######## draw_arbiter ########
==> draw_arbiter/pinout.png <==
Drawn at 4 px/um. Pins as bars across the die edge, other pins in gray.
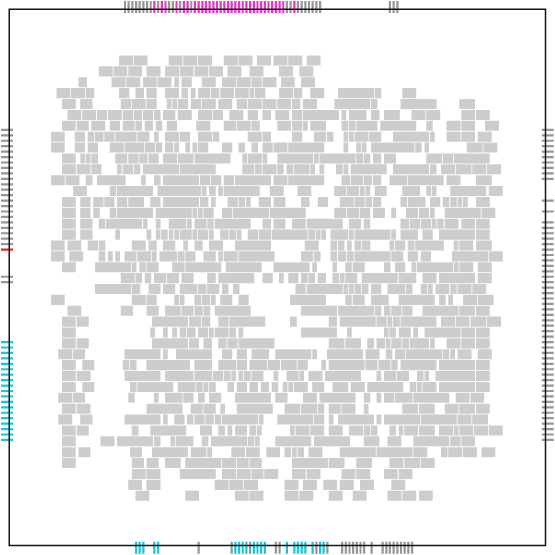

`src/rtl/draw_arbiter.sv`:
```
// draw_arbiter: shares one vga_adapter plot port among four rectangle
// requesters (0=loader, 1=ball, 2=brick, 3=platform). The winning
// requester's rectangle is raster-scanned one pixel per clock, with pixels
// off the visible screen suppressed. Completion is reported on done.
//
// Build option: define DRAW_ARB_RR_EN for round-robin arbitration. Without
// it, arbitration is fixed priority with index 0 highest.
//
// Handshake: a requester raises req[i] with its rect fields stable and holds
// them until it sees done[i] (a one-cycle pulse). Rect fields and erase are
// captured on the grant edge only. Dropping req mid-scan does not abort the
// scan. The requester may raise req again in the cycle after done.
module draw_arbiter #(
  parameter int COORD_W  = 10,
  parameter int DIM_W    = 8,
  parameter int SCREEN_W = 160,
  parameter int SCREEN_H = 120
) (
  input  logic                 clk,
  input  logic                 resetn,
  input  logic [3:0]           req,
  input  logic [4*COORD_W-1:0] rect_x,
  input  logic [4*COORD_W-1:0] rect_y,
  input  logic [4*DIM_W-1:0]   rect_w,
  input  logic [4*DIM_W-1:0]   rect_h,
  input  logic [11:0]          rect_colour,
  input  logic [3:0]           erase,
  output logic [3:0]           grant,
  output logic [3:0]           done,
  output logic                 busy,
  output logic [COORD_W-1:0]   x,
  output logic [COORD_W-1:0]   y,
  output logic [2:0]           colour,
  output logic                 writeEn
);

  typedef enum logic [1:0] {IDLE, SCAN, DONE} state_t;

  // Screen limits widened to the sum width so overflowed sums compare as off-screen.
  localparam logic [COORD_W:0] SCR_W = (COORD_W+1)'(SCREEN_W);
  localparam logic [COORD_W:0] SCR_H = (COORD_W+1)'(SCREEN_H);

  state_t             state;
  logic [COORD_W-1:0] x0, y0;
  logic [DIM_W-1:0]   w, h, cx, cy;
  logic [2:0]         col_lat;

  logic [1:0]         start, cand, win;
  logic               found;
  logic [DIM_W-1:0]   new_w, new_h;
  logic [COORD_W:0]   sx, sy;
  logic               last_col, last_row;

`ifdef DRAW_ARB_RR_EN
  logic [1:0]         rr_ptr;
  logic [1:0]         gidx;
  assign start = rr_ptr;
`else
  assign start = 2'd0;
`endif

  assign busy = (state != IDLE);

  // Pick the first requesting index, searching upward from start with wrap.
  always_comb begin
    found = 1'b0;
    win   = 2'd0;
    cand  = 2'd0;
    for (int i = 0; i < 4; i++) begin
      cand = start + 2'(i);
      if (!found && req[cand]) begin
        found = 1'b1;
        win   = cand;
      end
    end
  end

  // Scan datapath: pixel coordinates at one extra bit plus end-of-row/rect flags.
  always_comb begin
    new_w    = rect_w[win*DIM_W +: DIM_W];
    new_h    = rect_h[win*DIM_W +: DIM_W];
    sx       = {1'b0, x0} + {{(COORD_W+1-DIM_W){1'b0}}, cx};
    sy       = {1'b0, y0} + {{(COORD_W+1-DIM_W){1'b0}}, cy};
    last_col = (cx == w - DIM_W'(1));
    last_row = (cy == h - DIM_W'(1));
  end

  // Arbitration / scan FSM with registered plot and handshake outputs.
  always_ff @(posedge clk or negedge resetn) begin
    if (!resetn) begin
      state   <= IDLE;
      grant   <= '0;
      done    <= '0;
      x       <= '0;
      y       <= '0;
      colour  <= '0;
      writeEn <= 1'b0;
      x0      <= '0;
      y0      <= '0;
      w       <= '0;
      h       <= '0;
      cx      <= '0;
      cy      <= '0;
      col_lat <= '0;
`ifdef DRAW_ARB_RR_EN
      rr_ptr  <= 2'd0;
      gidx    <= 2'd0;
`endif
    end else begin
      case (state)
        IDLE: begin
          done    <= '0;
          writeEn <= 1'b0;
          if (found) begin
            grant   <= 4'(4'b0001 << win);
            x0      <= rect_x[win*COORD_W +: COORD_W];
            y0      <= rect_y[win*COORD_W +: COORD_W];
            w       <= new_w;
            h       <= new_h;
            col_lat <= erase[win] ? 3'b000 : rect_colour[win*3 +: 3];
            cx      <= '0;
            cy      <= '0;
`ifdef DRAW_ARB_RR_EN
            gidx    <= win;
`endif
            if (new_w == '0 || new_h == '0) begin
              // Empty rectangle: nothing to plot, report completion directly.
              state <= DONE;
`ifdef DRAW_ARB_RR_EN
              rr_ptr <= win + 2'd1;
`endif
            end else begin
              state <= SCAN;
            end
          end
        end
        SCAN: begin
          x       <= sx[COORD_W-1:0];
          y       <= sy[COORD_W-1:0];
          colour  <= col_lat;
          // Off-screen pixels still take their cycle, only the strobe is masked.
          writeEn <= (sx < SCR_W) && (sy < SCR_H);
          if (last_col) begin
            cx <= '0;
            if (last_row) begin
              state <= DONE;
`ifdef DRAW_ARB_RR_EN
              rr_ptr <= gidx + 2'd1;
`endif
            end else begin
              cy <= cy + DIM_W'(1);
            end
          end else begin
            cx <= cx + DIM_W'(1);
          end
        end
        DONE: begin
          done    <= grant;
          grant   <= '0;
          writeEn <= 1'b0;
          state   <= IDLE;
        end
        default: begin
          state <= IDLE;
        end
      endcase
    end
  end

endmodule

```
`config.mk`:
```
export PLATFORM = sky130hd
export DESIGN_NAME = draw_arbiter
export DESIGN_NICKNAME = d
export VERILOG_FILES = /design/src/rtl/draw_arbiter.sv
export SDC_FILE = /design/constraint.sdc
export NUM_CORES = 1
export LEC_CHECK = 0
export CAP_MARGIN = 40
export CORE_MARGIN = 10
export CORE_UTILIZATION = 45
export DETAILED_ROUTE_END_ITERATION = 7
export GPL_ROUTABILITY_DRIVEN = 0
export HOLD_SLACK_MARGIN = 0.06
export PLACE_DENSITY = 0.82
export REMOVE_ABC_BUFFERS = 1
export SYNTH_ARGS = -nofsm -noshare
export SYNTH_HDL_FRONTEND = slang
export SYNTH_SLANG_ARGS = --single-unit
```
`constraint.sdc`:
```
create_clock -name clk -period 3.5 [get_ports clk]
set_clock_uncertainty 0.15 [all_clocks]
set_input_delay 0.7 -clock clk [delete_from_list [all_inputs] [get_ports clk]]
set_output_delay 0.7 -clock clk [all_outputs]
set_load 0.005 [all_outputs]
```
######## led_fader ########
`config.mk`:
```
export PLATFORM = sky130hd
export DESIGN_NAME = led_fader
export DESIGN_NICKNAME = d
export VERILOG_FILES = /design/src/rtl/led_fader.sv
export SDC_FILE = /design/constraint.sdc
export NUM_CORES = 1
export LEC_CHECK = 0
export ABC_CLOCK_PERIOD_IN_PS = 5000
export CORE_ASPECT_RATIO = 2
export CORE_MARGIN = 2
export CORE_UTILIZATION = 40
export DETAILED_ROUTE_END_ITERATION = 10
export GPL_TIMING_DRIVEN = 0
export PLACE_DENSITY = 0.65
export REMOVE_ABC_BUFFERS = 1
export SLEW_MARGIN = 20
export SYNTH_ARGS = -nofsm -noshare
export SYNTH_HDL_FRONTEND = slang
export SYNTH_SLANG_ARGS = --single-unit
```
`constraint.sdc`:
```
create_clock -name clk -period 5 [get_ports clk]
set_clock_uncertainty 0.15 [all_clocks]
set_input_delay 0.5 -clock clk [delete_from_list [all_inputs] [get_ports clk]]
set_output_delay 0.5 -clock clk [all_outputs]
set_load 0.02 [all_outputs]
```
`src/rtl/led_fader.sv`:
```
// -----------------------------------------------------------------------------
// led_fader
//
// Turns a per-channel on/off LED request into a PWM drive whose brightness
// ramps smoothly toward the requested state. Every channel is independent;
// all channels share one brightness prescaler and one PWM counter.
//
// Ports:
//   clk      in   1       system clock, rising edge
//   rst_n    in   1       asynchronous active-low reset
//   led_req  in   NUM_CH  requested LED state per channel (1 = on)
//   led_out  out  NUM_CH  PWM-modulated LED drive, registered
//   fading   out  NUM_CH  1 while a channel's level has not reached its target
//
// Parameters:
//   NUM_CH    number of LED channels
//   PWM_BITS  brightness / PWM resolution, MAX level = 2^PWM_BITS - 1
//   STEP_DIV  clocks per brightness step (>= 1)
//
// Build option:
//   LED_FADER_GAMMA_EN  when defined, duty = (level*level) >> PWM_BITS through
//                       one register stage (perceptually linear fades, one
//                       extra clock of duty latency). When undefined,
//                       duty = level with no multiplier.
// -----------------------------------------------------------------------------
module led_fader #(
    parameter int NUM_CH   = 8,
    parameter int PWM_BITS = 8,
    parameter int STEP_DIV = 65536
) (
    input  logic              clk,
    input  logic              rst_n,
    input  logic [NUM_CH-1:0] led_req,
    output logic [NUM_CH-1:0] led_out,
    output logic [NUM_CH-1:0] fading
);

    localparam logic [PWM_BITS-1:0] MAX_LEVEL = {PWM_BITS{1'b1}};

    // A prescaler of one state still needs a 1-bit register to stay legal.
    localparam int               PRE_W    = (STEP_DIV > 1) ? $clog2(STEP_DIV) : 1;
    localparam logic [PRE_W-1:0] PRE_LAST = PRE_W'(STEP_DIV - 1);

    // -------------------------------------------------------------------------
    // State
    // -------------------------------------------------------------------------
    logic [NUM_CH-1:0]   req_q,     req_d;
    logic [PRE_W-1:0]    pre_q,     pre_d;
    logic [PWM_BITS-1:0] pwm_cnt_q, pwm_cnt_d;
    logic [PWM_BITS-1:0] level_q [NUM_CH];
    logic [PWM_BITS-1:0] level_d [NUM_CH];
    logic [NUM_CH-1:0]   led_out_q, led_out_d;

    logic                step_tick;
    logic [PWM_BITS-1:0] duty [NUM_CH];

    // -------------------------------------------------------------------------
    // Input stage and shared timebases
    // -------------------------------------------------------------------------
    // NOTE: every signal assigned in an always_comb gets a value on every path
    // (here the first statement), otherwise synthesis infers a latch.
    always_comb begin
        req_d     = led_req;
        step_tick = (pre_q == PRE_LAST);
        pre_d     = step_tick ? '0 : pre_q + PRE_W'(1);
        // The PWM counter wraps MAX -> 0 naturally at PWM_BITS width.
        pwm_cnt_d = pwm_cnt_q + PWM_BITS'(1);
    end

    // -------------------------------------------------------------------------
    // Per-channel brightness level: one saturating step per step_tick toward
    // the registered request. A reversed request simply steps the other way
    // from wherever the level is now.
    // -------------------------------------------------------------------------
    always_comb begin
        for (int i = 0; i < NUM_CH; i++) begin
            level_d[i] = level_q[i];
            if (step_tick) begin
                if (req_q[i] && (level_q[i] != MAX_LEVEL)) begin
                    level_d[i] = level_q[i] + PWM_BITS'(1);
                end else if (!req_q[i] && (level_q[i] != '0)) begin
                    level_d[i] = level_q[i] - PWM_BITS'(1);
                end
            end
        end
    end

    // -------------------------------------------------------------------------
    // Duty mapping
    // -------------------------------------------------------------------------
`ifdef LED_FADER_GAMMA_EN
    logic [PWM_BITS-1:0] duty_q [NUM_CH];
    logic [PWM_BITS-1:0] duty_d [NUM_CH];

    // Square law on the full 2*PWM_BITS product, keeping the upper half.
    function automatic logic [PWM_BITS-1:0] gamma_of(input logic [PWM_BITS-1:0] lvl);
        logic [2*PWM_BITS-1:0] prod;
        prod     = {{PWM_BITS{1'b0}}, lvl} * {{PWM_BITS{1'b0}}, lvl};
        gamma_of = PWM_BITS'(prod >> PWM_BITS);
    endfunction

    always_comb begin
        for (int i = 0; i < NUM_CH; i++) begin
            duty_d[i] = gamma_of(level_q[i]);
            duty[i]   = duty_q[i];
        end
    end

    always_ff @(posedge clk or negedge rst_n) begin
        if (!rst_n) begin
            for (int i = 0; i < NUM_CH; i++) begin
                duty_q[i] <= '0;
            end
        end else begin
            for (int i = 0; i < NUM_CH; i++) begin
                duty_q[i] <= duty_d[i];
            end
        end
    end
`else
    always_comb begin
        for (int i = 0; i < NUM_CH; i++) begin
            duty[i] = level_q[i];
        end
    end
`endif

    // -------------------------------------------------------------------------
    // PWM compare and fading status. The compare sees the level/duty as it is
    // before this clock's update, so a step_tick landing on a PWM wrap is
    // reflected one clock later.
    // -------------------------------------------------------------------------
    always_comb begin
        led_out_d = '0;
        fading    = '0;
        for (int i = 0; i < NUM_CH; i++) begin
            led_out_d[i] = (duty[i] > pwm_cnt_q);
            fading[i]    = ( req_q[i] && (level_q[i] != MAX_LEVEL)) ||
                           (!req_q[i] && (level_q[i] != '0));
        end
    end

    assign led_out = led_out_q;

    // -------------------------------------------------------------------------
    // Registers
    // -------------------------------------------------------------------------
    // NOTE: sequential state uses non-blocking (<=) so every flop samples the
    // pre-edge values of the others, independent of statement order.
    always_ff @(posedge clk or negedge rst_n) begin
        if (!rst_n) begin
            req_q     <= '0;
            pre_q     <= '0;
            pwm_cnt_q <= '0;
            led_out_q <= '0;
            // NOTE: the level array is a bank of flops, not a RAM, and a
            // reset mid-fade must restart every ramp from 0, so it is reset.
            for (int i = 0; i < NUM_CH; i++) begin
                level_q[i] <= '0;
            end
        end else begin
            req_q     <= req_d;
            pre_q     <= pre_d;
            pwm_cnt_q <= pwm_cnt_d;
            led_out_q <= led_out_d;
            for (int i = 0; i < NUM_CH; i++) begin
                level_q[i] <= level_d[i];
            end
        end
    end

endmodule

```
==> led_fader/pinout.png <==
Drawn at 3 px/um. Pins as bars across the die edge, other pins in gray.
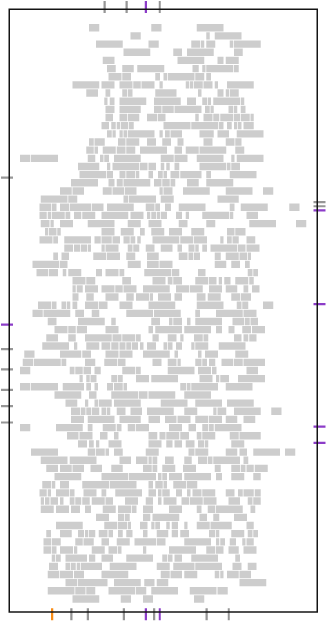
color	port	pins	direction	edge
orange	`clk`	1	input	south
purple	`led_out`	8	output	4 east, 2 south, 1 north, 1 west
all pins by edge	9 south, 7 west, 6 east, 4 north
Port Buffer Count: 25
Die Span Y: 200.4 um
Die W: 102.2 um

==> impl_metrics.py, led_fader <==
# Generated from Yosys and OpenROAD reports
metrics = {
    "clock_network": {
        "clk_pin_slew_worst_paths_ps": 70,
        "clkSinkCount": 104,
        "cts_buffer_depth": 2,
        "cts_buffers": 9,
    },
    "finish": {
        "utilization_pct": 45.60,
        "final_cells": 1029,
        "final_nets": 902,
    },
    "final_timing": {
        "min_period_ps": 3253,
        "setup_violations": 0,
        "setup_tns_ps": 0,
        "worst_pin_slew_ps": 997.3,
    },
    "placed_design": {
        "dpl_cell_area_mm2": 0.008304,
    },
    "synth": {
        "edf_count": 0,
        "ys_sh_xor_pct": 8.628,
        "synth_adder_area_share_pct": 20.73,
    },
    "run_status": {
        "outcome": "finished clean",
    },
    "grt": {
        "grt_first_pass_wirelength_mm": 27.95,
        "use_met1_pct": 18.29,
    },
    "setup_path": {
        "cp-end-kind": "register",
        "cp_max_fo": 8,
        "r2r_end": "duty[14]",
        "crit-reg2reg-launch": "duty[9]",
        "regToRegSetupSlack_ps": 1750,
    },
    "floorplanning": {
        "floorplan.core_util_pct": 40.96,
        "ios": 26,
    },
    "worst_hold_path": {
        "hold_path_depth": 1,
    },
    "flow_run": {
        "max_cap_violations": 0,
    },
}
[led_fader: synth_stat cells, drive strengths merged, types with 18 or more instances]
master / instances / area share, %
inv: 37 / 1.8
nand2: 35 / 1.7
dfrtp: 104 / 34
a21o: 28 / 2.7
xnor2: 38 / 4.3
nor4: 18 / 1.5
o21ai: 22 / 1.4
xor2: 38 / 4.3
mux2: 48 / 7.0
nor2: 29 / 1.4
nand4: 20 / 1.6
a21oi: 60 / 3.9
ha: 115 / 19
[led_fader: critical path: stages (launching register included)]
cell     delay (ps)
dfrtp_1         470
nand4_1         180
o21ai_0         820
ha_1            430
a21o_1          210
a311o_1         360
a21oi_1         180
xnor2_1          80
mux2_2          260
[led_fader: report_power, final]
part | leakage, nW | switching [W] | internal (W)
Clock | 0.134 | 0.000325 | 0.000348
Sequential | 1.41 | 0.00000623 | 0.000844
Combinational | 2.77 | 0.0000636 | 0.0000401
[led_fader: area by class of cell]
cell class	instances	area (um^2)
fillers	1851	10240
multi-input cells	586	4945
flip-flops and latches	104	2603
well taps	255	319.1
repair buffers	31	309.0
clock buffers	10	239.0
inverters	37	138.9
clock inverters	6	35.03
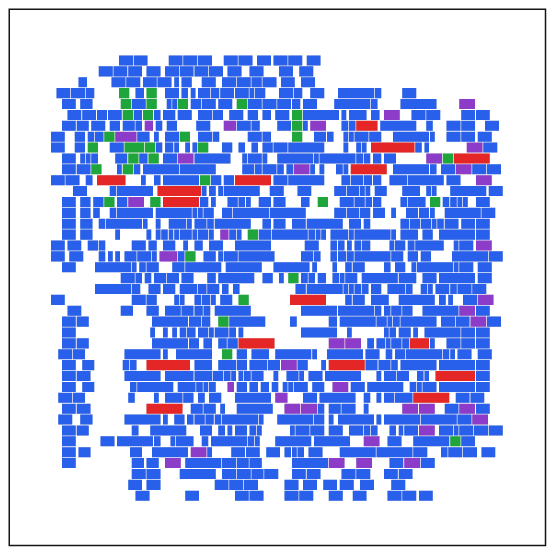
(draw_arbiter/sizing.png)
Drawn at 4 px/um.
color	size	cells
blue	x1 and smaller	755
green	x3 and x4	34
purple	x2	38
red	x6 and larger	16
PnR worst setup slack: 259.2 ps
Non-clock buffers: 232

## Picture notes: draw_arbiter/pinout.png
color	port	pins	direction	edge
cyan	`rect_y`	40	input	21 south, 19 west
red	`busy`	1	output	west
magenta	`rect_w`	32	input	north
all pins by edge	57 north, 53 east, 45 south, 44 west
Port Buffer Count: 198
Die W: 133.7 um
Die Span Y: 133.7 um

==> impl_metrics.py, draw_arbiter <==
# Generated from Yosys and OpenROAD reports
metrics = {
    "run_status": {
        "outcome": "finished clean",
    },
    "finish": {
        "clkCellAreaFrac_pct": 4.051,
        "final_cells": 1015,
        "n_all_inverters": 24,
    },
    "clock_network": {
        "clkSinkCount": 89,
        "post-cts-setup-buffers": 0,
        "cts_buffers": 9,
    },
    "drt": {
        "wl_met3_mm": 1.405,
        "via_count": 5897,
        "topRoutingLayerUsed": "met4",
        "ant_nets": 0,
        "drt-total-wl_mm": 20.06,
    },
    "final_timing": {
        "slew_viol_final": 0,
        "min_period_ps": 3241,
    },
    "power": {
        "totalPowerFinal_w": 0.004157,
    },
    "grt": {
        "antenna_found_initial": 0,
    },
}
## draw_arbiter: sequential cells by signal (all words and copies together), names as in the netlist
name	flops
cy	8
writeEn	1
y	10
cx	8
done	4
x	10
h	8
y0	10
x0	10
colour	3
col_lat	3
w	8
state	2
grant	4
## draw_arbiter: placed cells by master, fill, tap and decap left out, types with 16 or more instances in the layout
| master | netlist | routed |
|---|---|---|
| nand2_1 | 63 | 62 |
| inv_1 | 23 | 23 |
| xnor2_1 | 18 | 18 |
| a222oi_1 | 16 | 16 |
| dfrtp_1 | 89 | 89 |
| nor2_1 | 35 | 35 |
| a21oi_1 | 23 | 23 |
| o21ai_0 | 66 | 66 |
| buf_4 | 1 | 32 |
| xor2_1 | 18 | 18 |
| nor3_1 | 16 | 16 |
| ha_1 | 20 | 20 |
| clkdlybuf4s50_1 | 0 | 197 |
| mux2_2 | 31 | 31 |
## draw_arbiter: cells by family after synthesis
group	after synthesis	synth area share [%]
flip-flops	89	38.30
buffers and inverters	58	4.046
adder cells (fa/ha/maj)	23	5.165
AND-OR/OR-AND	211	25.39
multiplexers	36	6.886
AND/OR/NAND/NOR	176	14.78
XOR/XNOR	36	5.423

######## mips_debug_ctrl ########
==> mips_debug_ctrl/port_trees.png <==
Drawn at 3 px/um.
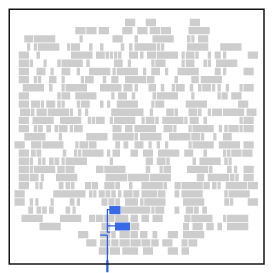

$ cat src/rtl/mips_debug_pkg.sv
// Shared constants, state encoding and frame sizing for the Mips debug controller.
// Optional step counter enabled by defining MIPS_DEBUG_STEP_COUNT_EN.
package mips_debug_pkg;

    localparam logic [7:0] CMD_STEP     = 8'h53;
    localparam logic [7:0] CMD_RUN      = 8'h52;
    localparam logic [7:0] CMD_HALT     = 8'h48;
    localparam logic [7:0] CMD_DUMP     = 8'h44;
    localparam logic [7:0] CMD_CLEAR    = 8'h43;
    localparam logic [7:0] FRAME_HEADER = 8'hA5;

    localparam int STEP_COUNT_W = 32;

    typedef enum logic [2:0] {
        IDLE    = 3'd0,
        STEP    = 3'd1,
        RUN     = 3'd2,
        SETTLE  = 3'd3,
        CAPTURE = 3'd4,
        SEND    = 3'd5
    } state_t;

    // Header + data bytes + operation + function (+ step counter when enabled).
    function automatic int frame_len(input int nb_bits);
`ifdef MIPS_DEBUG_STEP_COUNT_EN
        return 1 + nb_bits / 8 + 2 + STEP_COUNT_W / 8;
`else
        return 1 + nb_bits / 8 + 2;
`endif
    endfunction

endpackage

$ cat src/rtl/debug_frame_tx.sv
// Parallel-loaded frame buffer that streams its bytes MSB first over valid/ready.
// done pulses in the cycle the last byte is handed off.
module debug_frame_tx #(
    parameter int FRAME_LEN = 7
) (
    input  logic                   clk,
    input  logic                   srst,
    input  logic                   load,
    input  logic [FRAME_LEN*8-1:0] frame,
    output logic [7:0]             tx_data,
    output logic                   tx_valid,
    input  logic                   tx_ready,
    output logic                   done
);

    localparam int FRAME_W = FRAME_LEN * 8;
    localparam int IDX_W   = $clog2(FRAME_LEN + 1);
    localparam logic [IDX_W-1:0] LAST_IDX = IDX_W'(FRAME_LEN - 1);

    logic [FRAME_W-1:0] shift_reg;
    logic [IDX_W-1:0]   idx_reg;
    logic               valid_reg;
    logic               handshake;

    assign handshake = valid_reg && tx_ready;
    assign done      = handshake && (idx_reg == LAST_IDX);
    assign tx_data   = shift_reg[FRAME_W-1 -: 8];
    assign tx_valid  = valid_reg;

    // The buffer only moves on a handshake, so data and valid hold during stalls.
    always_ff @(posedge clk) begin
        if (srst) begin
            shift_reg <= '0;
            idx_reg   <= '0;
            valid_reg <= 1'b0;
        end else if (load) begin
            shift_reg <= frame;
            idx_reg   <= '0;
            valid_reg <= 1'b1;
        end else if (handshake) begin
            shift_reg <= {shift_reg[FRAME_W-9:0], 8'h00};
            if (idx_reg == LAST_IDX) begin
                idx_reg   <= '0;
                valid_reg <= 1'b0;
            end else begin
                idx_reg <= idx_reg + 1'b1;
            end
        end
    end

endmodule

$ cat src/rtl/mips_debug_ctrl.sv
// Host debug controller: decodes UART command bytes, steps/runs the Mips core and
// returns snapshot frames. Step counter in the frame when MIPS_DEBUG_STEP_COUNT_EN is defined.
module mips_debug_ctrl
    import mips_debug_pkg::*;
#(
    parameter int NB_BITS       = 32,
    parameter int NB_OP         = 6,
    parameter int SETTLE_CYCLES = 2
) (
    input  logic               i_clk,
    input  logic               i_rst,
    input  logic [7:0]         i_rx_data,
    input  logic               i_rx_valid,
    output logic [7:0]         o_tx_data,
    output logic               o_tx_valid,
    input  logic               i_tx_ready,
    output logic               o_mips_valid,
    output logic               o_mips_continue,
    input  logic [NB_BITS-1:0] i_mips_data,
    input  logic [NB_OP-1:0]   i_mips_operation,
    input  logic [NB_OP-1:0]   i_mips_function,
    output logic               o_busy
);

    localparam int FRAME_LEN = frame_len(NB_BITS);
    localparam int SETTLE_W  = (SETTLE_CYCLES > 1) ? $clog2(SETTLE_CYCLES) : 1;
    localparam logic [SETTLE_W-1:0] SETTLE_LAST = SETTLE_W'(SETTLE_CYCLES - 1);

    state_t                 state_reg, state_next;
    logic [SETTLE_W-1:0]    settle_cnt_reg, settle_cnt_next;
    logic                   mips_valid_reg, mips_continue_reg;
    logic                   frame_load, frame_done;
    logic                   cmd_clear;
    logic [FRAME_LEN*8-1:0] frame_word;

    always_comb begin
        state_next      = state_reg;
        settle_cnt_next = '0;
        frame_load      = 1'b0;
        cmd_clear       = 1'b0;
        case (state_reg)
            IDLE: begin
                if (i_rx_valid) begin
                    case (i_rx_data)
                        CMD_STEP: state_next = STEP;
                        CMD_RUN:  state_next = RUN;
                        CMD_DUMP: state_next = SETTLE;
`ifdef MIPS_DEBUG_STEP_COUNT_EN
                        CMD_CLEAR: cmd_clear = 1'b1;
`endif
                        default: ;
                    endcase
                end
            end
            STEP:    state_next = SETTLE;
            RUN: begin
                if (i_rx_valid && (i_rx_data == CMD_HALT)) begin
                    state_next = SETTLE;
                end
            end
            SETTLE: begin
                if (settle_cnt_reg == SETTLE_LAST) begin
                    state_next = CAPTURE;
                end else begin
                    settle_cnt_next = settle_cnt_reg + 1'b1;
                end
            end
            CAPTURE: begin
                frame_load = 1'b1;
                state_next = SEND;
            end
            SEND: begin
                if (frame_done) begin
                    state_next = IDLE;
                end
            end
            default: state_next = IDLE;
        endcase
    end

    // Core controls are registered from the next state so they align with STEP/RUN.
    always_ff @(posedge i_clk) begin
        if (i_rst) begin
            state_reg         <= IDLE;
            settle_cnt_reg    <= '0;
            mips_valid_reg    <= 1'b0;
            mips_continue_reg <= 1'b0;
        end else begin
            state_reg         <= state_next;
            settle_cnt_reg    <= settle_cnt_next;
            mips_valid_reg    <= (state_next == STEP);
            mips_continue_reg <= (state_next == RUN);
        end
    end

`ifdef MIPS_DEBUG_STEP_COUNT_EN
    logic [STEP_COUNT_W-1:0] step_cnt_reg;

    always_ff @(posedge i_clk) begin
        if (i_rst || cmd_clear) begin
            step_cnt_reg <= '0;
        end else if (mips_valid_reg || mips_continue_reg) begin
            step_cnt_reg <= step_cnt_reg + 1'b1;
        end
    end

    assign frame_word = {FRAME_HEADER, i_mips_data, 8'(i_mips_operation),
                         8'(i_mips_function), step_cnt_reg};
`else
    assign frame_word = {FRAME_HEADER, i_mips_data, 8'(i_mips_operation),
                         8'(i_mips_function)};
`endif

    debug_frame_tx #(
        .FRAME_LEN (FRAME_LEN)
    ) u_frame_tx (
        .clk      (i_clk),
        .srst     (i_rst),
        .load     (frame_load),
        .frame    (frame_word),
        .tx_data  (o_tx_data),
        .tx_valid (o_tx_valid),
        .tx_ready (i_tx_ready),
        .done     (frame_done)
    );

    assign o_mips_valid    = mips_valid_reg;
    assign o_mips_continue = mips_continue_reg;
    assign o_busy          = (state_reg != IDLE);

endmodule

$ cat config.mk
export PLATFORM = sky130hd
export DESIGN_NAME = mips_debug_ctrl
export DESIGN_NICKNAME = d
export VERILOG_FILES = /design/src/rtl/mips_debug_pkg.sv /design/src/rtl/debug_frame_tx.sv /design/src/rtl/mips_debug_ctrl.sv
export SDC_FILE = /design/constraint.sdc
export NUM_CORES = 1
export LEC_CHECK = 0
export ABC_CLOCK_PERIOD_IN_PS = 2400
export CAP_MARGIN = 20
export CORE_MARGIN = 1
export CORE_UTILIZATION = 40
export CTS_BUF_LIST = sky130_fd_sc_hd__clkbuf_4
export DETAILED_ROUTE_END_ITERATION = 12
export PLACE_DENSITY = 0.67
export SETUP_SLACK_MARGIN = 0.02
export SLEW_MARGIN = 20
export SYNTH_ARGS = -nofsm -noshare
export SYNTH_HDL_FRONTEND = slang
export SYNTH_SLANG_ARGS = --single-unit
$ cat constraint.sdc
create_clock -name i_clk -period 2.4 [get_ports i_clk]
set_input_delay 0.72 -clock i_clk [delete_from_list [all_inputs] [get_ports i_clk]]
set_output_delay 0.72 -clock i_clk [all_outputs]
set_load 0.05 [all_outputs]
######## seq_cmd_sequencer_flat ########
File: src/rtl/seq_cmd_if.sv
// Command stream handshake between a command source and seq_cmd_sequencer.
// The master drives valid/op/arg; the slave returns ready.
interface seq_cmd_if #(
    parameter int unsigned WIDTH = 8
) ();
    logic             cmd_valid;
    logic             cmd_ready;
    logic [1:0]       cmd_op;
    logic [WIDTH-1:0] cmd_arg;

    modport master (output cmd_valid, output cmd_op, output cmd_arg, input cmd_ready);
    modport slave  (input cmd_valid, input cmd_op, input cmd_arg, output cmd_ready);
endinterface

File: src/rtl/seq_cmd_sequencer.sv
// Command FIFO plus IDLE/RUN/HOLD sequencer that drives the en strobe and d data.
// Define SEQ_CMD_SEQUENCER_STATS_EN to add the saturating inc_total en-cycle counter.
module seq_cmd_sequencer #(
    parameter int unsigned WIDTH      = 8,
    parameter int unsigned FIFO_DEPTH = 4
) (
    input  logic             clk,
    input  logic             rst,
    seq_cmd_if.slave         cmd,
    output logic             en,
    output logic [WIDTH-1:0] d,
`ifdef SEQ_CMD_SEQUENCER_STATS_EN
    output logic [15:0]      inc_total,
`endif
    output logic             busy
);
    localparam int unsigned PtrW = $clog2(FIFO_DEPTH);
    localparam int unsigned CntW = PtrW + 1;

    localparam logic [1:0] OpNop  = 2'd0;
    localparam logic [1:0] OpInc  = 2'd1;
    localparam logic [1:0] OpLoad = 2'd2;
    localparam logic [1:0] OpWait = 2'd3;

    typedef enum logic [1:0] {StIdle, StRun, StHold} state_e;

    logic [WIDTH+1:0] mem [FIFO_DEPTH];
    logic [PtrW-1:0]  wr_ptr_q, rd_ptr_q;
    logic [CntW-1:0]  count_q;
    logic             full, empty, push, pop;
    logic [1:0]       head_op;
    logic [WIDTH-1:0] head_arg;

    state_e           state_q, state_d;
    logic [WIDTH-1:0] rem_q, rem_d;
    logic [WIDTH-1:0] d_q, d_d;

    assign full          = (count_q == CntW'(FIFO_DEPTH));
    assign empty         = (count_q == '0);
    assign cmd.cmd_ready = !full && !rst;
    assign push          = cmd.cmd_valid && cmd.cmd_ready;
    assign head_op       = mem[rd_ptr_q][WIDTH+1:WIDTH];
    assign head_arg      = mem[rd_ptr_q][WIDTH-1:0];
    // Pop while idle, or on the last cycle of a segment so commands run without bubbles.
    assign pop           = !empty && (state_q == StIdle || rem_q == WIDTH'(1));

    always_ff @(posedge clk) begin
        if (push) mem[wr_ptr_q] <= {cmd.cmd_op, cmd.cmd_arg};
    end

    // Pointers are PtrW bits wide, so they wrap naturally at the power-of-two depth.
    always_ff @(posedge clk or posedge rst) begin
        if (rst) begin
            wr_ptr_q <= '0;
            rd_ptr_q <= '0;
            count_q  <= '0;
        end else begin
            if (push) wr_ptr_q <= wr_ptr_q + PtrW'(1);
            if (pop)  rd_ptr_q <= rd_ptr_q + PtrW'(1);
            if (push && !pop)      count_q <= count_q + CntW'(1);
            else if (pop && !push) count_q <= count_q - CntW'(1);
        end
    end

    always_ff @(posedge clk or posedge rst) begin
        if (rst) begin
            state_q <= StIdle;
            rem_q   <= '0;
            d_q     <= '0;
        end else begin
            state_q <= state_d;
            rem_q   <= rem_d;
            d_q     <= d_d;
        end
    end

    always_comb begin
        state_d = state_q;
        rem_d   = rem_q;
        d_d     = d_q;
        if (state_q != StIdle) begin
            rem_d = rem_q - WIDTH'(1);
            if (rem_q == WIDTH'(1)) state_d = StIdle;
        end
        if (pop) begin
            unique case (head_op)
                OpNop: state_d = StIdle;
                OpInc: begin
                    if (head_arg != '0) begin
                        state_d = StRun;
                        rem_d   = head_arg;
                    end else begin
                        state_d = StIdle;
                    end
                end
                OpLoad: begin
                    d_d     = head_arg;
                    state_d = StHold;
                    rem_d   = WIDTH'(1);
                end
                OpWait: begin
                    state_d = StHold;
                    rem_d   = (head_arg == '0) ? WIDTH'(1) : head_arg;
                end
                default: state_d = StIdle;
            endcase
        end
    end

    always_comb begin
        en   = (state_q == StRun);
        d    = d_q;
        busy = (state_q != StIdle) || !empty;
    end

`ifdef SEQ_CMD_SEQUENCER_STATS_EN
    logic [15:0] inc_total_q;

    always_ff @(posedge clk or posedge rst) begin
        if (rst) begin
            inc_total_q <= '0;
        end else if (en && inc_total_q != 16'hFFFF) begin
            inc_total_q <= inc_total_q + 16'd1;
        end
    end

    assign inc_total = inc_total_q;
`endif
endmodule
File: src/flat_wrapper.sv
// flat-port wrapper written by rule: the top's interface ports become plain ports
module seq_cmd_sequencer_flat 
#(
    parameter int unsigned WIDTH      = 8,
    parameter int unsigned FIFO_DEPTH = 4
)
  (clk, rst, en, d, busy, cmd_cmd_valid, cmd_cmd_op, cmd_cmd_arg, cmd_cmd_ready);
  seq_cmd_if #(.WIDTH(WIDTH)) cmd_i ();
  input  logic clk;
  input  logic rst;
  output logic en;
  output logic [WIDTH-1:0] d;
  output logic busy;
  input wire logic [$bits(cmd_i.cmd_valid)-1:0] cmd_cmd_valid;
  input wire logic [$bits(cmd_i.cmd_op)-1:0] cmd_cmd_op;
  input wire logic [$bits(cmd_i.cmd_arg)-1:0] cmd_cmd_arg;
  output wire logic [$bits(cmd_i.cmd_ready)-1:0] cmd_cmd_ready;
  assign cmd_i.cmd_valid = cmd_cmd_valid;
  assign cmd_i.cmd_op = cmd_cmd_op;
  assign cmd_i.cmd_arg = cmd_cmd_arg;
  assign cmd_cmd_ready = cmd_i.cmd_ready;
  seq_cmd_sequencer #(.WIDTH(WIDTH), .FIFO_DEPTH(FIFO_DEPTH)) u_core (.clk(clk), .rst(rst), .cmd(cmd_i), .en(en), .d(d), .busy(busy));
endmodule
File: config.mk
export PLATFORM = sky130hd
export DESIGN_NAME = seq_cmd_sequencer_flat
export DESIGN_NICKNAME = d
export VERILOG_FILES = /design/src/rtl/seq_cmd_if.sv /design/src/rtl/seq_cmd_sequencer.sv /design/src/flat_wrapper.sv
export SDC_FILE = /design/constraint.sdc
export NUM_CORES = 1
export LEC_CHECK = 0
export CORE_MARGIN = 8
export CORE_UTILIZATION = 29
export CTS_BUF_LIST = sky130_fd_sc_hd__clkbuf_8
export DETAILED_ROUTE_END_ITERATION = 7
export PLACE_DENSITY_LB_ADDON = 0.2
export SETUP_SLACK_MARGIN = 0.05
export SLEW_MARGIN = 25
export SYNTH_ARGS = -nofsm -noshare
export SYNTH_HDL_FRONTEND = slang
export SYNTH_SLANG_ARGS = --single-unit
File: constraint.sdc
create_clock -name clk -period 7.4 [get_ports clk]
set_input_delay 1.48 -clock clk [delete_from_list [all_inputs] [get_ports clk]]
set_output_delay 1.48 -clock clk [all_outputs]
set_load 0.005 [all_outputs]
######## alu_cmd_assembler ########
### src/rtl/alu_cmd_assembler.sv
// Byte-stream framer for the ALU command pipeline: turns header+operand byte
// pairs into 10-bit commands {op,data2,data1}, buffered in a 2-entry output
// FIFO. Flags bad headers, operand timeouts and divide-by-zero commands.
module alu_cmd_assembler #(
    parameter int unsigned TIMEOUT = 16,
    parameter int unsigned CNT_W   = 8
) (
    input  logic             clk,
    input  logic             reset,
    input  logic [7:0]       in_data,
    input  logic             in_valid,
    output logic             in_ready,
    output logic [9:0]       cmd_data,
    output logic             cmd_valid,
    input  logic             cmd_ready,
    output logic             cmd_div0,
    output logic             err_hdr,
    output logic             err_timeout,
    output logic [CNT_W-1:0] cmd_count,
    output logic [CNT_W-1:0] drop_count
);

    localparam int unsigned TMR_W = $clog2(TIMEOUT);
    localparam logic [TMR_W-1:0] TMR_LAST = TMR_W'(TIMEOUT - 1);

    typedef enum logic {IDLE, OPND} state_t;

    state_t           state, state_next;
    logic [1:0]       op;
    logic [TMR_W-1:0] timer;
    logic [1:0]       occ;
    logic [9:0]       tail_data;
    logic             tail_div0;

    logic       hdr_ok, hdr_bad, push, timeout_hit, pop;
    logic [9:0] push_data;
    logic       push_div0;

    assign push_data = {op, in_data};
    assign push_div0 = (op == 2'b11) && (in_data[7:4] == 4'd0);
    assign cmd_valid = (occ != 2'd0);
    assign pop       = cmd_valid && cmd_ready;

    // State register
    always_ff @(posedge clk or posedge reset) begin
        if (reset) state <= IDLE;
        else       state <= state_next;
    end

    // Next-state: header moves to OPND; operand or timeout returns to IDLE
    always_comb begin
        state_next = state;
        case (state)
            IDLE:    if (hdr_ok) state_next = OPND;
            OPND:    if (push || timeout_hit) state_next = IDLE;
            default: state_next = IDLE;
        endcase
    end

    // FSM outputs: ready and per-cycle accept/error strobes
    always_comb begin
        in_ready    = 1'b1;
        hdr_ok      = 1'b0;
        hdr_bad     = 1'b0;
        push        = 1'b0;
        timeout_hit = 1'b0;
        case (state)
            IDLE: begin
                if (in_valid) begin
                    if (in_data[7:6] == 2'b10 && in_data[5:2] == 4'd0) hdr_ok = 1'b1;
                    else                                               hdr_bad = 1'b1;
                end
            end
            OPND: begin
                // Occupancy before any pop this cycle; no pop-through when full
                in_ready    = (occ != 2'd2);
                push        = in_valid && in_ready;
                timeout_hit = !push && (timer == TMR_LAST);
            end
            default: in_ready = 1'b1;
        endcase
    end

    // Latched opcode and inter-byte timer
    always_ff @(posedge clk or posedge reset) begin
        if (reset) begin
            op    <= 2'b00;
            timer <= '0;
        end else if (hdr_ok) begin
            op    <= in_data[1:0];
            timer <= '0;
        end else if (state == OPND && !push) begin
            timer <= timer + TMR_W'(1);
        end
    end

    // Output buffer: head register drives the outputs, tail holds the second entry
    always_ff @(posedge clk or posedge reset) begin
        if (reset) begin
            occ       <= 2'd0;
            cmd_data  <= '0;
            cmd_div0  <= 1'b0;
            tail_data <= '0;
            tail_div0 <= 1'b0;
        end else begin
            case (occ)
                2'd0: if (push) begin
                    cmd_data <= push_data;
                    cmd_div0 <= push_div0;
                    occ      <= 2'd1;
                end
                2'd1: begin
                    if (push && pop) begin
                        cmd_data <= push_data;
                        cmd_div0 <= push_div0;
                    end else if (push) begin
                        tail_data <= push_data;
                        tail_div0 <= push_div0;
                        occ       <= 2'd2;
                    end else if (pop) begin
                        occ <= 2'd0;
                    end
                end
                default: if (pop) begin
                    cmd_data <= tail_data;
                    cmd_div0 <= tail_div0;
                    if (push) begin
                        tail_data <= push_data;
                        tail_div0 <= push_div0;
                    end else begin
                        occ <= 2'd1;
                    end
                end
            endcase
        end
    end

    // Error pulses and saturating statistics
    always_ff @(posedge clk or posedge reset) begin
        if (reset) begin
            err_hdr     <= 1'b0;
            err_timeout <= 1'b0;
            cmd_count   <= '0;
            drop_count  <= '0;
        end else begin
            err_hdr     <= hdr_bad;
            err_timeout <= timeout_hit;
            if (pop && cmd_count != '1)
                cmd_count <= cmd_count + CNT_W'(1);
            if ((hdr_bad || timeout_hit) && drop_count != '1)
                drop_count <= drop_count + CNT_W'(1);
        end
    end

endmodule
### config.mk
export PLATFORM = sky130hd
export DESIGN_NAME = alu_cmd_assembler
export DESIGN_NICKNAME = d
export VERILOG_FILES = /design/src/rtl/alu_cmd_assembler.sv
export SDC_FILE = /design/constraint.sdc
export NUM_CORES = 1
export LEC_CHECK = 0
export CORE_MARGIN = 2
export CORE_UTILIZATION = 40
export DETAILED_ROUTE_END_ITERATION = 6
export PLACE_DENSITY = 0.68
export SYNTH_ARGS = -nofsm -noshare
export SYNTH_HDL_FRONTEND = slang
export SYNTH_SLANG_ARGS = --single-unit
### constraint.sdc
create_clock -name clk -period 4.5 [get_ports clk]
set_clock_uncertainty 0.05 [all_clocks]
set_input_delay 1.125 -clock clk [delete_from_list [all_inputs] [get_ports clk]]
set_output_delay 1.125 -clock clk [all_outputs]
set_load 0.03 [all_outputs]
######## load_store_unit ########
`config.mk`:
```
export PLATFORM = sky130hd
export DESIGN_NAME = load_store_unit
export DESIGN_NICKNAME = d
export VERILOG_FILES = /design/src/rtl/load_store_unit_pkg.sv /design/src/rtl/load_store_unit_load_extender.sv /design/src/rtl/load_store_unit.sv
export SDC_FILE = /design/constraint.sdc
export NUM_CORES = 1
export LEC_CHECK = 0
export ABC_AREA = 1
export CAP_MARGIN = 20
export CORE_UTILIZATION = 40
export DETAILED_ROUTE_END_ITERATION = 8
export GPL_TIMING_DRIVEN = 1
export PLACE_DENSITY = 0.91
export SETUP_SLACK_MARGIN = 0.1
export SYNTH_ARGS = -nofsm -noshare
export SYNTH_HDL_FRONTEND = slang
export SYNTH_SLANG_ARGS = --single-unit
```
`constraint.sdc`:
```
create_clock -name clk -period 1.8 [get_ports clk]
set_input_delay 0.45 -clock clk [delete_from_list [all_inputs] [get_ports clk]]
set_output_delay 0.45 -clock clk [all_outputs]
set_load 0.03 [all_outputs]
```
`src/rtl/load_store_unit_pkg.sv`:
```
// rtl/load_store_unit_pkg.sv - shared RV32I load/store definitions
//
// Purpose: funct3 constants, memory addressable-unit modes, LSU state
// encoding and funct3 decode helpers used by the load/store unit.
// Also supplies default widths for `ADDR_WIDTH / `WORD_WIDTH.
// Ports: none (package).

`ifndef ADDR_WIDTH
`define ADDR_WIDTH 16
`endif
`ifndef WORD_WIDTH
`define WORD_WIDTH 32
`endif

package load_store_unit_pkg;

  localparam logic [2:0] LB  = 3'b000;
  localparam logic [2:0] LH  = 3'b001;
  localparam logic [2:0] LW  = 3'b010;
  localparam logic [2:0] LBU = 3'b100;
  localparam logic [2:0] LHU = 3'b101;
  localparam logic [2:0] SB  = 3'b000;
  localparam logic [2:0] SH  = 3'b001;
  localparam logic [2:0] SW  = 3'b010;

  localparam logic [1:0] BYTE_MEMORY_MODE     = 2'd0;
  localparam logic [1:0] HALFWORD_MEMORY_MODE = 2'd1;
  localparam logic [1:0] WORD_MEMORY_MODE     = 2'd2;

  typedef enum logic [1:0] {
    LSU_IDLE    = 2'd0,
    LSU_ISSUE   = 2'd1,
    LSU_CAPTURE = 2'd2,
    LSU_RESP    = 2'd3
  } lsu_state_t;

  // Low two funct3 bits select the unit; bit 2 only chooses zero-extension.
  function automatic logic [1:0] funct3_to_mode(input logic [2:0] f3);
    case (f3[1:0])
      2'b00:   return BYTE_MEMORY_MODE;
      2'b01:   return HALFWORD_MEMORY_MODE;
      default: return WORD_MEMORY_MODE;
    endcase
  endfunction

  function automatic logic funct3_illegal(input logic write, input logic [2:0] f3);
    if (write) return (f3 > SW);
    return (f3 == 3'b011) || (f3[2:1] == 2'b11);
  endfunction

endpackage

```
`src/rtl/load_store_unit_load_extender.sv`:
```
// rtl/load_store_unit_load_extender.sv - load data sign/zero extender
//
// Purpose: purely combinational; turns the raw memory word into the
// architectural load result for the given funct3. Illegal funct3 yields 0.
// Ports:
//   funct3   in   3           load funct3
//   raw      in   WORD_WIDTH  raw memory word (only low bits used for LB/LH)
//   extended out  WORD_WIDTH  extended result

module load_store_unit_load_extender
  import load_store_unit_pkg::*;
#(
  parameter int WORD_WIDTH = `WORD_WIDTH
) (
  input  logic [2:0]            funct3,
  input  logic [WORD_WIDTH-1:0] raw,
  output logic [WORD_WIDTH-1:0] extended
);

  always_comb begin
    extended = '0;
    case (funct3)
      LB:      extended = {{(WORD_WIDTH-8){raw[7]}}, raw[7:0]};
      LH:      extended = {{(WORD_WIDTH-16){raw[15]}}, raw[15:0]};
      LW:      extended = raw;
      LBU:     extended = {{(WORD_WIDTH-8){1'b0}}, raw[7:0]};
      LHU:     extended = {{(WORD_WIDTH-16){1'b0}}, raw[15:0]};
      default: extended = '0;
    endcase
  end

endmodule

```
`src/rtl/load_store_unit.sv`:
```
// rtl/load_store_unit.sv - RV32I load/store unit in front of a sync byte memory
//
// Purpose: accepts one load/store at a time, checks funct3 (and alignment
// when LSU_MISALIGN_CHECK_EN is defined; otherwise forces the address
// aligned), drives one memory access cycle and returns extended load data
// or a store acknowledge.
// Ports:
//   clk, rst                             clock, sync active-high reset
//   req_valid/req_ready                  request handshake
//   req_write, req_funct3, req_addr, req_wdata   request fields
//   resp_valid/resp_ready                response handshake
//   resp_rdata, resp_err                 response fields
//   mem_read, mem_write, mem_addr_unit, mem_address, mem_wdata  to memory
//   mem_rdata                            from memory, valid cycle after mem_read

module load_store_unit
  import load_store_unit_pkg::*;
#(
  parameter int ADDR_WIDTH = `ADDR_WIDTH,
  parameter int WORD_WIDTH = `WORD_WIDTH
) (
  input  logic                  clk,
  input  logic                  rst,
  input  logic                  req_valid,
  output logic                  req_ready,
  input  logic                  req_write,
  input  logic [2:0]            req_funct3,
  input  logic [ADDR_WIDTH-1:0] req_addr,
  input  logic [WORD_WIDTH-1:0] req_wdata,
  output logic                  resp_valid,
  input  logic                  resp_ready,
  output logic [WORD_WIDTH-1:0] resp_rdata,
  output logic                  resp_err,
  output logic                  mem_read,
  output logic                  mem_write,
  output logic [1:0]            mem_addr_unit,
  output logic [ADDR_WIDTH-1:0] mem_address,
  output logic [WORD_WIDTH-1:0] mem_wdata,
  input  logic [WORD_WIDTH-1:0] mem_rdata
);

  lsu_state_t state, state_next;

  logic                  write_q;
  logic [2:0]            funct3_q;
  logic [ADDR_WIDTH-1:0] addr_q;
  logic [WORD_WIDTH-1:0] wdata_q;
  logic [WORD_WIDTH-1:0] rdata_q;
  logic                  err_q;

  logic [1:0]            req_mode;
  logic                  req_err;
  logic [ADDR_WIDTH-1:0] req_addr_eff;
  logic [WORD_WIDTH-1:0] ext_rdata;

  // Request decode, evaluated only in the accept cycle.
  always_comb begin
    req_mode     = funct3_to_mode(req_funct3);
    req_addr_eff = req_addr;
`ifdef LSU_MISALIGN_CHECK_EN
    req_err = funct3_illegal(req_write, req_funct3)
            | ((req_mode == HALFWORD_MEMORY_MODE) & req_addr[0])
            | ((req_mode == WORD_MEMORY_MODE) & (|req_addr[1:0]));
`else
    req_err = funct3_illegal(req_write, req_funct3);
    if (req_mode == HALFWORD_MEMORY_MODE) req_addr_eff[0] = 1'b0;
    if (req_mode == WORD_MEMORY_MODE)     req_addr_eff[1:0] = 2'b00;
`endif
  end

  always_ff @(posedge clk) begin
    if (rst) state <= LSU_IDLE;
    else     state <= state_next;
  end

  // Memory strobes are gated by ~rst so a reset cycle never writes.
  always_comb begin
    state_next = state;
    req_ready  = 1'b0;
    resp_valid = 1'b0;
    mem_read   = 1'b0;
    mem_write  = 1'b0;
    case (state)
      LSU_IDLE: begin
        req_ready = ~rst;
        if (req_valid) state_next = req_err ? LSU_RESP : LSU_ISSUE;
      end
      LSU_ISSUE: begin
        mem_read   = ~write_q & ~rst;
        mem_write  = write_q & ~rst;
        state_next = write_q ? LSU_RESP : LSU_CAPTURE;
      end
      LSU_CAPTURE: state_next = LSU_RESP;
      LSU_RESP: begin
        resp_valid = ~rst;
        if (resp_ready) state_next = LSU_IDLE;
      end
      default: state_next = LSU_IDLE;
    endcase
  end

  always_ff @(posedge clk) begin
    if (rst) begin
      write_q  <= 1'b0;
      funct3_q <= 3'b000;
      addr_q   <= '0;
      wdata_q  <= '0;
      rdata_q  <= '0;
      err_q    <= 1'b0;
    end else begin
      if (state == LSU_IDLE && req_valid) begin
        write_q  <= req_write;
        funct3_q <= req_funct3;
        addr_q   <= req_addr_eff;
        wdata_q  <= req_wdata;
        rdata_q  <= '0;
        err_q    <= req_err;
      end
      if (state == LSU_CAPTURE) rdata_q <= ext_rdata;
    end
  end

  load_store_unit_load_extender #(
    .WORD_WIDTH(WORD_WIDTH)
  ) u_load_extender (
    .funct3   (funct3_q),
    .raw      (mem_rdata),
    .extended (ext_rdata)
  );

  assign mem_addr_unit = funct3_to_mode(funct3_q);
  assign mem_address   = addr_q;
  assign mem_wdata     = wdata_q;
  assign resp_rdata    = rdata_q;
  assign resp_err      = err_q;

endmodule

```

## Gallery

Cell outlines without signal wires.
shot_01.png
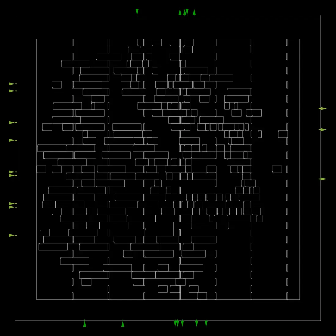
shot_02.png
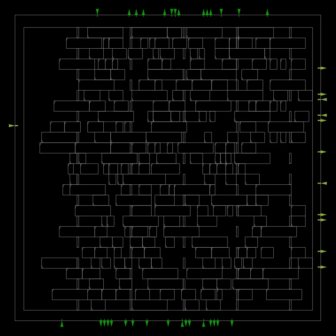
shot_03.png
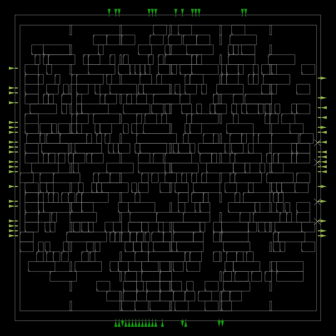
shot_04.png
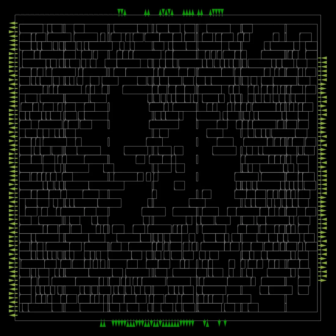
The one with the lowest utilization is shot_01.png.
- shot_03.png = mips_debug_ctrl
- shot_01.png = seq_cmd_sequencer_flat
- shot_04.png = load_store_unit
- shot_02.png = alu_cmd_assembler

==> alu_cmd_assembler/layers.png <==
Drawn at 6 px/um. Only two layers are drawn.
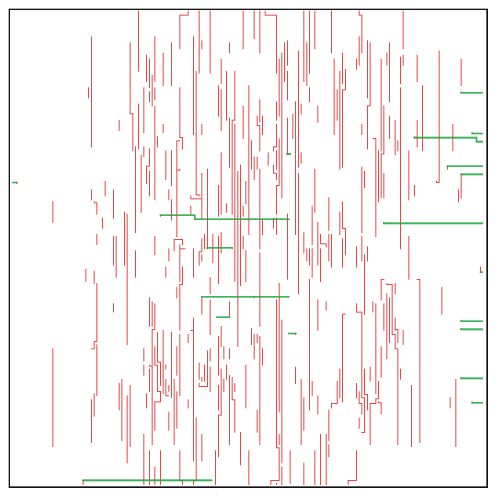
color	layer	wire length
green	M3	121 um
red	M2	2160 um
total track usage: 14.73%
routed wire length: 4.234 mm
vias: 1559
per-cell routed wire length: 13.66 um

==> impl_metrics.py, alu_cmd_assembler <==
# Generated from Yosys and OpenROAD reports
metrics = {
    "setup_path": {
        "rr_worst_depth": 4,
        "cpLargestDelayFamily": "flip-flops",
        "crit_path_end": "in_ready",
    },
    "synth": {
        "yosys_warnings": 0,
        "synth.cell_area_mm2": 0.002275,
        "ys_top_logic_family": "multiplexers",
        "ys.flops": 49,
        "synth_cell_type_count": 43,
        "top_cells_by_area": "dfrtp_1 54%, mux2_2 8.4%, mux2i_1 4.8%",
        "mux_share_pct": 14.25,
    },
    "power": {
        "pg_clk_w": 0.000328,
        "power_density_mw_per_mm2": 405.1,
        "totalPowerFinal_w": 0.001167,
        "pg_comb_w": 0.000296,
    },
    "finish": {
        "lay_top_cells": "49 x dfrtp_1, 42 x clkdlybuf4s50_1, 18 x nand2_1",
        "lay_top_count": "dfrtp_1",
        "final_cells": 310,
    },
    "floorplanning": {
        "ios": 43,
        "die_h_um": 79.41,
    },
    "placed_design": {
        "place_congestion": 0.7826,
    },
    "run_status": {
        "outcome": "finished clean",
    },
    "final_timing": {
        "finalClockPeriodUsage_pct": 73.64,
        "hold_ws_ps": 431.4,
        "worst_pin_slew_ps": 1001,
    },
    "grt": {
        "grt_max_degree": 50,
        "grt_pass1_vias": 1557,
    },
    "clock_network": {
        "clkLatencyLatePin_ps": 300,
        "cts_hold_buf": 0,
    },
}
alu_cmd_assembler: synthesized netlist by cell type (2+ instances only):
library cell  instances
nor2_1                2
inv_1                 6
and3_1                4
clkbuf_1              2
o21ai_0              15
o2111ai_1             3
mux2_1                2
and4_1                2
a21oi_1               3
buf_4                 2
nand2_1              18
ha_1                  3
dfrtp_1              49
nand3_1               8
o21ai_1               2
nor2b_1               2
mux2_2               17
a211oi_1              2
mux2i_1              11
and2_1                3
xnor2_1               7
xor2_1                4
nor3b_1               2
nand2b_1              2
nand4_1               3
nor3_1                2
alu_cmd_assembler: area by class of cell:
cell class	count	share of cell area (%)
multi-input cells	132	34.52
repair buffers	43	14.85
inverters	6	0.7816
well taps	72	3.126
flip-flops and latches	49	42.55
clock inverters	2	1.303
clock buffers	6	2.866
alu_cmd_assembler: layer usage:
| metal | vias to the layer above | share of wire (%) | GRT usage [%] | wire length [um] |
|---|---|---|---|---|
| li1 | 774 | - | - | - |
| met1 | 758 | 45 | 18.54 | 1892 |
| met2 | 21 | 51 | 25.25 | 2162 |
| met3 | 6 | 2.8 | 3.281 | 120 |
| met4 | 0 | 1.4 | 4.655 | 58 |
| met5 | - | 0 | 0 | 0 |
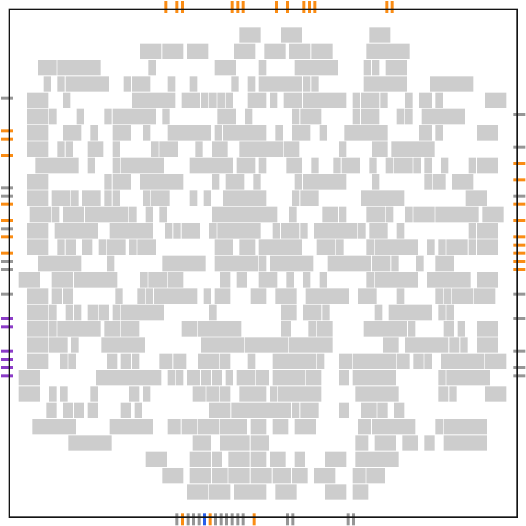
(mips_debug_ctrl/pinout.png)
Drawn at 6 px/um. Pins as bars across the die edge, other pins in gray.
color	port	pins	direction	edge
blue	`i_rx_valid`	1	input	south
orange	`i_mips_data`	32	input	13 north, 9 east, 7 west, 3 south
purple	`i_mips_function`	6	input	west
all pins by edge	20 west, 18 south, 17 east, 13 north
Die Span Y: 84.41 um
Port Buffer Count: 67
Die W: 84.41 um

About mips_debug_ctrl/port_trees.png:
color	port	bits	direction	end cells	buffers	wire
blue	`i_rx_valid`	1	input	2	1	23.4 um
I/O pins: 68

==> impl_metrics.py, mips_debug_ctrl <==
# Generated from Yosys and OpenROAD reports
metrics = {
    "synth": {
        "synth_cells": 340,
        "synthFlopType": "dfxtp_1",
        "synthSimpleGateAreaFrac_pct": 27.50,
        "fp_nets": 396,
    },
    "final_timing": {
        "min_period_ps": 2265,
        "fin_ws_ps": 135.2,
        "clock.fmax_ghz": 0.4415,
    },
    "run_status": {
        "violations": "design-rule violations",
        "outcome": "finished with violations",
    },
    "grt": {
        "use_met1_pct": 25.55,
        "gr-total-overflow": 0,
    },
    "finish": {
        "final_cells": 476,
        "drive_gt1_share_pct": 10.03,
        "largest_reg_flops": 52,
    },
    "setup_path": {
        "arrival_ps": 1540,
        "regToRegSetupSlack_ps": 650,
    },
    "drt": {
        "drc": 4,
    },
    "clock_network": {
        "htree_levels": 3,
    },
}
mips_debug_ctrl: cells in the mapped netlist (2+ instances only):
| cell | n |
|---|---|
| and2_1 | 2 |
| nor2_1 | 41 |
| buf_4 | 8 |
| nand3_1 | 10 |
| buf_2 | 2 |
| nor4_1 | 2 |
| nand3b_1 | 2 |
| clkbuf_1 | 18 |
| a311oi_1 | 36 |
| nand2b_1 | 2 |
| a21oi_1 | 18 |
| buf_1 | 8 |
| inv_1 | 2 |
| or3b_2 | 2 |
| or4b_1 | 2 |
| nand2_1 | 99 |
| dfxtp_1 | 62 |
| a31oi_1 | 5 |
mips_debug_ctrl: final cells by class:
cell class / count / share of cell area (%)
Multi-Input combinational cell: 239 / 36.04
Sequential cell: 62 / 34.54
Timing Repair Buffer: 80 / 22.18
Tap cell: 77 / 2.681
Clock inverter: 7 / 2.472
Clock buffer: 9 / 1.880
Inverter: 2 / 0.2089
mips_debug_ctrl: metal layers:
metal,share of wire [%],vias up
met3,4.8,4
met4,0.68,0
li1,-,1299
met1,47,1187
met2,47,66
met5,0,-
mips_debug_ctrl: worst min-delay path, delay by kind of cell, from the launching register on:
family / cells / cell delay (ps)
compound gates: 1 / 50
flops: 1 / 320
simple gates: 1 / 50
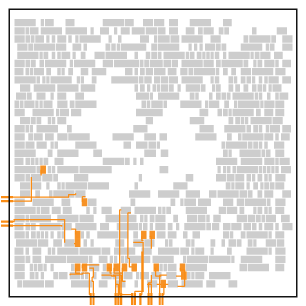
(load_store_unit/port_trees.png)
Drawn at 3 px/um.
color	port	bits	direction	end cells	buffers	wire
orange	`req_addr`	16	input	16	16	305 um
Port Buffer Count: 174
I/O pins: 175

==> impl_metrics.py, load_store_unit <==
# Generated from Yosys and OpenROAD reports
metrics = {
    "run_status": {
        "outcome": "finished clean",
    },
    "finish": {
        "final_cells": 752,
        "stdcell_area_mm2": 0.005582,
    },
    "final_timing": {
        "finalClockPeriodUsage_pct": 94.30,
        "relSlewSlack_pct": 76.92,
        "setup_tns_ps": 0,
    },
    "synth": {
        "aoi_share_pct": 14.93,
        "synth_area_leader_cell": "dfxtp_1",
        "synth.cell_area_mm2": 0.003486,
        "synthFlopType": "dfxtp_1",
    },
    "clock_network": {
        "cts_hold_buf": 0,
        "cts_buffer_depth": 2,
        "clkLatencyLatePin_ps": 340,
    },
    "drt": {
        "ant_nets": 0,
    },
    "grt": {
        "gr-total-overflow": 0,
    },
}
-- load_store_unit: power groups by stage --
stage	Combinational [W]	Clock [W]	Sequential, W
floorplan	0.00180	0	0.00366
global placement	0.00430	0	0.00274
detailed placement	0.00442	0	0.00277
CTS	0.00426	0.00140	0.00275
global route	0.00470	0.00148	0.00281
finish	0.00429	0.00137	0.00276
-- load_store_unit: worst max-delay path by stage --
stage                           endpoint  slack [ps]  cells after the start
after floorplan                 mem_read         210                      4
after global placement    resp_rdata[15]          10                      8
after detailed placement  resp_rdata[30]        -110                      8
after CTS                      mem_write          60                      5
after global routing           mem_write          40                      5
final                          mem_write         100                      5
-- load_store_unit: cell families after synthesis --
logic type,Yosys count
compound gates,100
simple gates,231
flops,87
fa+ha+maj,5
buf+inv,49
-- load_store_unit: per-layer routing --
layer | wire length [um] | global-route usage, %
met1 | 4336 | 26.93
met2 | 5229 | 42.26
met3 | 1040 | 8.612
met4 | 108 | 7.323
met5 | 13 | 0
-- load_store_unit: critical path, cell delays in order (launching register included) --
cell	delay (ps)
dfxtp_4	370
inv_6	70
ha_4	150
nand2_4	60
nor2_4	100
buf_6	140
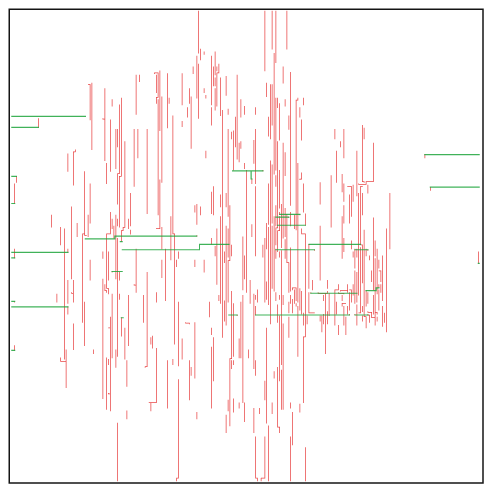
(seq_cmd_sequencer_flat/layers.png)
Drawn at 4 px/um. Only two layers are drawn.
color	layer	wire length
red	M2	3090 um
green	M3	238 um
vias: 1769
total track usage: 9.450%
routed wire length: 6.382 mm
per-cell routed wire length: 17.58 um

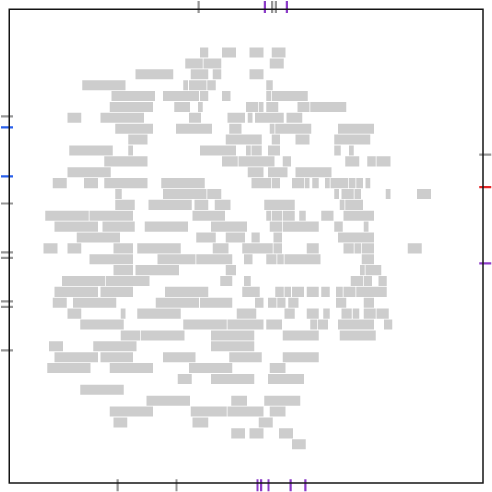
(seq_cmd_sequencer_flat/pinout.png)
Drawn at 4 px/um. Pins as bars across the die edge, other pins in gray.
color	port	pins	direction	edge
purple	`d`	8	output	5 south, 2 north, 1 east
blue	`cmd_cmd_op`	2	input	west
red	`busy`	1	output	east
Die W: 118.1 um
Port Buffer Count: 23
Die Span Y: 118.1 um

==> impl_metrics.py, seq_cmd_sequencer_flat <==
# Generated from Yosys and OpenROAD reports
metrics = {
    "power": {
        "p_int_w": 0.0008770,
        "power_switching_w": 0.0005213,
        "p_leak_nw": 1.218,
    },
    "clock_network": {
        "htree_levels": 3,
    },
    "setup_path": {
        "crit_chain": "clkdlybuf4s50_1 -> a21oi_1 -> clkdlybuf4s50_1",
        "crit_path_end": "cmd_cmd_ready",
    },
    "finish": {
        "drive_gt1_share_pct": 18.06,
        "diodes": 0,
        "syn_to_final_growth_pct": 17.35,
        "final_nets": 243,
        "n_clock_buffer": 10,
        "utilization_pct": 34.66,
    },
    "synth": {
        "synth_adder_area_share_pct": 3.561,
        "ys_top_logic_family": "multiplexers",
    },
    "final_timing": {
        "skew_ps": 5.851,
        "hold_viol": 0,
    },
    "drt": {
        "wl_met1_mm": 2.966,
    },
    "flow_run": {
        "warning_count": 30,
    },
    "floorplanning": {
        "ios": 24,
        "die-area_mm2": 0.01394,
        "nWellTaps": 136,
    },
    "worst_hold_path": {
        "hp-start": "u_core.d[4]",
        "hold_path_end": "u_core.d[4]",
    },
    "run_status": {
        "outcome": "finished clean",
    },
    "grt": {
        "antenna_found_initial": 0,
    },
}
==> seq_cmd_sequencer_flat: layout by cell type, fill, tap and decap left out, drive strengths merged, types with 2 or more instances in the layout <==
| cell | count |
|---|---|
| o211ai | 6 |
| clkbuf | 10 |
| clkinv | 2 |
| nand3 | 3 |
| mux4 | 10 |
| dfrtp | 25 |
| clkinvlp | 2 |
| ha | 7 |
| xor2 | 2 |
| xnor2 | 6 |
| clkdlybuf4s50 | 23 |
| or3 | 3 |
| nor4 | 7 |
| mux2i | 2 |
| mux2 | 11 |
| o32ai | 5 |
| nor3 | 4 |
| o31a | 3 |
| inv | 8 |
| edfxtp | 40 |
| and3 | 5 |
| nor4b | 2 |
| nor2 | 8 |
| o21ai | 8 |
| nand4 | 8 |
| nand2 | 4 |
==> seq_cmd_sequencer_flat: sequential cells by signal (all words and copies together), names as in the netlist <==
signal and cells:
u_core.count_q 3, u_core.d 8, u_core.mem 40, u_core.rd_ptr_q 2, u_core.rem_q 8, u_core.state_q 2
u_core.wr_ptr_q 2
==> seq_cmd_sequencer_flat: per-layer routing <==
metal	global-route usage (%)	up-vias
met5	0	-
met4	4.163	0
met3	2.542	9
met2	15.13	41
met1	11.68	879
li1	-	840

######## fetch_sequencer ########
==> fetch_sequencer/sizing.png <==
Drawn at 4 px/um.
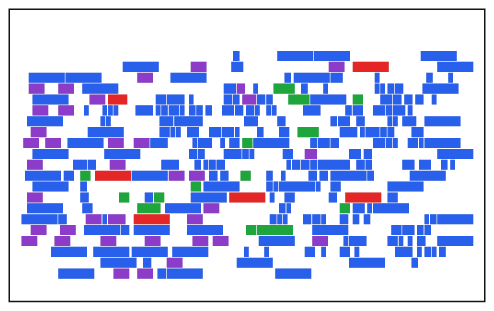

<file path="config.mk">
export PLATFORM = sky130hd
export DESIGN_NAME = fetch_sequencer
export DESIGN_NICKNAME = d
export VERILOG_FILES = /design/src/rtl/fetch_sequencer.sv
export SDC_FILE = /design/constraint.sdc
export NUM_CORES = 1
export LEC_CHECK = 0
export CAP_MARGIN = 40
export CORE_ASPECT_RATIO = 0.6
export CORE_MARGIN = 2
export CORE_UTILIZATION = 38
export CTS_CLUSTER_SIZE = 8
export DETAILED_ROUTE_END_ITERATION = 8
export DONT_BUFFER_PORTS = 1
export PLACE_DENSITY = 0.56
export SYNTH_ARGS = -nofsm -noshare
export SYNTH_HDL_FRONTEND = slang
export SYNTH_SLANG_ARGS = --single-unit
</file>
<file path="constraint.sdc">
create_clock -name clk -period 4.42 [get_ports clk]
set_input_delay 0.663 -clock clk [delete_from_list [all_inputs] [get_ports clk]]
set_output_delay 0.663 -clock clk [all_outputs]
set_load 0.01 [all_outputs]
</file>
<file path="src/rtl/fetch_sequencer.sv">
// Program counter and instruction fetch stage feeding the 8-bit ALU.
// Fetches one instruction per step over a req/ack handshake, holds it while
// the execute side works, then computes the next PC from the ALU's jump
// flag and relative offset. Self-jumps halt; ack timeouts raise fetch_err.
module fetch_sequencer #(
  parameter logic [7:0]  RESET_PC    = 8'h00,
  parameter int unsigned ACK_TIMEOUT = 15
) (
  input  logic       clk,
  input  logic       rst_n,
  output logic       imem_req,
  output logic [7:0] imem_addr,
  input  logic       imem_ack,
  input  logic [7:0] imem_data,
  output logic [7:0] instr,
  output logic [7:0] pc,
  output logic       instr_valid,
  input  logic       exec_done,
  input  logic [7:0] jump,
  input  logic [7:0] alu_out,
  output logic       link_we,
  output logic [7:0] link_data,
  output logic       halted,
  output logic       fetch_err
);

  localparam int unsigned   CW     = (ACK_TIMEOUT < 2) ? 1 : $clog2(ACK_TIMEOUT + 1);
  localparam logic [CW-1:0] TO_LIM = CW'(ACK_TIMEOUT);
  localparam logic          TO_EN  = (ACK_TIMEOUT != 0);

  typedef enum logic [2:0] {
    S_IDLE   = 3'd0,
    S_FETCH  = 3'd1,
    S_EXEC   = 3'd2,
    S_UPDATE = 3'd3,
    S_HALT   = 3'd4,
    S_ERROR  = 3'd5
  } state_t;

  state_t state_r, state_nxt_s;

  logic [7:0]    pc_r, pc_nxt_s;
  logic [7:0]    instr_r, instr_nxt_s;
  logic          req_r, req_nxt_s;
  logic          ivalid_r, ivalid_nxt_s;
  logic          link_we_r, link_we_nxt_s;
  logic [7:0]    link_data_r, link_data_nxt_s;
  logic          halted_r, halted_nxt_s;
  logic          err_r, err_nxt_s;
  logic [CW-1:0] cnt_r, cnt_nxt_s;
  logic [7:0]    jump_r, jump_nxt_s;
  logic [7:0]    alu_r, alu_nxt_s;

  logic [CW-1:0] cnt_inc_s;
  logic          timeout_s;
  logic          taken_s;
  logic [7:0]    pc_inc_s;
  logic [7:0]    imm_sext_s;
  logic [7:0]    target_s;
  logic          halt_s;
  logic          jal_now_s;

  assign cnt_inc_s  = cnt_r + CW'(1);
  assign timeout_s  = TO_EN && (cnt_inc_s == TO_LIM);
  assign taken_s    = (jump_r == 8'hFF);
  assign pc_inc_s   = pc_r + 8'd1;
  assign imm_sext_s = {{4{instr_r[3]}}, instr_r[3:0]};
  assign halt_s     = taken_s && (target_s == pc_r);
  // Link decision uses the live ALU flag on the exec_done cycle so link_we
  // can be registered high for exactly the UPDATE cycle.
  assign jal_now_s  = (instr_r[7:4] == 4'b1001) && (jump == 8'hFF);

  assign imem_req    = req_r;
  assign imem_addr   = pc_r;
  assign pc          = pc_r;
  assign instr       = instr_r;
  assign instr_valid = ivalid_r;
  assign link_we     = link_we_r;
  assign link_data   = link_data_r;
  assign halted      = halted_r;
  assign fetch_err   = err_r;

  // Branch target selection from the latched ALU results and opcode.
  always_comb begin
    target_s = pc_inc_s;
    if (taken_s) begin
      case (instr_r[7:4])
        4'b1000, 4'b1001: target_s = pc_inc_s + alu_r;
        4'b1100, 4'b1101: target_s = pc_inc_s + imm_sext_s;
        default:          target_s = pc_inc_s;
      endcase
    end else begin
      target_s = pc_inc_s;
    end
  end

  // State register.
  always_ff @(posedge clk or negedge rst_n) begin
    if (!rst_n) begin
      state_r <= S_IDLE;
    end else begin
      state_r <= state_nxt_s;
    end
  end

  // Next-state logic.
  always_comb begin
    state_nxt_s = state_r;
    case (state_r)
      S_IDLE:   state_nxt_s = S_FETCH;
      S_FETCH: begin
        if (imem_ack) begin
          state_nxt_s = S_EXEC;
        end else if (timeout_s) begin
          state_nxt_s = S_ERROR;
        end else begin
          state_nxt_s = S_FETCH;
        end
      end
      S_EXEC: begin
        if (exec_done) begin
          state_nxt_s = S_UPDATE;
        end else begin
          state_nxt_s = S_EXEC;
        end
      end
      S_UPDATE: begin
        if (halt_s) begin
          state_nxt_s = S_HALT;
        end else begin
          state_nxt_s = S_FETCH;
        end
      end
      S_HALT:   state_nxt_s = S_HALT;
      S_ERROR:  state_nxt_s = S_ERROR;
      default:  state_nxt_s = S_IDLE;
    endcase
  end

  // Output logic: next values of the registered outputs and datapath.
  always_comb begin
    pc_nxt_s        = pc_r;
    instr_nxt_s     = instr_r;
    req_nxt_s       = req_r;
    ivalid_nxt_s    = ivalid_r;
    link_we_nxt_s   = 1'b0;
    link_data_nxt_s = link_data_r;
    halted_nxt_s    = halted_r;
    err_nxt_s       = err_r;
    cnt_nxt_s       = cnt_r;
    jump_nxt_s      = jump_r;
    alu_nxt_s       = alu_r;
    case (state_r)
      S_IDLE: begin
        req_nxt_s = 1'b1;
      end
      S_FETCH: begin
        if (imem_ack) begin
          instr_nxt_s  = imem_data;
          req_nxt_s    = 1'b0;
          cnt_nxt_s    = '0;
          ivalid_nxt_s = 1'b1;
        end else if (timeout_s) begin
          req_nxt_s = 1'b0;
          err_nxt_s = 1'b1;
          cnt_nxt_s = cnt_inc_s;
        end else begin
          cnt_nxt_s = cnt_inc_s;
        end
      end
      S_EXEC: begin
        if (exec_done) begin
          jump_nxt_s    = jump;
          alu_nxt_s     = alu_out;
          ivalid_nxt_s  = 1'b0;
          link_we_nxt_s = jal_now_s;
          if (jal_now_s) begin
            link_data_nxt_s = pc_inc_s;
          end else begin
            link_data_nxt_s = link_data_r;
          end
        end else begin
          ivalid_nxt_s = 1'b1;
        end
      end
      S_UPDATE: begin
        if (halt_s) begin
          halted_nxt_s = 1'b1;
        end else begin
          pc_nxt_s  = target_s;
          req_nxt_s = 1'b1;
        end
      end
      S_HALT:  req_nxt_s = 1'b0;
      S_ERROR: req_nxt_s = 1'b0;
      default: req_nxt_s = 1'b0;
    endcase
  end

  // Output and datapath registers.
  always_ff @(posedge clk or negedge rst_n) begin
    if (!rst_n) begin
      pc_r        <= RESET_PC;
      instr_r     <= 8'h00;
      req_r       <= 1'b0;
      ivalid_r    <= 1'b0;
      link_we_r   <= 1'b0;
      link_data_r <= 8'h00;
      halted_r    <= 1'b0;
      err_r       <= 1'b0;
      cnt_r       <= '0;
      jump_r      <= 8'h00;
      alu_r       <= 8'h00;
    end else begin
      pc_r        <= pc_nxt_s;
      instr_r     <= instr_nxt_s;
      req_r       <= req_nxt_s;
      ivalid_r    <= ivalid_nxt_s;
      link_we_r   <= link_we_nxt_s;
      link_data_r <= link_data_nxt_s;
      halted_r    <= halted_nxt_s;
      err_r       <= err_nxt_s;
      cnt_r       <= cnt_nxt_s;
      jump_r      <= jump_nxt_s;
      alu_r       <= alu_nxt_s;
    end
  end

endmodule

</file>
######## exec_stage ########
### src/rtl/exec_stage.sv
// rtl/exec_stage.sv - execute stage: ALU, iterative shift-add multiply, flags, bypassed registered writeback
module exec_stage #(
    parameter int DW = 8,
    parameter int AW = 4
) (
    input  logic          clk,
    input  logic          rst_n,
    input  logic          in_valid,
    output logic          in_ready,
    input  logic [3:0]    op,
    input  logic [AW-1:0] dst,
    input  logic [AW-1:0] src_a,
    input  logic [AW-1:0] src_b,
    input  logic [DW-1:0] opnd_a,
    input  logic [DW-1:0] opnd_b,
    input  logic [DW-1:0] imm,
    input  logic          use_imm,
    output logic          wb_we,
    output logic [AW-1:0] wb_wa,
    output logic [DW-1:0] wb_wd,
    output logic [2:0]    flags,
    output logic          busy
);

    localparam int CW = (DW > 1) ? $clog2(DW) : 1;
    localparam logic [CW-1:0] LAST_ITER = CW'(DW - 1);

    localparam logic [3:0] OP_ADD = 4'd0;
    localparam logic [3:0] OP_SUB = 4'd1;
    localparam logic [3:0] OP_AND = 4'd2;
    localparam logic [3:0] OP_OR  = 4'd3;
    localparam logic [3:0] OP_XOR = 4'd4;
    localparam logic [3:0] OP_SHL = 4'd5;
    localparam logic [3:0] OP_SHR = 4'd6;
    localparam logic [3:0] OP_MOV = 4'd7;
    localparam logic [3:0] OP_MUL = 4'd8;
    localparam logic [3:0] OP_CMP = 4'd9;

    typedef enum logic {
        S_IDLE,
        S_MUL
    } state_t;

    state_t state, state_nxt;

    logic          accept;
    logic          start_mul;
    logic          mul_done;

    logic          byp_a, byp_b;
    logic [DW-1:0] eff_a, eff_b;

    logic [DW:0]   sum, diff;
    logic [DW-1:0] alu_res;
    logic          alu_c;
    logic          alu_fl_en;
    logic          alu_wr;

    logic [2*DW-1:0] mul_mcand;
    logic [DW-1:0]   mul_mplier;
    logic [2*DW-1:0] mul_acc;
    logic [2*DW-1:0] mul_step;
    logic [CW-1:0]   mul_cnt;
    logic [AW-1:0]   mul_dst;

    // The register file commits one edge after wb_*, so the pending writeback is forwarded.
    assign byp_a = wb_we && (wb_wa == src_a) && (src_a != '0);
    assign byp_b = wb_we && (wb_wa == src_b) && (src_b != '0);
    assign eff_a = byp_a ? wb_wd : opnd_a;
    assign eff_b = use_imm ? imm : (byp_b ? wb_wd : opnd_b);

    assign accept    = in_valid && in_ready;
    assign start_mul = accept && (op == OP_MUL);
    assign mul_done  = (state == S_MUL) && (mul_cnt == LAST_ITER);

    always_ff @(posedge clk or negedge rst_n) begin
        if (!rst_n) begin
            state <= S_IDLE;
        end else begin
            state <= state_nxt;
        end
    end

    always_comb begin
        state_nxt = state;
        in_ready  = 1'b0;
        busy      = 1'b0;
        case (state)
            S_IDLE: begin
                in_ready = 1'b1;
                if (start_mul) begin
                    state_nxt = S_MUL;
                end
            end
            S_MUL: begin
                busy = 1'b1;
                if (mul_done) begin
                    state_nxt = S_IDLE;
                end
            end
            default: state_nxt = S_IDLE;
        endcase
    end

    assign sum  = {1'b0, eff_a} + {1'b0, eff_b};
    assign diff = {1'b0, eff_a} - {1'b0, eff_b};

    always_comb begin
        alu_res   = '0;
        alu_c     = 1'b0;
        alu_fl_en = 1'b1;
        case (op)
            OP_ADD: begin
                alu_res = sum[DW-1:0];
                alu_c   = sum[DW];
            end
            OP_SUB, OP_CMP: begin
                alu_res = diff[DW-1:0];
                alu_c   = diff[DW];
            end
            OP_AND: alu_res = eff_a & eff_b;
            OP_OR:  alu_res = eff_a | eff_b;
            OP_XOR: alu_res = eff_a ^ eff_b;
            OP_SHL: begin
                alu_res = {eff_a[DW-2:0], 1'b0};
                alu_c   = eff_a[DW-1];
            end
            OP_SHR: begin
                alu_res = {1'b0, eff_a[DW-1:1]};
                alu_c   = eff_a[0];
            end
            OP_MOV: alu_res = eff_b;
            default: alu_fl_en = 1'b0;
        endcase
    end

    assign alu_wr   = (op <= OP_MOV) && (dst != '0);
    assign mul_step = mul_acc + (mul_mplier[0] ? mul_mcand : '0);

    always_ff @(posedge clk or negedge rst_n) begin
        if (!rst_n) begin
            wb_we      <= 1'b0;
            wb_wa      <= '0;
            wb_wd      <= '0;
            flags      <= '0;
            mul_mcand  <= '0;
            mul_mplier <= '0;
            mul_acc    <= '0;
            mul_cnt    <= '0;
            mul_dst    <= '0;
        end else begin
            wb_we <= 1'b0;
            if (accept && (op != OP_MUL) && alu_fl_en) begin
                wb_we <= alu_wr;
                wb_wa <= dst;
                wb_wd <= alu_res;
                flags <= {alu_res[DW-1], alu_c, (alu_res == '0)};
            end
            if (start_mul) begin
                mul_mcand  <= {{DW{1'b0}}, eff_a};
                mul_mplier <= eff_b;
                mul_acc    <= '0;
                mul_cnt    <= '0;
                mul_dst    <= dst;
            end
            // One multiplier bit per cycle, LSB first.
            if (state == S_MUL) begin
                mul_acc    <= mul_step;
                mul_mcand  <= mul_mcand << 1;
                mul_mplier <= mul_mplier >> 1;
                mul_cnt    <= mul_cnt + 1'b1;
                if (mul_done) begin
                    wb_we <= (mul_dst != '0);
                    wb_wa <= mul_dst;
                    wb_wd <= mul_step[DW-1:0];
                    flags <= {mul_step[DW-1], (mul_step[2*DW-1:DW] != '0),
                              (mul_step[DW-1:0] == '0)};
                end
            end
        end
    end

endmodule

### config.mk
export PLATFORM = sky130hd
export DESIGN_NAME = exec_stage
export DESIGN_NICKNAME = d
export VERILOG_FILES = /design/src/rtl/exec_stage.sv
export SDC_FILE = /design/constraint.sdc
export NUM_CORES = 1
export LEC_CHECK = 0
export CAP_MARGIN = 30
export CELL_PAD_IN_SITES_DETAIL_PLACEMENT = 0
export CELL_PAD_IN_SITES_GLOBAL_PLACEMENT = 1
export CORE_MARGIN = 2
export CORE_UTILIZATION = 43
export CTS_CLUSTER_SIZE = 8
export DETAILED_ROUTE_END_ITERATION = 6
export PLACE_DENSITY = 0.83
export SYNTH_ARGS = -nofsm -noshare
export SYNTH_HDL_FRONTEND = slang
export SYNTH_SLANG_ARGS = --single-unit
### constraint.sdc
create_clock -name clk -period 5.2 [get_ports clk]
set_input_delay 1.04 -clock clk [delete_from_list [all_inputs] [get_ports clk]]
set_output_delay 1.04 -clock clk [all_outputs]
set_load 0.02 [all_outputs]
######## skintone_detector ########
--- src/rtl/skintone_detector.sv ---
// Skin-tone pixel classifier: two-stage elastic pipeline that tags each YCrCb
// pixel with a skin mask byte and keeps saturating frame statistics.
module skintone_detector #(
   parameter int unsigned DATAIN_WIDTH  = 32,
   parameter int unsigned DATAOUT_WIDTH = 32,
   parameter int unsigned Y_MIN         = 40,
   parameter int unsigned CR_MIN        = 133,
   parameter int unsigned CR_MAX        = 173,
   parameter int unsigned CB_MIN        = 77,
   parameter int unsigned CB_MAX        = 127,
   parameter int unsigned COUNT_WIDTH   = 32
) (
   input  logic                     clk,
   input  logic                     rst,
   input  logic [DATAIN_WIDTH-1:0]  datain,
   input  logic                     datain_valid,
   output logic                     datain_ready,
   output logic [DATAOUT_WIDTH-1:0] dataout,
   output logic                     dataout_valid,
   input  logic                     dataout_ready,
   input  logic                     count_clear,
   output logic [COUNT_WIDTH-1:0]   pixel_count,
   output logic [COUNT_WIDTH-1:0]   skin_count
);

   localparam int unsigned BYTE_W = 8;
   localparam logic [BYTE_W-1:0] MASK_SKIN = 8'hFF;
   localparam logic [BYTE_W-1:0] MASK_NONE = 8'h00;

   logic [BYTE_W-1:0] in_y;
   logic [BYTE_W-1:0] in_cr;
   logic [BYTE_W-1:0] in_cb;
   logic              in_skin;
   logic              in_fire;
   logic              out_fire;
   logic              s1_adv;
   logic              s2_adv;

   logic              s1_valid;
   logic              s1_skin;
   logic [BYTE_W-1:0] s1_y;
   logic [BYTE_W-1:0] s1_cr;
   logic [BYTE_W-1:0] s1_cb;

   // The top input byte carries no pixel information and is dropped here.
   logic unused_top_byte;
   assign unused_top_byte = ^datain[31:24];

   assign in_y  = datain[23:16];
   assign in_cr = datain[15:8];
   assign in_cb = datain[7:0];

   // Inclusive window test; Y has no upper bound.
   assign in_skin = (in_y  >= BYTE_W'(Y_MIN))  &&
                    (in_cr >= BYTE_W'(CR_MIN)) && (in_cr <= BYTE_W'(CR_MAX)) &&
                    (in_cb >= BYTE_W'(CB_MIN)) && (in_cb <= BYTE_W'(CB_MAX));

   // Elastic handshake: a stage advances when it is empty or its consumer advances.
   assign s2_adv       = !dataout_valid || dataout_ready;
   assign s1_adv       = !s1_valid || s2_adv;
   assign datain_ready = s1_adv && !rst;
   assign in_fire      = datain_valid && datain_ready;
   assign out_fire     = dataout_valid && dataout_ready;

   // Stage 1: capture pixel fields and classification result.
   always_ff @(posedge clk) begin
      if (rst) begin
         s1_valid <= 1'b0;
         s1_skin  <= 1'b0;
         s1_y     <= '0;
         s1_cr    <= '0;
         s1_cb    <= '0;
      end else if (s1_adv) begin
         s1_valid <= in_fire;
         if (in_fire) begin
            s1_skin <= in_skin;
            s1_y    <= in_y;
            s1_cr   <= in_cr;
            s1_cb   <= in_cb;
         end
      end
   end

   // Stage 2: assemble the output word with the mask byte on top.
   always_ff @(posedge clk) begin
      if (rst) begin
         dataout_valid <= 1'b0;
         dataout       <= '0;
      end else if (s2_adv) begin
         dataout_valid <= s1_valid;
         if (s1_valid) begin
            dataout <= DATAOUT_WIDTH'({(s1_skin ? MASK_SKIN : MASK_NONE), s1_y, s1_cr, s1_cb});
         end
      end
   end

   // Saturating statistics; clear wins over a same-cycle transfer.
   always_ff @(posedge clk) begin
      if (rst || count_clear) begin
         pixel_count <= '0;
         skin_count  <= '0;
      end else if (out_fire) begin
         if (pixel_count != {COUNT_WIDTH{1'b1}}) begin
            pixel_count <= pixel_count + COUNT_WIDTH'(1);
         end
         if ((dataout[31:24] == MASK_SKIN) && (skin_count != {COUNT_WIDTH{1'b1}})) begin
            skin_count <= skin_count + COUNT_WIDTH'(1);
         end
      end
   end

endmodule

--- config.mk ---
export PLATFORM = sky130hd
export DESIGN_NAME = skintone_detector
export DESIGN_NICKNAME = d
export VERILOG_FILES = /design/src/rtl/skintone_detector.sv
export SDC_FILE = /design/constraint.sdc
export NUM_CORES = 1
export LEC_CHECK = 0
export CORE_MARGIN = 8
export CORE_UTILIZATION = 53
export CTS_CLUSTER_DIAMETER = 30
export DETAILED_ROUTE_END_ITERATION = 7
export GPL_ROUTABILITY_DRIVEN = 0
export PLACE_DENSITY = 0.86
export SYNTH_ARGS = -nofsm -noshare
export SYNTH_HDL_FRONTEND = slang
export SYNTH_SLANG_ARGS = --single-unit
--- constraint.sdc ---
create_clock -name clk -period 5.6 [get_ports clk]
set_input_delay 0.56 -clock clk [delete_from_list [all_inputs] [get_ports clk]]
set_output_delay 0.56 -clock clk [all_outputs]
set_load 0.005 [all_outputs]
######## uart_rx ########
[src/rtl/uart_rx.sv]
// 8N1 serial receiver: two-flop synchroniser, centre-sampled bits, one-cycle result strobes.
// Define UART_RX_PARITY_EN to receive 8E1 frames with parity checking instead.
module uart_rx #(
  parameter int CLK_FRQ   = 50000000,
  parameter int BAUD_RATE = 115200
) (
  input  logic       clk,
  input  logic       areset,
  input  logic       rx_in,
  output logic [7:0] data_out,
  output logic       data_valid,
  output logic       frame_err,
  output logic       parity_err,
  output logic       rx_busy
);

  localparam int CLKS_PER_BIT = CLK_FRQ / BAUD_RATE;
  localparam int HALF         = CLKS_PER_BIT / 2;
  localparam int TW           = (CLKS_PER_BIT > 1) ? $clog2(CLKS_PER_BIT) : 1;
  localparam logic [TW-1:0] FULL_LAST = TW'(CLKS_PER_BIT - 1);
  localparam logic [TW-1:0] HALF_LAST = TW'(HALF - 1);

  typedef enum logic [2:0] {
    S_IDLE,
    S_START,
    S_DATA,
`ifdef UART_RX_PARITY_EN
    S_PARITY,
`endif
    S_STOP,
    S_RECOVER
  } state_t;

  state_t          state;
  logic            rx_meta;
  logic            rx_s;
  logic [TW-1:0]   timer;
  logic [2:0]      bit_idx;
  logic [7:0]      shift_reg;
`ifdef UART_RX_PARITY_EN
  logic            parity_bit;
`else
  assign parity_err = 1'b0;
`endif

  // Synchroniser resets to the idle (high) line level so reset release is not seen as a start edge.
  always_ff @(posedge clk or posedge areset) begin
    if (areset) begin
      rx_meta <= 1'b1;
      rx_s    <= 1'b1;
    end else begin
      rx_meta <= rx_in;
      rx_s    <= rx_meta;
    end
  end

  always_ff @(posedge clk or posedge areset) begin
    if (areset) begin
      state      <= S_IDLE;
      timer      <= '0;
      bit_idx    <= 3'd0;
      shift_reg  <= 8'h00;
      data_out   <= 8'h00;
      data_valid <= 1'b0;
      frame_err  <= 1'b0;
      rx_busy    <= 1'b0;
`ifdef UART_RX_PARITY_EN
      parity_bit <= 1'b0;
      parity_err <= 1'b0;
`endif
    end else begin
      data_valid <= 1'b0;
      frame_err  <= 1'b0;
`ifdef UART_RX_PARITY_EN
      parity_err <= 1'b0;
`endif
      timer <= timer + 1'b1;
      case (state)
        S_IDLE: begin
          timer <= '0;
          if (!rx_s) begin
            state   <= S_START;
            rx_busy <= 1'b1;
          end
        end
        // A start bit that is high again at its centre was a glitch.
        S_START: begin
          if (timer == HALF_LAST) begin
            timer <= '0;
            if (!rx_s) begin
              state   <= S_DATA;
              bit_idx <= 3'd0;
            end else begin
              state   <= S_IDLE;
              rx_busy <= 1'b0;
            end
          end
        end
        S_DATA: begin
          if (timer == FULL_LAST) begin
            timer              <= '0;
            shift_reg[bit_idx] <= rx_s;
            if (bit_idx == 3'd7) begin
`ifdef UART_RX_PARITY_EN
              state <= S_PARITY;
`else
              state <= S_STOP;
`endif
            end else begin
              bit_idx <= bit_idx + 3'd1;
            end
          end
        end
`ifdef UART_RX_PARITY_EN
        S_PARITY: begin
          if (timer == FULL_LAST) begin
            timer      <= '0;
            parity_bit <= rx_s;
            state      <= S_STOP;
          end
        end
`endif
        // Framing error wins over parity; a low stop bit waits in RECOVER for the line to idle.
        S_STOP: begin
          if (timer == FULL_LAST) begin
            timer <= '0;
            if (!rx_s) begin
              frame_err <= 1'b1;
              state     <= S_RECOVER;
            end else begin
`ifdef UART_RX_PARITY_EN
              if ((^shift_reg) != parity_bit) begin
                parity_err <= 1'b1;
              end else begin
                data_out   <= shift_reg;
                data_valid <= 1'b1;
              end
`else
              data_out   <= shift_reg;
              data_valid <= 1'b1;
`endif
              state   <= S_IDLE;
              rx_busy <= 1'b0;
            end
          end
        end
        S_RECOVER: begin
          timer <= '0;
          if (rx_s) begin
            state   <= S_IDLE;
            rx_busy <= 1'b0;
          end
        end
        default: begin
          timer   <= '0;
          state   <= S_IDLE;
          rx_busy <= 1'b0;
        end
      endcase
    end
  end

endmodule

[config.mk]
export PLATFORM = sky130hd
export DESIGN_NAME = uart_rx
export DESIGN_NICKNAME = d
export VERILOG_FILES = /design/src/rtl/uart_rx.sv
export SDC_FILE = /design/constraint.sdc
export NUM_CORES = 1
export LEC_CHECK = 0
export CORE_MARGIN = 4
export CORE_UTILIZATION = 49
export CTS_CLUSTER_DIAMETER = 40
export CTS_CLUSTER_SIZE = 20
export DETAILED_ROUTE_END_ITERATION = 10
export GPL_TIMING_DRIVEN = 0
export PLACE_DENSITY_LB_ADDON = 0.15
export SLEW_MARGIN = 40
export SYNTH_ARGS = -nofsm -noshare
export SYNTH_HDL_FRONTEND = slang
export SYNTH_SLANG_ARGS = --single-unit
[constraint.sdc]
create_clock -name clk -period 1.95 [get_ports clk]
set_input_delay 0.39 -clock clk [delete_from_list [all_inputs] [get_ports clk]]
set_output_delay 0.39 -clock clk [all_outputs]
set_load 0.01 [all_outputs]

## Gallery

Signal wires by layer.
picture 1
Drawn at 4 px/um. Only two layers are drawn.
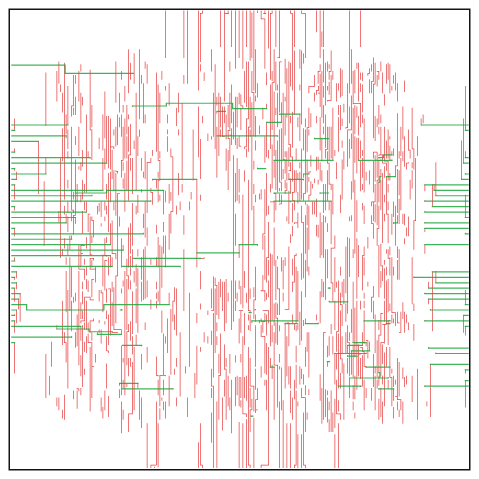
picture 2
Drawn at 4 px/um. Only two layers are drawn.
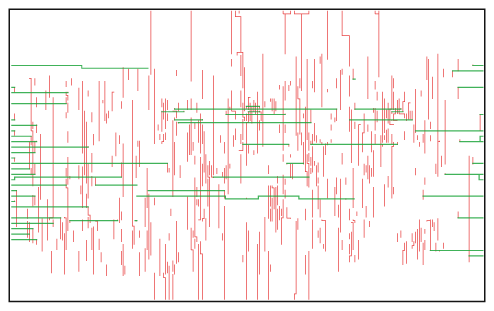
picture 3
Drawn at 4 px/um. Only two layers are drawn.
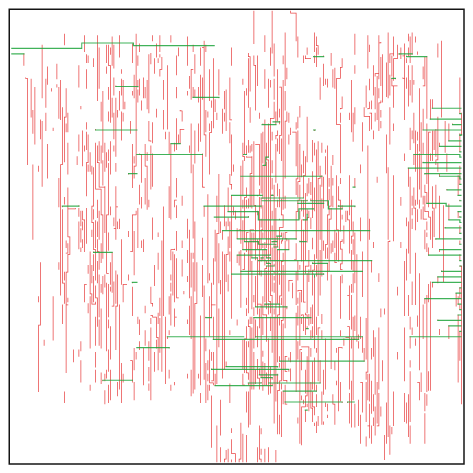
picture 4
Drawn at 8 px/um. Only two layers are drawn.
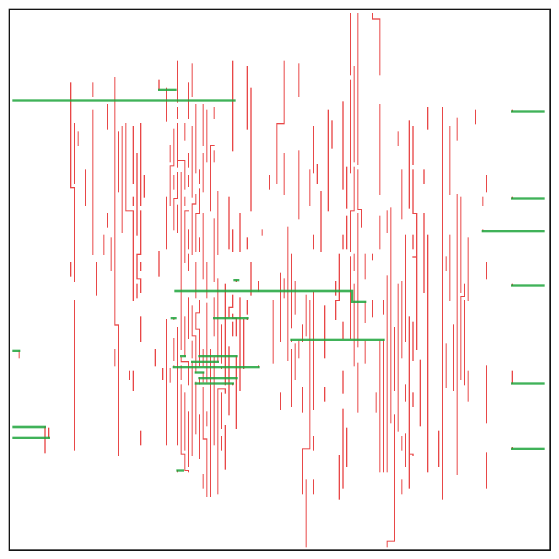
Of these, smallest die: picture 4
Picture 1 is skintone_detector.
Picture 3 is exec_stage.
Picture 2 is fetch_sequencer.
Picture 4 is uart_rx.

==> uart_rx/pinout.png <==
Drawn at 8 px/um. Pins as bars across the die edge, other pins in gray.
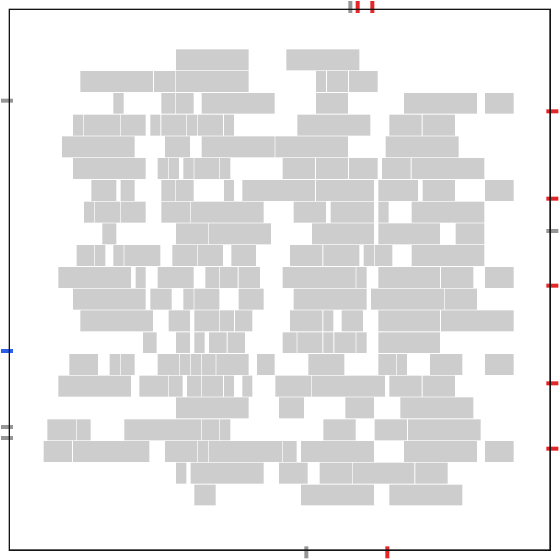
color	port	pins	direction	edge
red	`data_out`	8	output	5 east, 2 north, 1 south
blue	`rx_busy`	1	output	west
all pins by edge	6 east, 4 west, 3 north, 2 south
Port Buffer Count: 13
Die W: 67.43 um
Die Span Y: 67.43 um

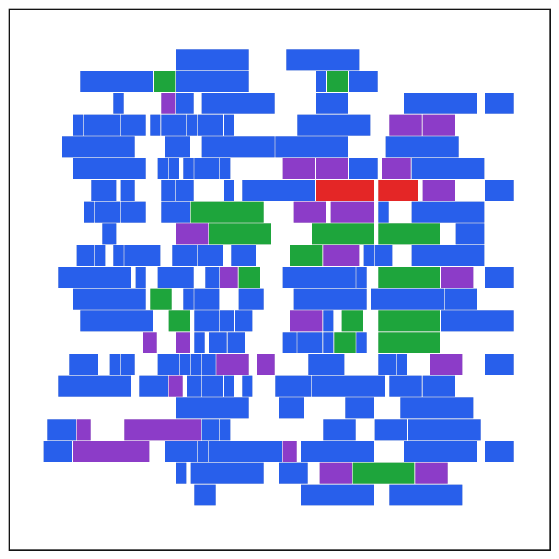
(uart_rx/sizing.png)
Drawn at 8 px/um.
color	size	cells
purple	x2	26
green	x3 and x4	16
red	x6 and larger	2
blue	x1 and smaller	130
design area: 0.002135 mm^2
Non-clock buffers: 21

==> impl_metrics.py, uart_rx <==
# Generated from Yosys and OpenROAD reports
metrics = {
    "floorplanning": {
        "rows": 21,
        "core-area_mm2": 0.003363,
    },
    "grt": {
        "gr-total-overflow": 0,
        "antenna_found_initial": 0,
    },
    "final_timing": {
        "min_period_ps": 1860,
        "finalClockPeriodUsage_pct": 95.40,
        "setup_violations": 0,
    },
    "worst_hold_path": {
        "min_path_type": "reg -> reg",
    },
    "run_status": {
        "outcome": "finished clean",
    },
    "clock_network": {
        "clk_pin_slew_worst_paths_ps": 110,
        "cts_buffers": 5,
    },
    "placed_design": {
        "dp_slack_ps": -11.98,
    },
    "finish": {
        "lay_top_cells": "34 x dfrtp_1, 17 x nor2_1, 13 x clkdlybuf4s50_1",
        "n_all_inverters": 6,
        "bufAreaShareNonClock_pct": 8.792,
    },
    "synth": {
        "synth_area_leader_cell": "dfrtp_1",
        "top_cells_by_count": "34 x dfrtp_1, 17 x nor2_1, 11 x mux2_2, 9 x nand2_1, 7 x mux2_1",
        "synthFlopType": "dfrtp_1",
    },
    "drt": {
        "route.met2.wl_mm": 1.691,
        "topRoutingLayerUsed": "met4",
    },
}
## uart_rx: per-layer routing
metal | GRT usage (%) | vias to the layer above
li1 | - | 578
met1 | 17.95 | 595
met2 | 28.59 | 33
met3 | 3.993 | 7
met4 | 7.595 | 0
met5 | 0 | -
## uart_rx: final timing paths
path | slack, ps | start | end
min in group asynchronous | 420 | areset | data_out[3]
worst min register to register | 360 | rx_meta | rx_s
worst max-delay path | 90 | timer[0] | shift_reg[7]
worst max register to register | 90 | timer[0] | shift_reg[7]
max in group asynchronous | 1160 | areset | timer[6]
worst min-delay path | 360 | rx_meta | rx_s
## uart_rx: kinds of logic after synthesis
group | Yosys count
AND-OR/OR-AND | 11
XOR/XNOR | 7
adder cells (fa/ha/maj) | 6
buffers and inverters | 12
flip-flops | 36
multiplexers | 18
other | 1
AND/OR/NAND/NOR | 59
## uart_rx: worst register-to-register path, cell delays in order (launching register included)
cell and delay [ps]:
dfrtp_1 450, ha_1 200, and4b_2 300, nand4_4 230, nor4_4 230, mux2_1 350
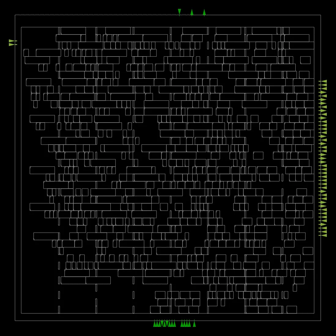
(exec_stage/placed.png)
Flops: 64
area of the core: 0.01152 mm^2
fill cell total of the finished layout: 1062

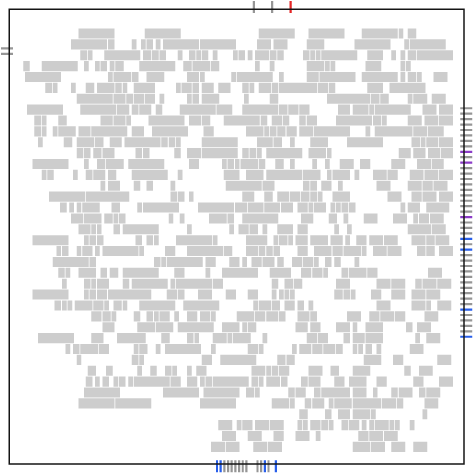
(exec_stage/pinout.png)
Drawn at 4 px/um. Pins as bars across the die edge, other pins in gray.
color	port	pins	direction	edge
red	`busy`	1	output	north
purple	`flags`	3	output	east
blue	`imm`	8	input	4 south, 4 east
all pins by edge	43 east, 14 south, 3 north, 2 west
Die Span Y: 113.3 um
Die W: 113.3 um

==> impl_metrics.py, exec_stage <==
# Generated from Yosys and OpenROAD reports
metrics = {
    "final_timing": {
        "skew_ps": 7.298,
        "setup_tns_ps": 0,
    },
    "worst_hold_path": {
        "hold_path_end": "mul_mplier[2]",
    },
    "drt": {
        "viasPerCell": 5.807,
        "firstDrtPassIters": 5,
    },
    "clock_network": {
        "cts_tree": "built",
    },
    "setup_path": {
        "start_kind": "input pin",
        "crit_chain": "clkdlybuf4s50_1 -> and2_1 -> o21ai_4 -> mux2i_1 -> o21ai_0 -> buf_4 -> ha_1 -> fa_1 -> a21o_1 -> a21oi_1 -> nor2_1 -> a211oi_1 -> a31oi_1 -> a2111oi_2 -> nand4_1 -> o21ai_1",
        "cpMaxStageDelayCell": "a2111oi_2",
        "arrival_ps": 4890,
    },
    "power": {
        "p_leak_nw": 2.872,
    },
    "run_status": {
        "outcome": "finished clean",
    },
    "finish": {
        "stdcell_area_mm2": 0.006276,
        "diodes": 0,
        "final_nets": 763,
    },
    "floorplanning": {
        "ios": 62,
    },
    "synth": {
        "ys_top_logic_family": "AND-OR/OR-AND gates",
        "yosys_warnings": 0,
        "yosysCellCount": 619,
    },
    "flow_run": {
        "max_cap_violations": 0,
    },
}
[exec_stage: layer usage]
metal  wire [um]  up-vias  track usage (%)  part of all wire (%)
li1            -     2314                -                     -
met1        7191     2261            34.73                    48
met2        6649      170            37.33                    44
met3         844       28            4.071                   5.6
met4         359        0            7.642                   2.4
met5           0        -                0                     0
[exec_stage: synthesized netlist by cell type, drive strengths merged (5+ instances only)]
cell type | n | area (um^2)
nand2 | 90 | 337.8
a31oi | 9 | 56.30
nand2b | 8 | 50.05
a21oi | 29 | 145.1
a21o | 15 | 113.9
xor2 | 10 | 87.58
o21a | 5 | 37.54
clkbuf | 28 | 105.1
ha | 42 | 525.5
o221ai | 5 | 43.79
and2 | 18 | 112.6
mux2i | 20 | 200.2
a211oi | 15 | 112.6
inv | 20 | 75.07
nand3 | 13 | 65.06
buf | 7 | 32.53
xnor2 | 15 | 131.4
mux2 | 5 | 56.30
nor2 | 59 | 221.5
nor3 | 10 | 65.06
o211ai | 6 | 45.04
dfrtp | 64 | 1602
o21ai | 64 | 331.6
[exec_stage: where the power goes]
group / total [W] / switching, W / internal (W)
sequential: 0.000873 / 0.000185 / 0.000688
combinational: 0.00108 / 0.000614 / 0.000464
clock: 0.000731 / 0.000256 / 0.000475
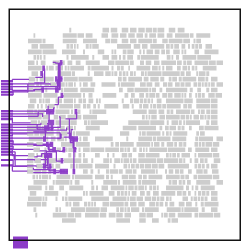
(skintone_detector/port_trees.png)
Drawn at 2 px/um.
color	port	bits	direction	end cells	buffers	wire
purple	`datain`	32	input	34	24	733 um
Port Buffer Count: 126
I/O pins: 135

==> impl_metrics.py, skintone_detector <==
# Generated from Yosys and OpenROAD reports
metrics = {
    "finish": {
        "utilization_pct": 72.73,
        "final_cells": 893,
        "final_nets": 787,
        "logic_area_mm2": 0.002614,
        "bufAreaShareNonClock_pct": 18.20,
        "clkCellAreaFrac_pct": 8.424,
        "signal_buffers": 128,
    },
    "final_timing": {
        "setup_violations": 0,
        "clock.fmax_ghz": 0.3734,
        "hold_ws_ps": 447.1,
        "setup_tns_ps": 0,
    },
    "setup_path": {
        "timing_worst_setup_path_type": "in -> out",
        "cp-end-kind": "output pin",
    },
    "synth": {
        "mux_share_pct": 0.1936,
        "ys.flops": 116,
        "yosysCellCount": 642,
    },
    "floorplanning": {
        "die-area_mm2": 0.01317,
    },
    "run_status": {
        "outcome": "finished clean",
    },
    "drt": {
        "drt_iter0_markers": 289,
        "via_count": 5093,
    },
    "worst_hold_path": {
        "hold_path_depth": 2,
    },
    "grt": {
        "antenna_found_initial": 0,
    },
}
skintone_detector: registers in the layout, summed over array words and instances (netlist names):
name / cells
s1_valid: 1
pixel_count: 32
s1_skin: 1
s1_cb: 8
dataout_valid: 1
s1_cr: 8
s1_y: 8
dataout: 25
skin_count: 32
skintone_detector: where the power goes:
group          switching (W)  internal [W]  leakage, nW
clock               0.000365      0.000707        0.283
combinational      0.0000496     0.0000437         1.23
sequential         0.0000102      0.000845        0.941
total               0.000425       0.00160         2.45
skintone_detector: worst max-delay path, cell delays in order:
cell	delay [ps]
clkdlybuf4s50_1	570
nor2b_1	140
a21oi_1	270
clkdlybuf4s50_1	580
skintone_detector: routing by layer:
metal  track usage [%]  wire (um)
met1             23.30       5819
met2             35.79       6867
met3             6.933       1044
met4             9.545        221
met5                 0          0
skintone_detector: final timing paths:
kind | start | end
hold reg to reg | s1_cb[0] | dataout[0]
hold / removal | s1_cb[0] | dataout[0]
setup reg to reg | pixel_count[17] | pixel_count[3]
setup / recovery | dataout_ready | datain_ready
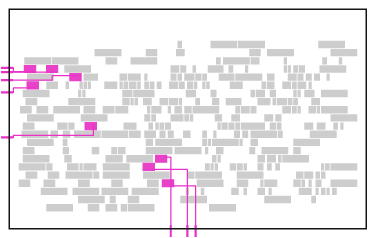
(fetch_sequencer/port_trees.png)
Drawn at 3 px/um.
color	port	bits	direction	end cells	buffers	wire
magenta	`alu_out`	8	input	8	0	167 um
I/O pins: 65
Port Buffer Count: 0

About fetch_sequencer/sizing.png:
color	size	cells
green	x3 and x4	14
purple	x2	37
red	x6 and larger	6
blue	x1 and smaller	232
design area: 0.003252 mm^2
Area growth syn-to-layout: 8.790%
Non-clock buffers: 7

==> impl_metrics.py, fetch_sequencer <==
# Generated from Yosys and OpenROAD reports
metrics = {
    "drt": {
        "wl_met1_mm": 3.539,
    },
    "clock_network": {
        "post-cts-setup-buffers": 0,
        "clkSinkCount": 52,
        "clkLatencyLatePin_ps": 290,
    },
    "grt": {
        "use_met3_pct": 5.781,
        "gr-total-overflow": 0,
        "grt_first_pass_wirelength_mm": 11.29,
        "grt_pass1_vias": 2104,
    },
    "flow_run": {
        "max_cap_violations": 0,
    },
    "final_timing": {
        "relSlewSlack_pct": 48.46,
        "rsz0062_at_grt": "no",
        "finalClockPeriodUsage_pct": 88.93,
    },
    "synth": {
        "synth.cell_area_mm2": 0.002989,
        "yosys.cell_count.top_type": "dfrtp_1",
        "async_flop_share_pct": 100.0,
    },
    "setup_path": {
        "crit_chain": "nand3b_1 -> buf_4 -> mux2_2 -> ha_1 -> a211oi_1 -> o21bai_1 -> a211o_1 -> o22ai_1 -> xnor3_1 -> nand2b_1 -> o21a_2 -> mux2_4",
    },
    "finish": {
        "clkCellAreaFrac_pct": 4.733,
        "drive_gt1_share_pct": 19.72,
    },
    "power": {
        "p_seq_share_pct": 34.4,
        "clkPwrFrac_pct": 16.1,
    },
    "floorplanning": {
        "floorplan.core_util_pct": 40.14,
    },
    "run_status": {
        "outcome": "finished clean",
    },
}
## fetch_sequencer: sequential cells by signal (all words and copies together), names as in the netlist
signal       flops
instr_valid      1
jump_r           8
link_we          1
instr            8
halted           1
alu_r            8
imem_addr        8
state_r          3
link_data        8
imem_req         1
cnt_r            4
fetch_err        1
## fetch_sequencer: per-stage QoR
step           instances  utilization [%]  total power [W]  worst slack, ps  instance area, um^2
6_report             393            43.67         0.002498            489.5                 3252
3_5_place_dp         383            41.40         0.002083            346.3                 3083
4_1_cts              391            43.46         0.002499            343.1                 3237
5_1_grt              393            43.67         0.002731            186.6                 3252
3_3_place_gp         383            41.40         0.002059            537.9                 3083
2_1_floorplan        291                -         0.001829            809.4                 2989
## fetch_sequencer: worst paths after layout
| kind | startpoint | to | cells past startpoint |
|---|---|---|---|
| setup reg to reg | instr[5] | imem_addr[1] | 12 |
| max in group asynchronous | rst_n | link_data[0] | 0 |
| min in group clk | imem_ack | cnt_r[1] | 1 |
| hold reg to reg | alu_r[2] | alu_r[2] | 1 |
| hold / removal | rst_n | cnt_r[2] | 0 |
| setup / recovery | instr[5] | imem_addr[1] | 12 |


==> layout pictures side by side <==
Pin map.
panel A
Drawn at 4 px/um. Pins as bars across the die edge, other pins in gray.
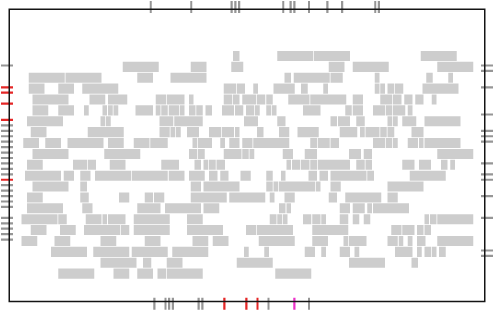
panel B
Drawn at 4 px/um. Pins as bars across the die edge, other pins in gray.
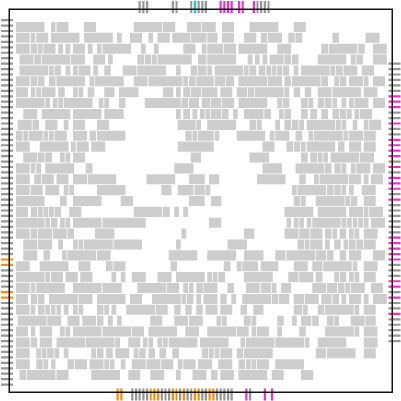
panel C
Drawn at 6 px/um. Pins as bars across the die edge, other pins in gray.
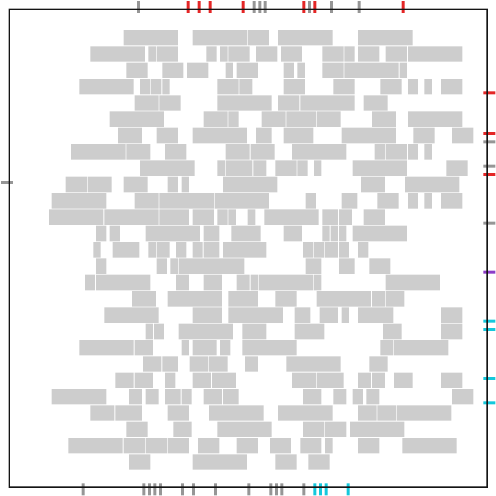
panel D
Drawn at 4 px/um. Pins as bars across the die edge, other pins in gray.
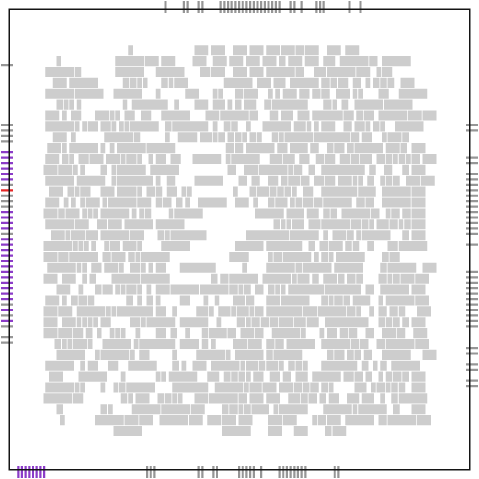
load_store_unit is panel B.
fetch_sequencer is panel A.
skintone_detector is panel D.
alu_cmd_assembler is panel C.
Of these, fewest pins: panel C

Key to panel C:
color	port	pins	direction	edge
purple	`cmd_ready`	1	input	east
red	`cmd_data`	10	output	7 north, 3 east
cyan	`cmd_count`	8	output	4 south, 4 east
all pins by edge	17 south, 14 north, 11 east, 1 west


==> layout pictures side by side <==
Cell outlines without signal wires.
(a)
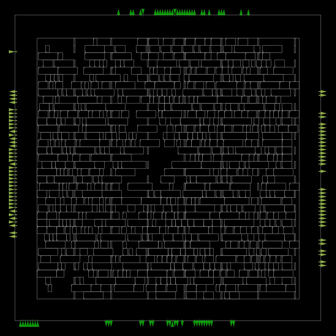
(b)
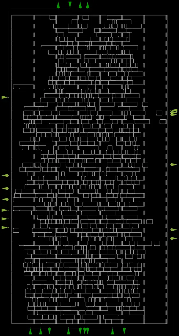
(c)
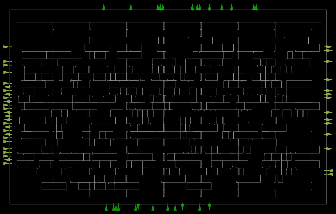
(d)
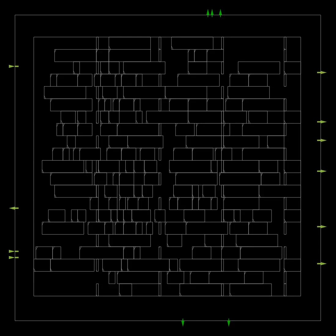
(e)
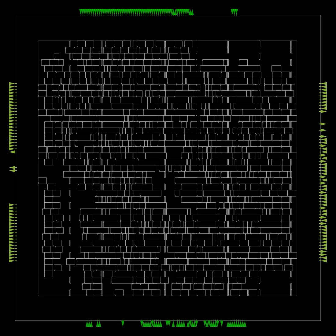
| picture | from |
|---|---|
| (b) | led_fader |
| (c) | fetch_sequencer |
| (e) | draw_arbiter |
| (d) | uart_rx |
| (a) | skintone_detector |

Power and IR drop assume default switching activity.
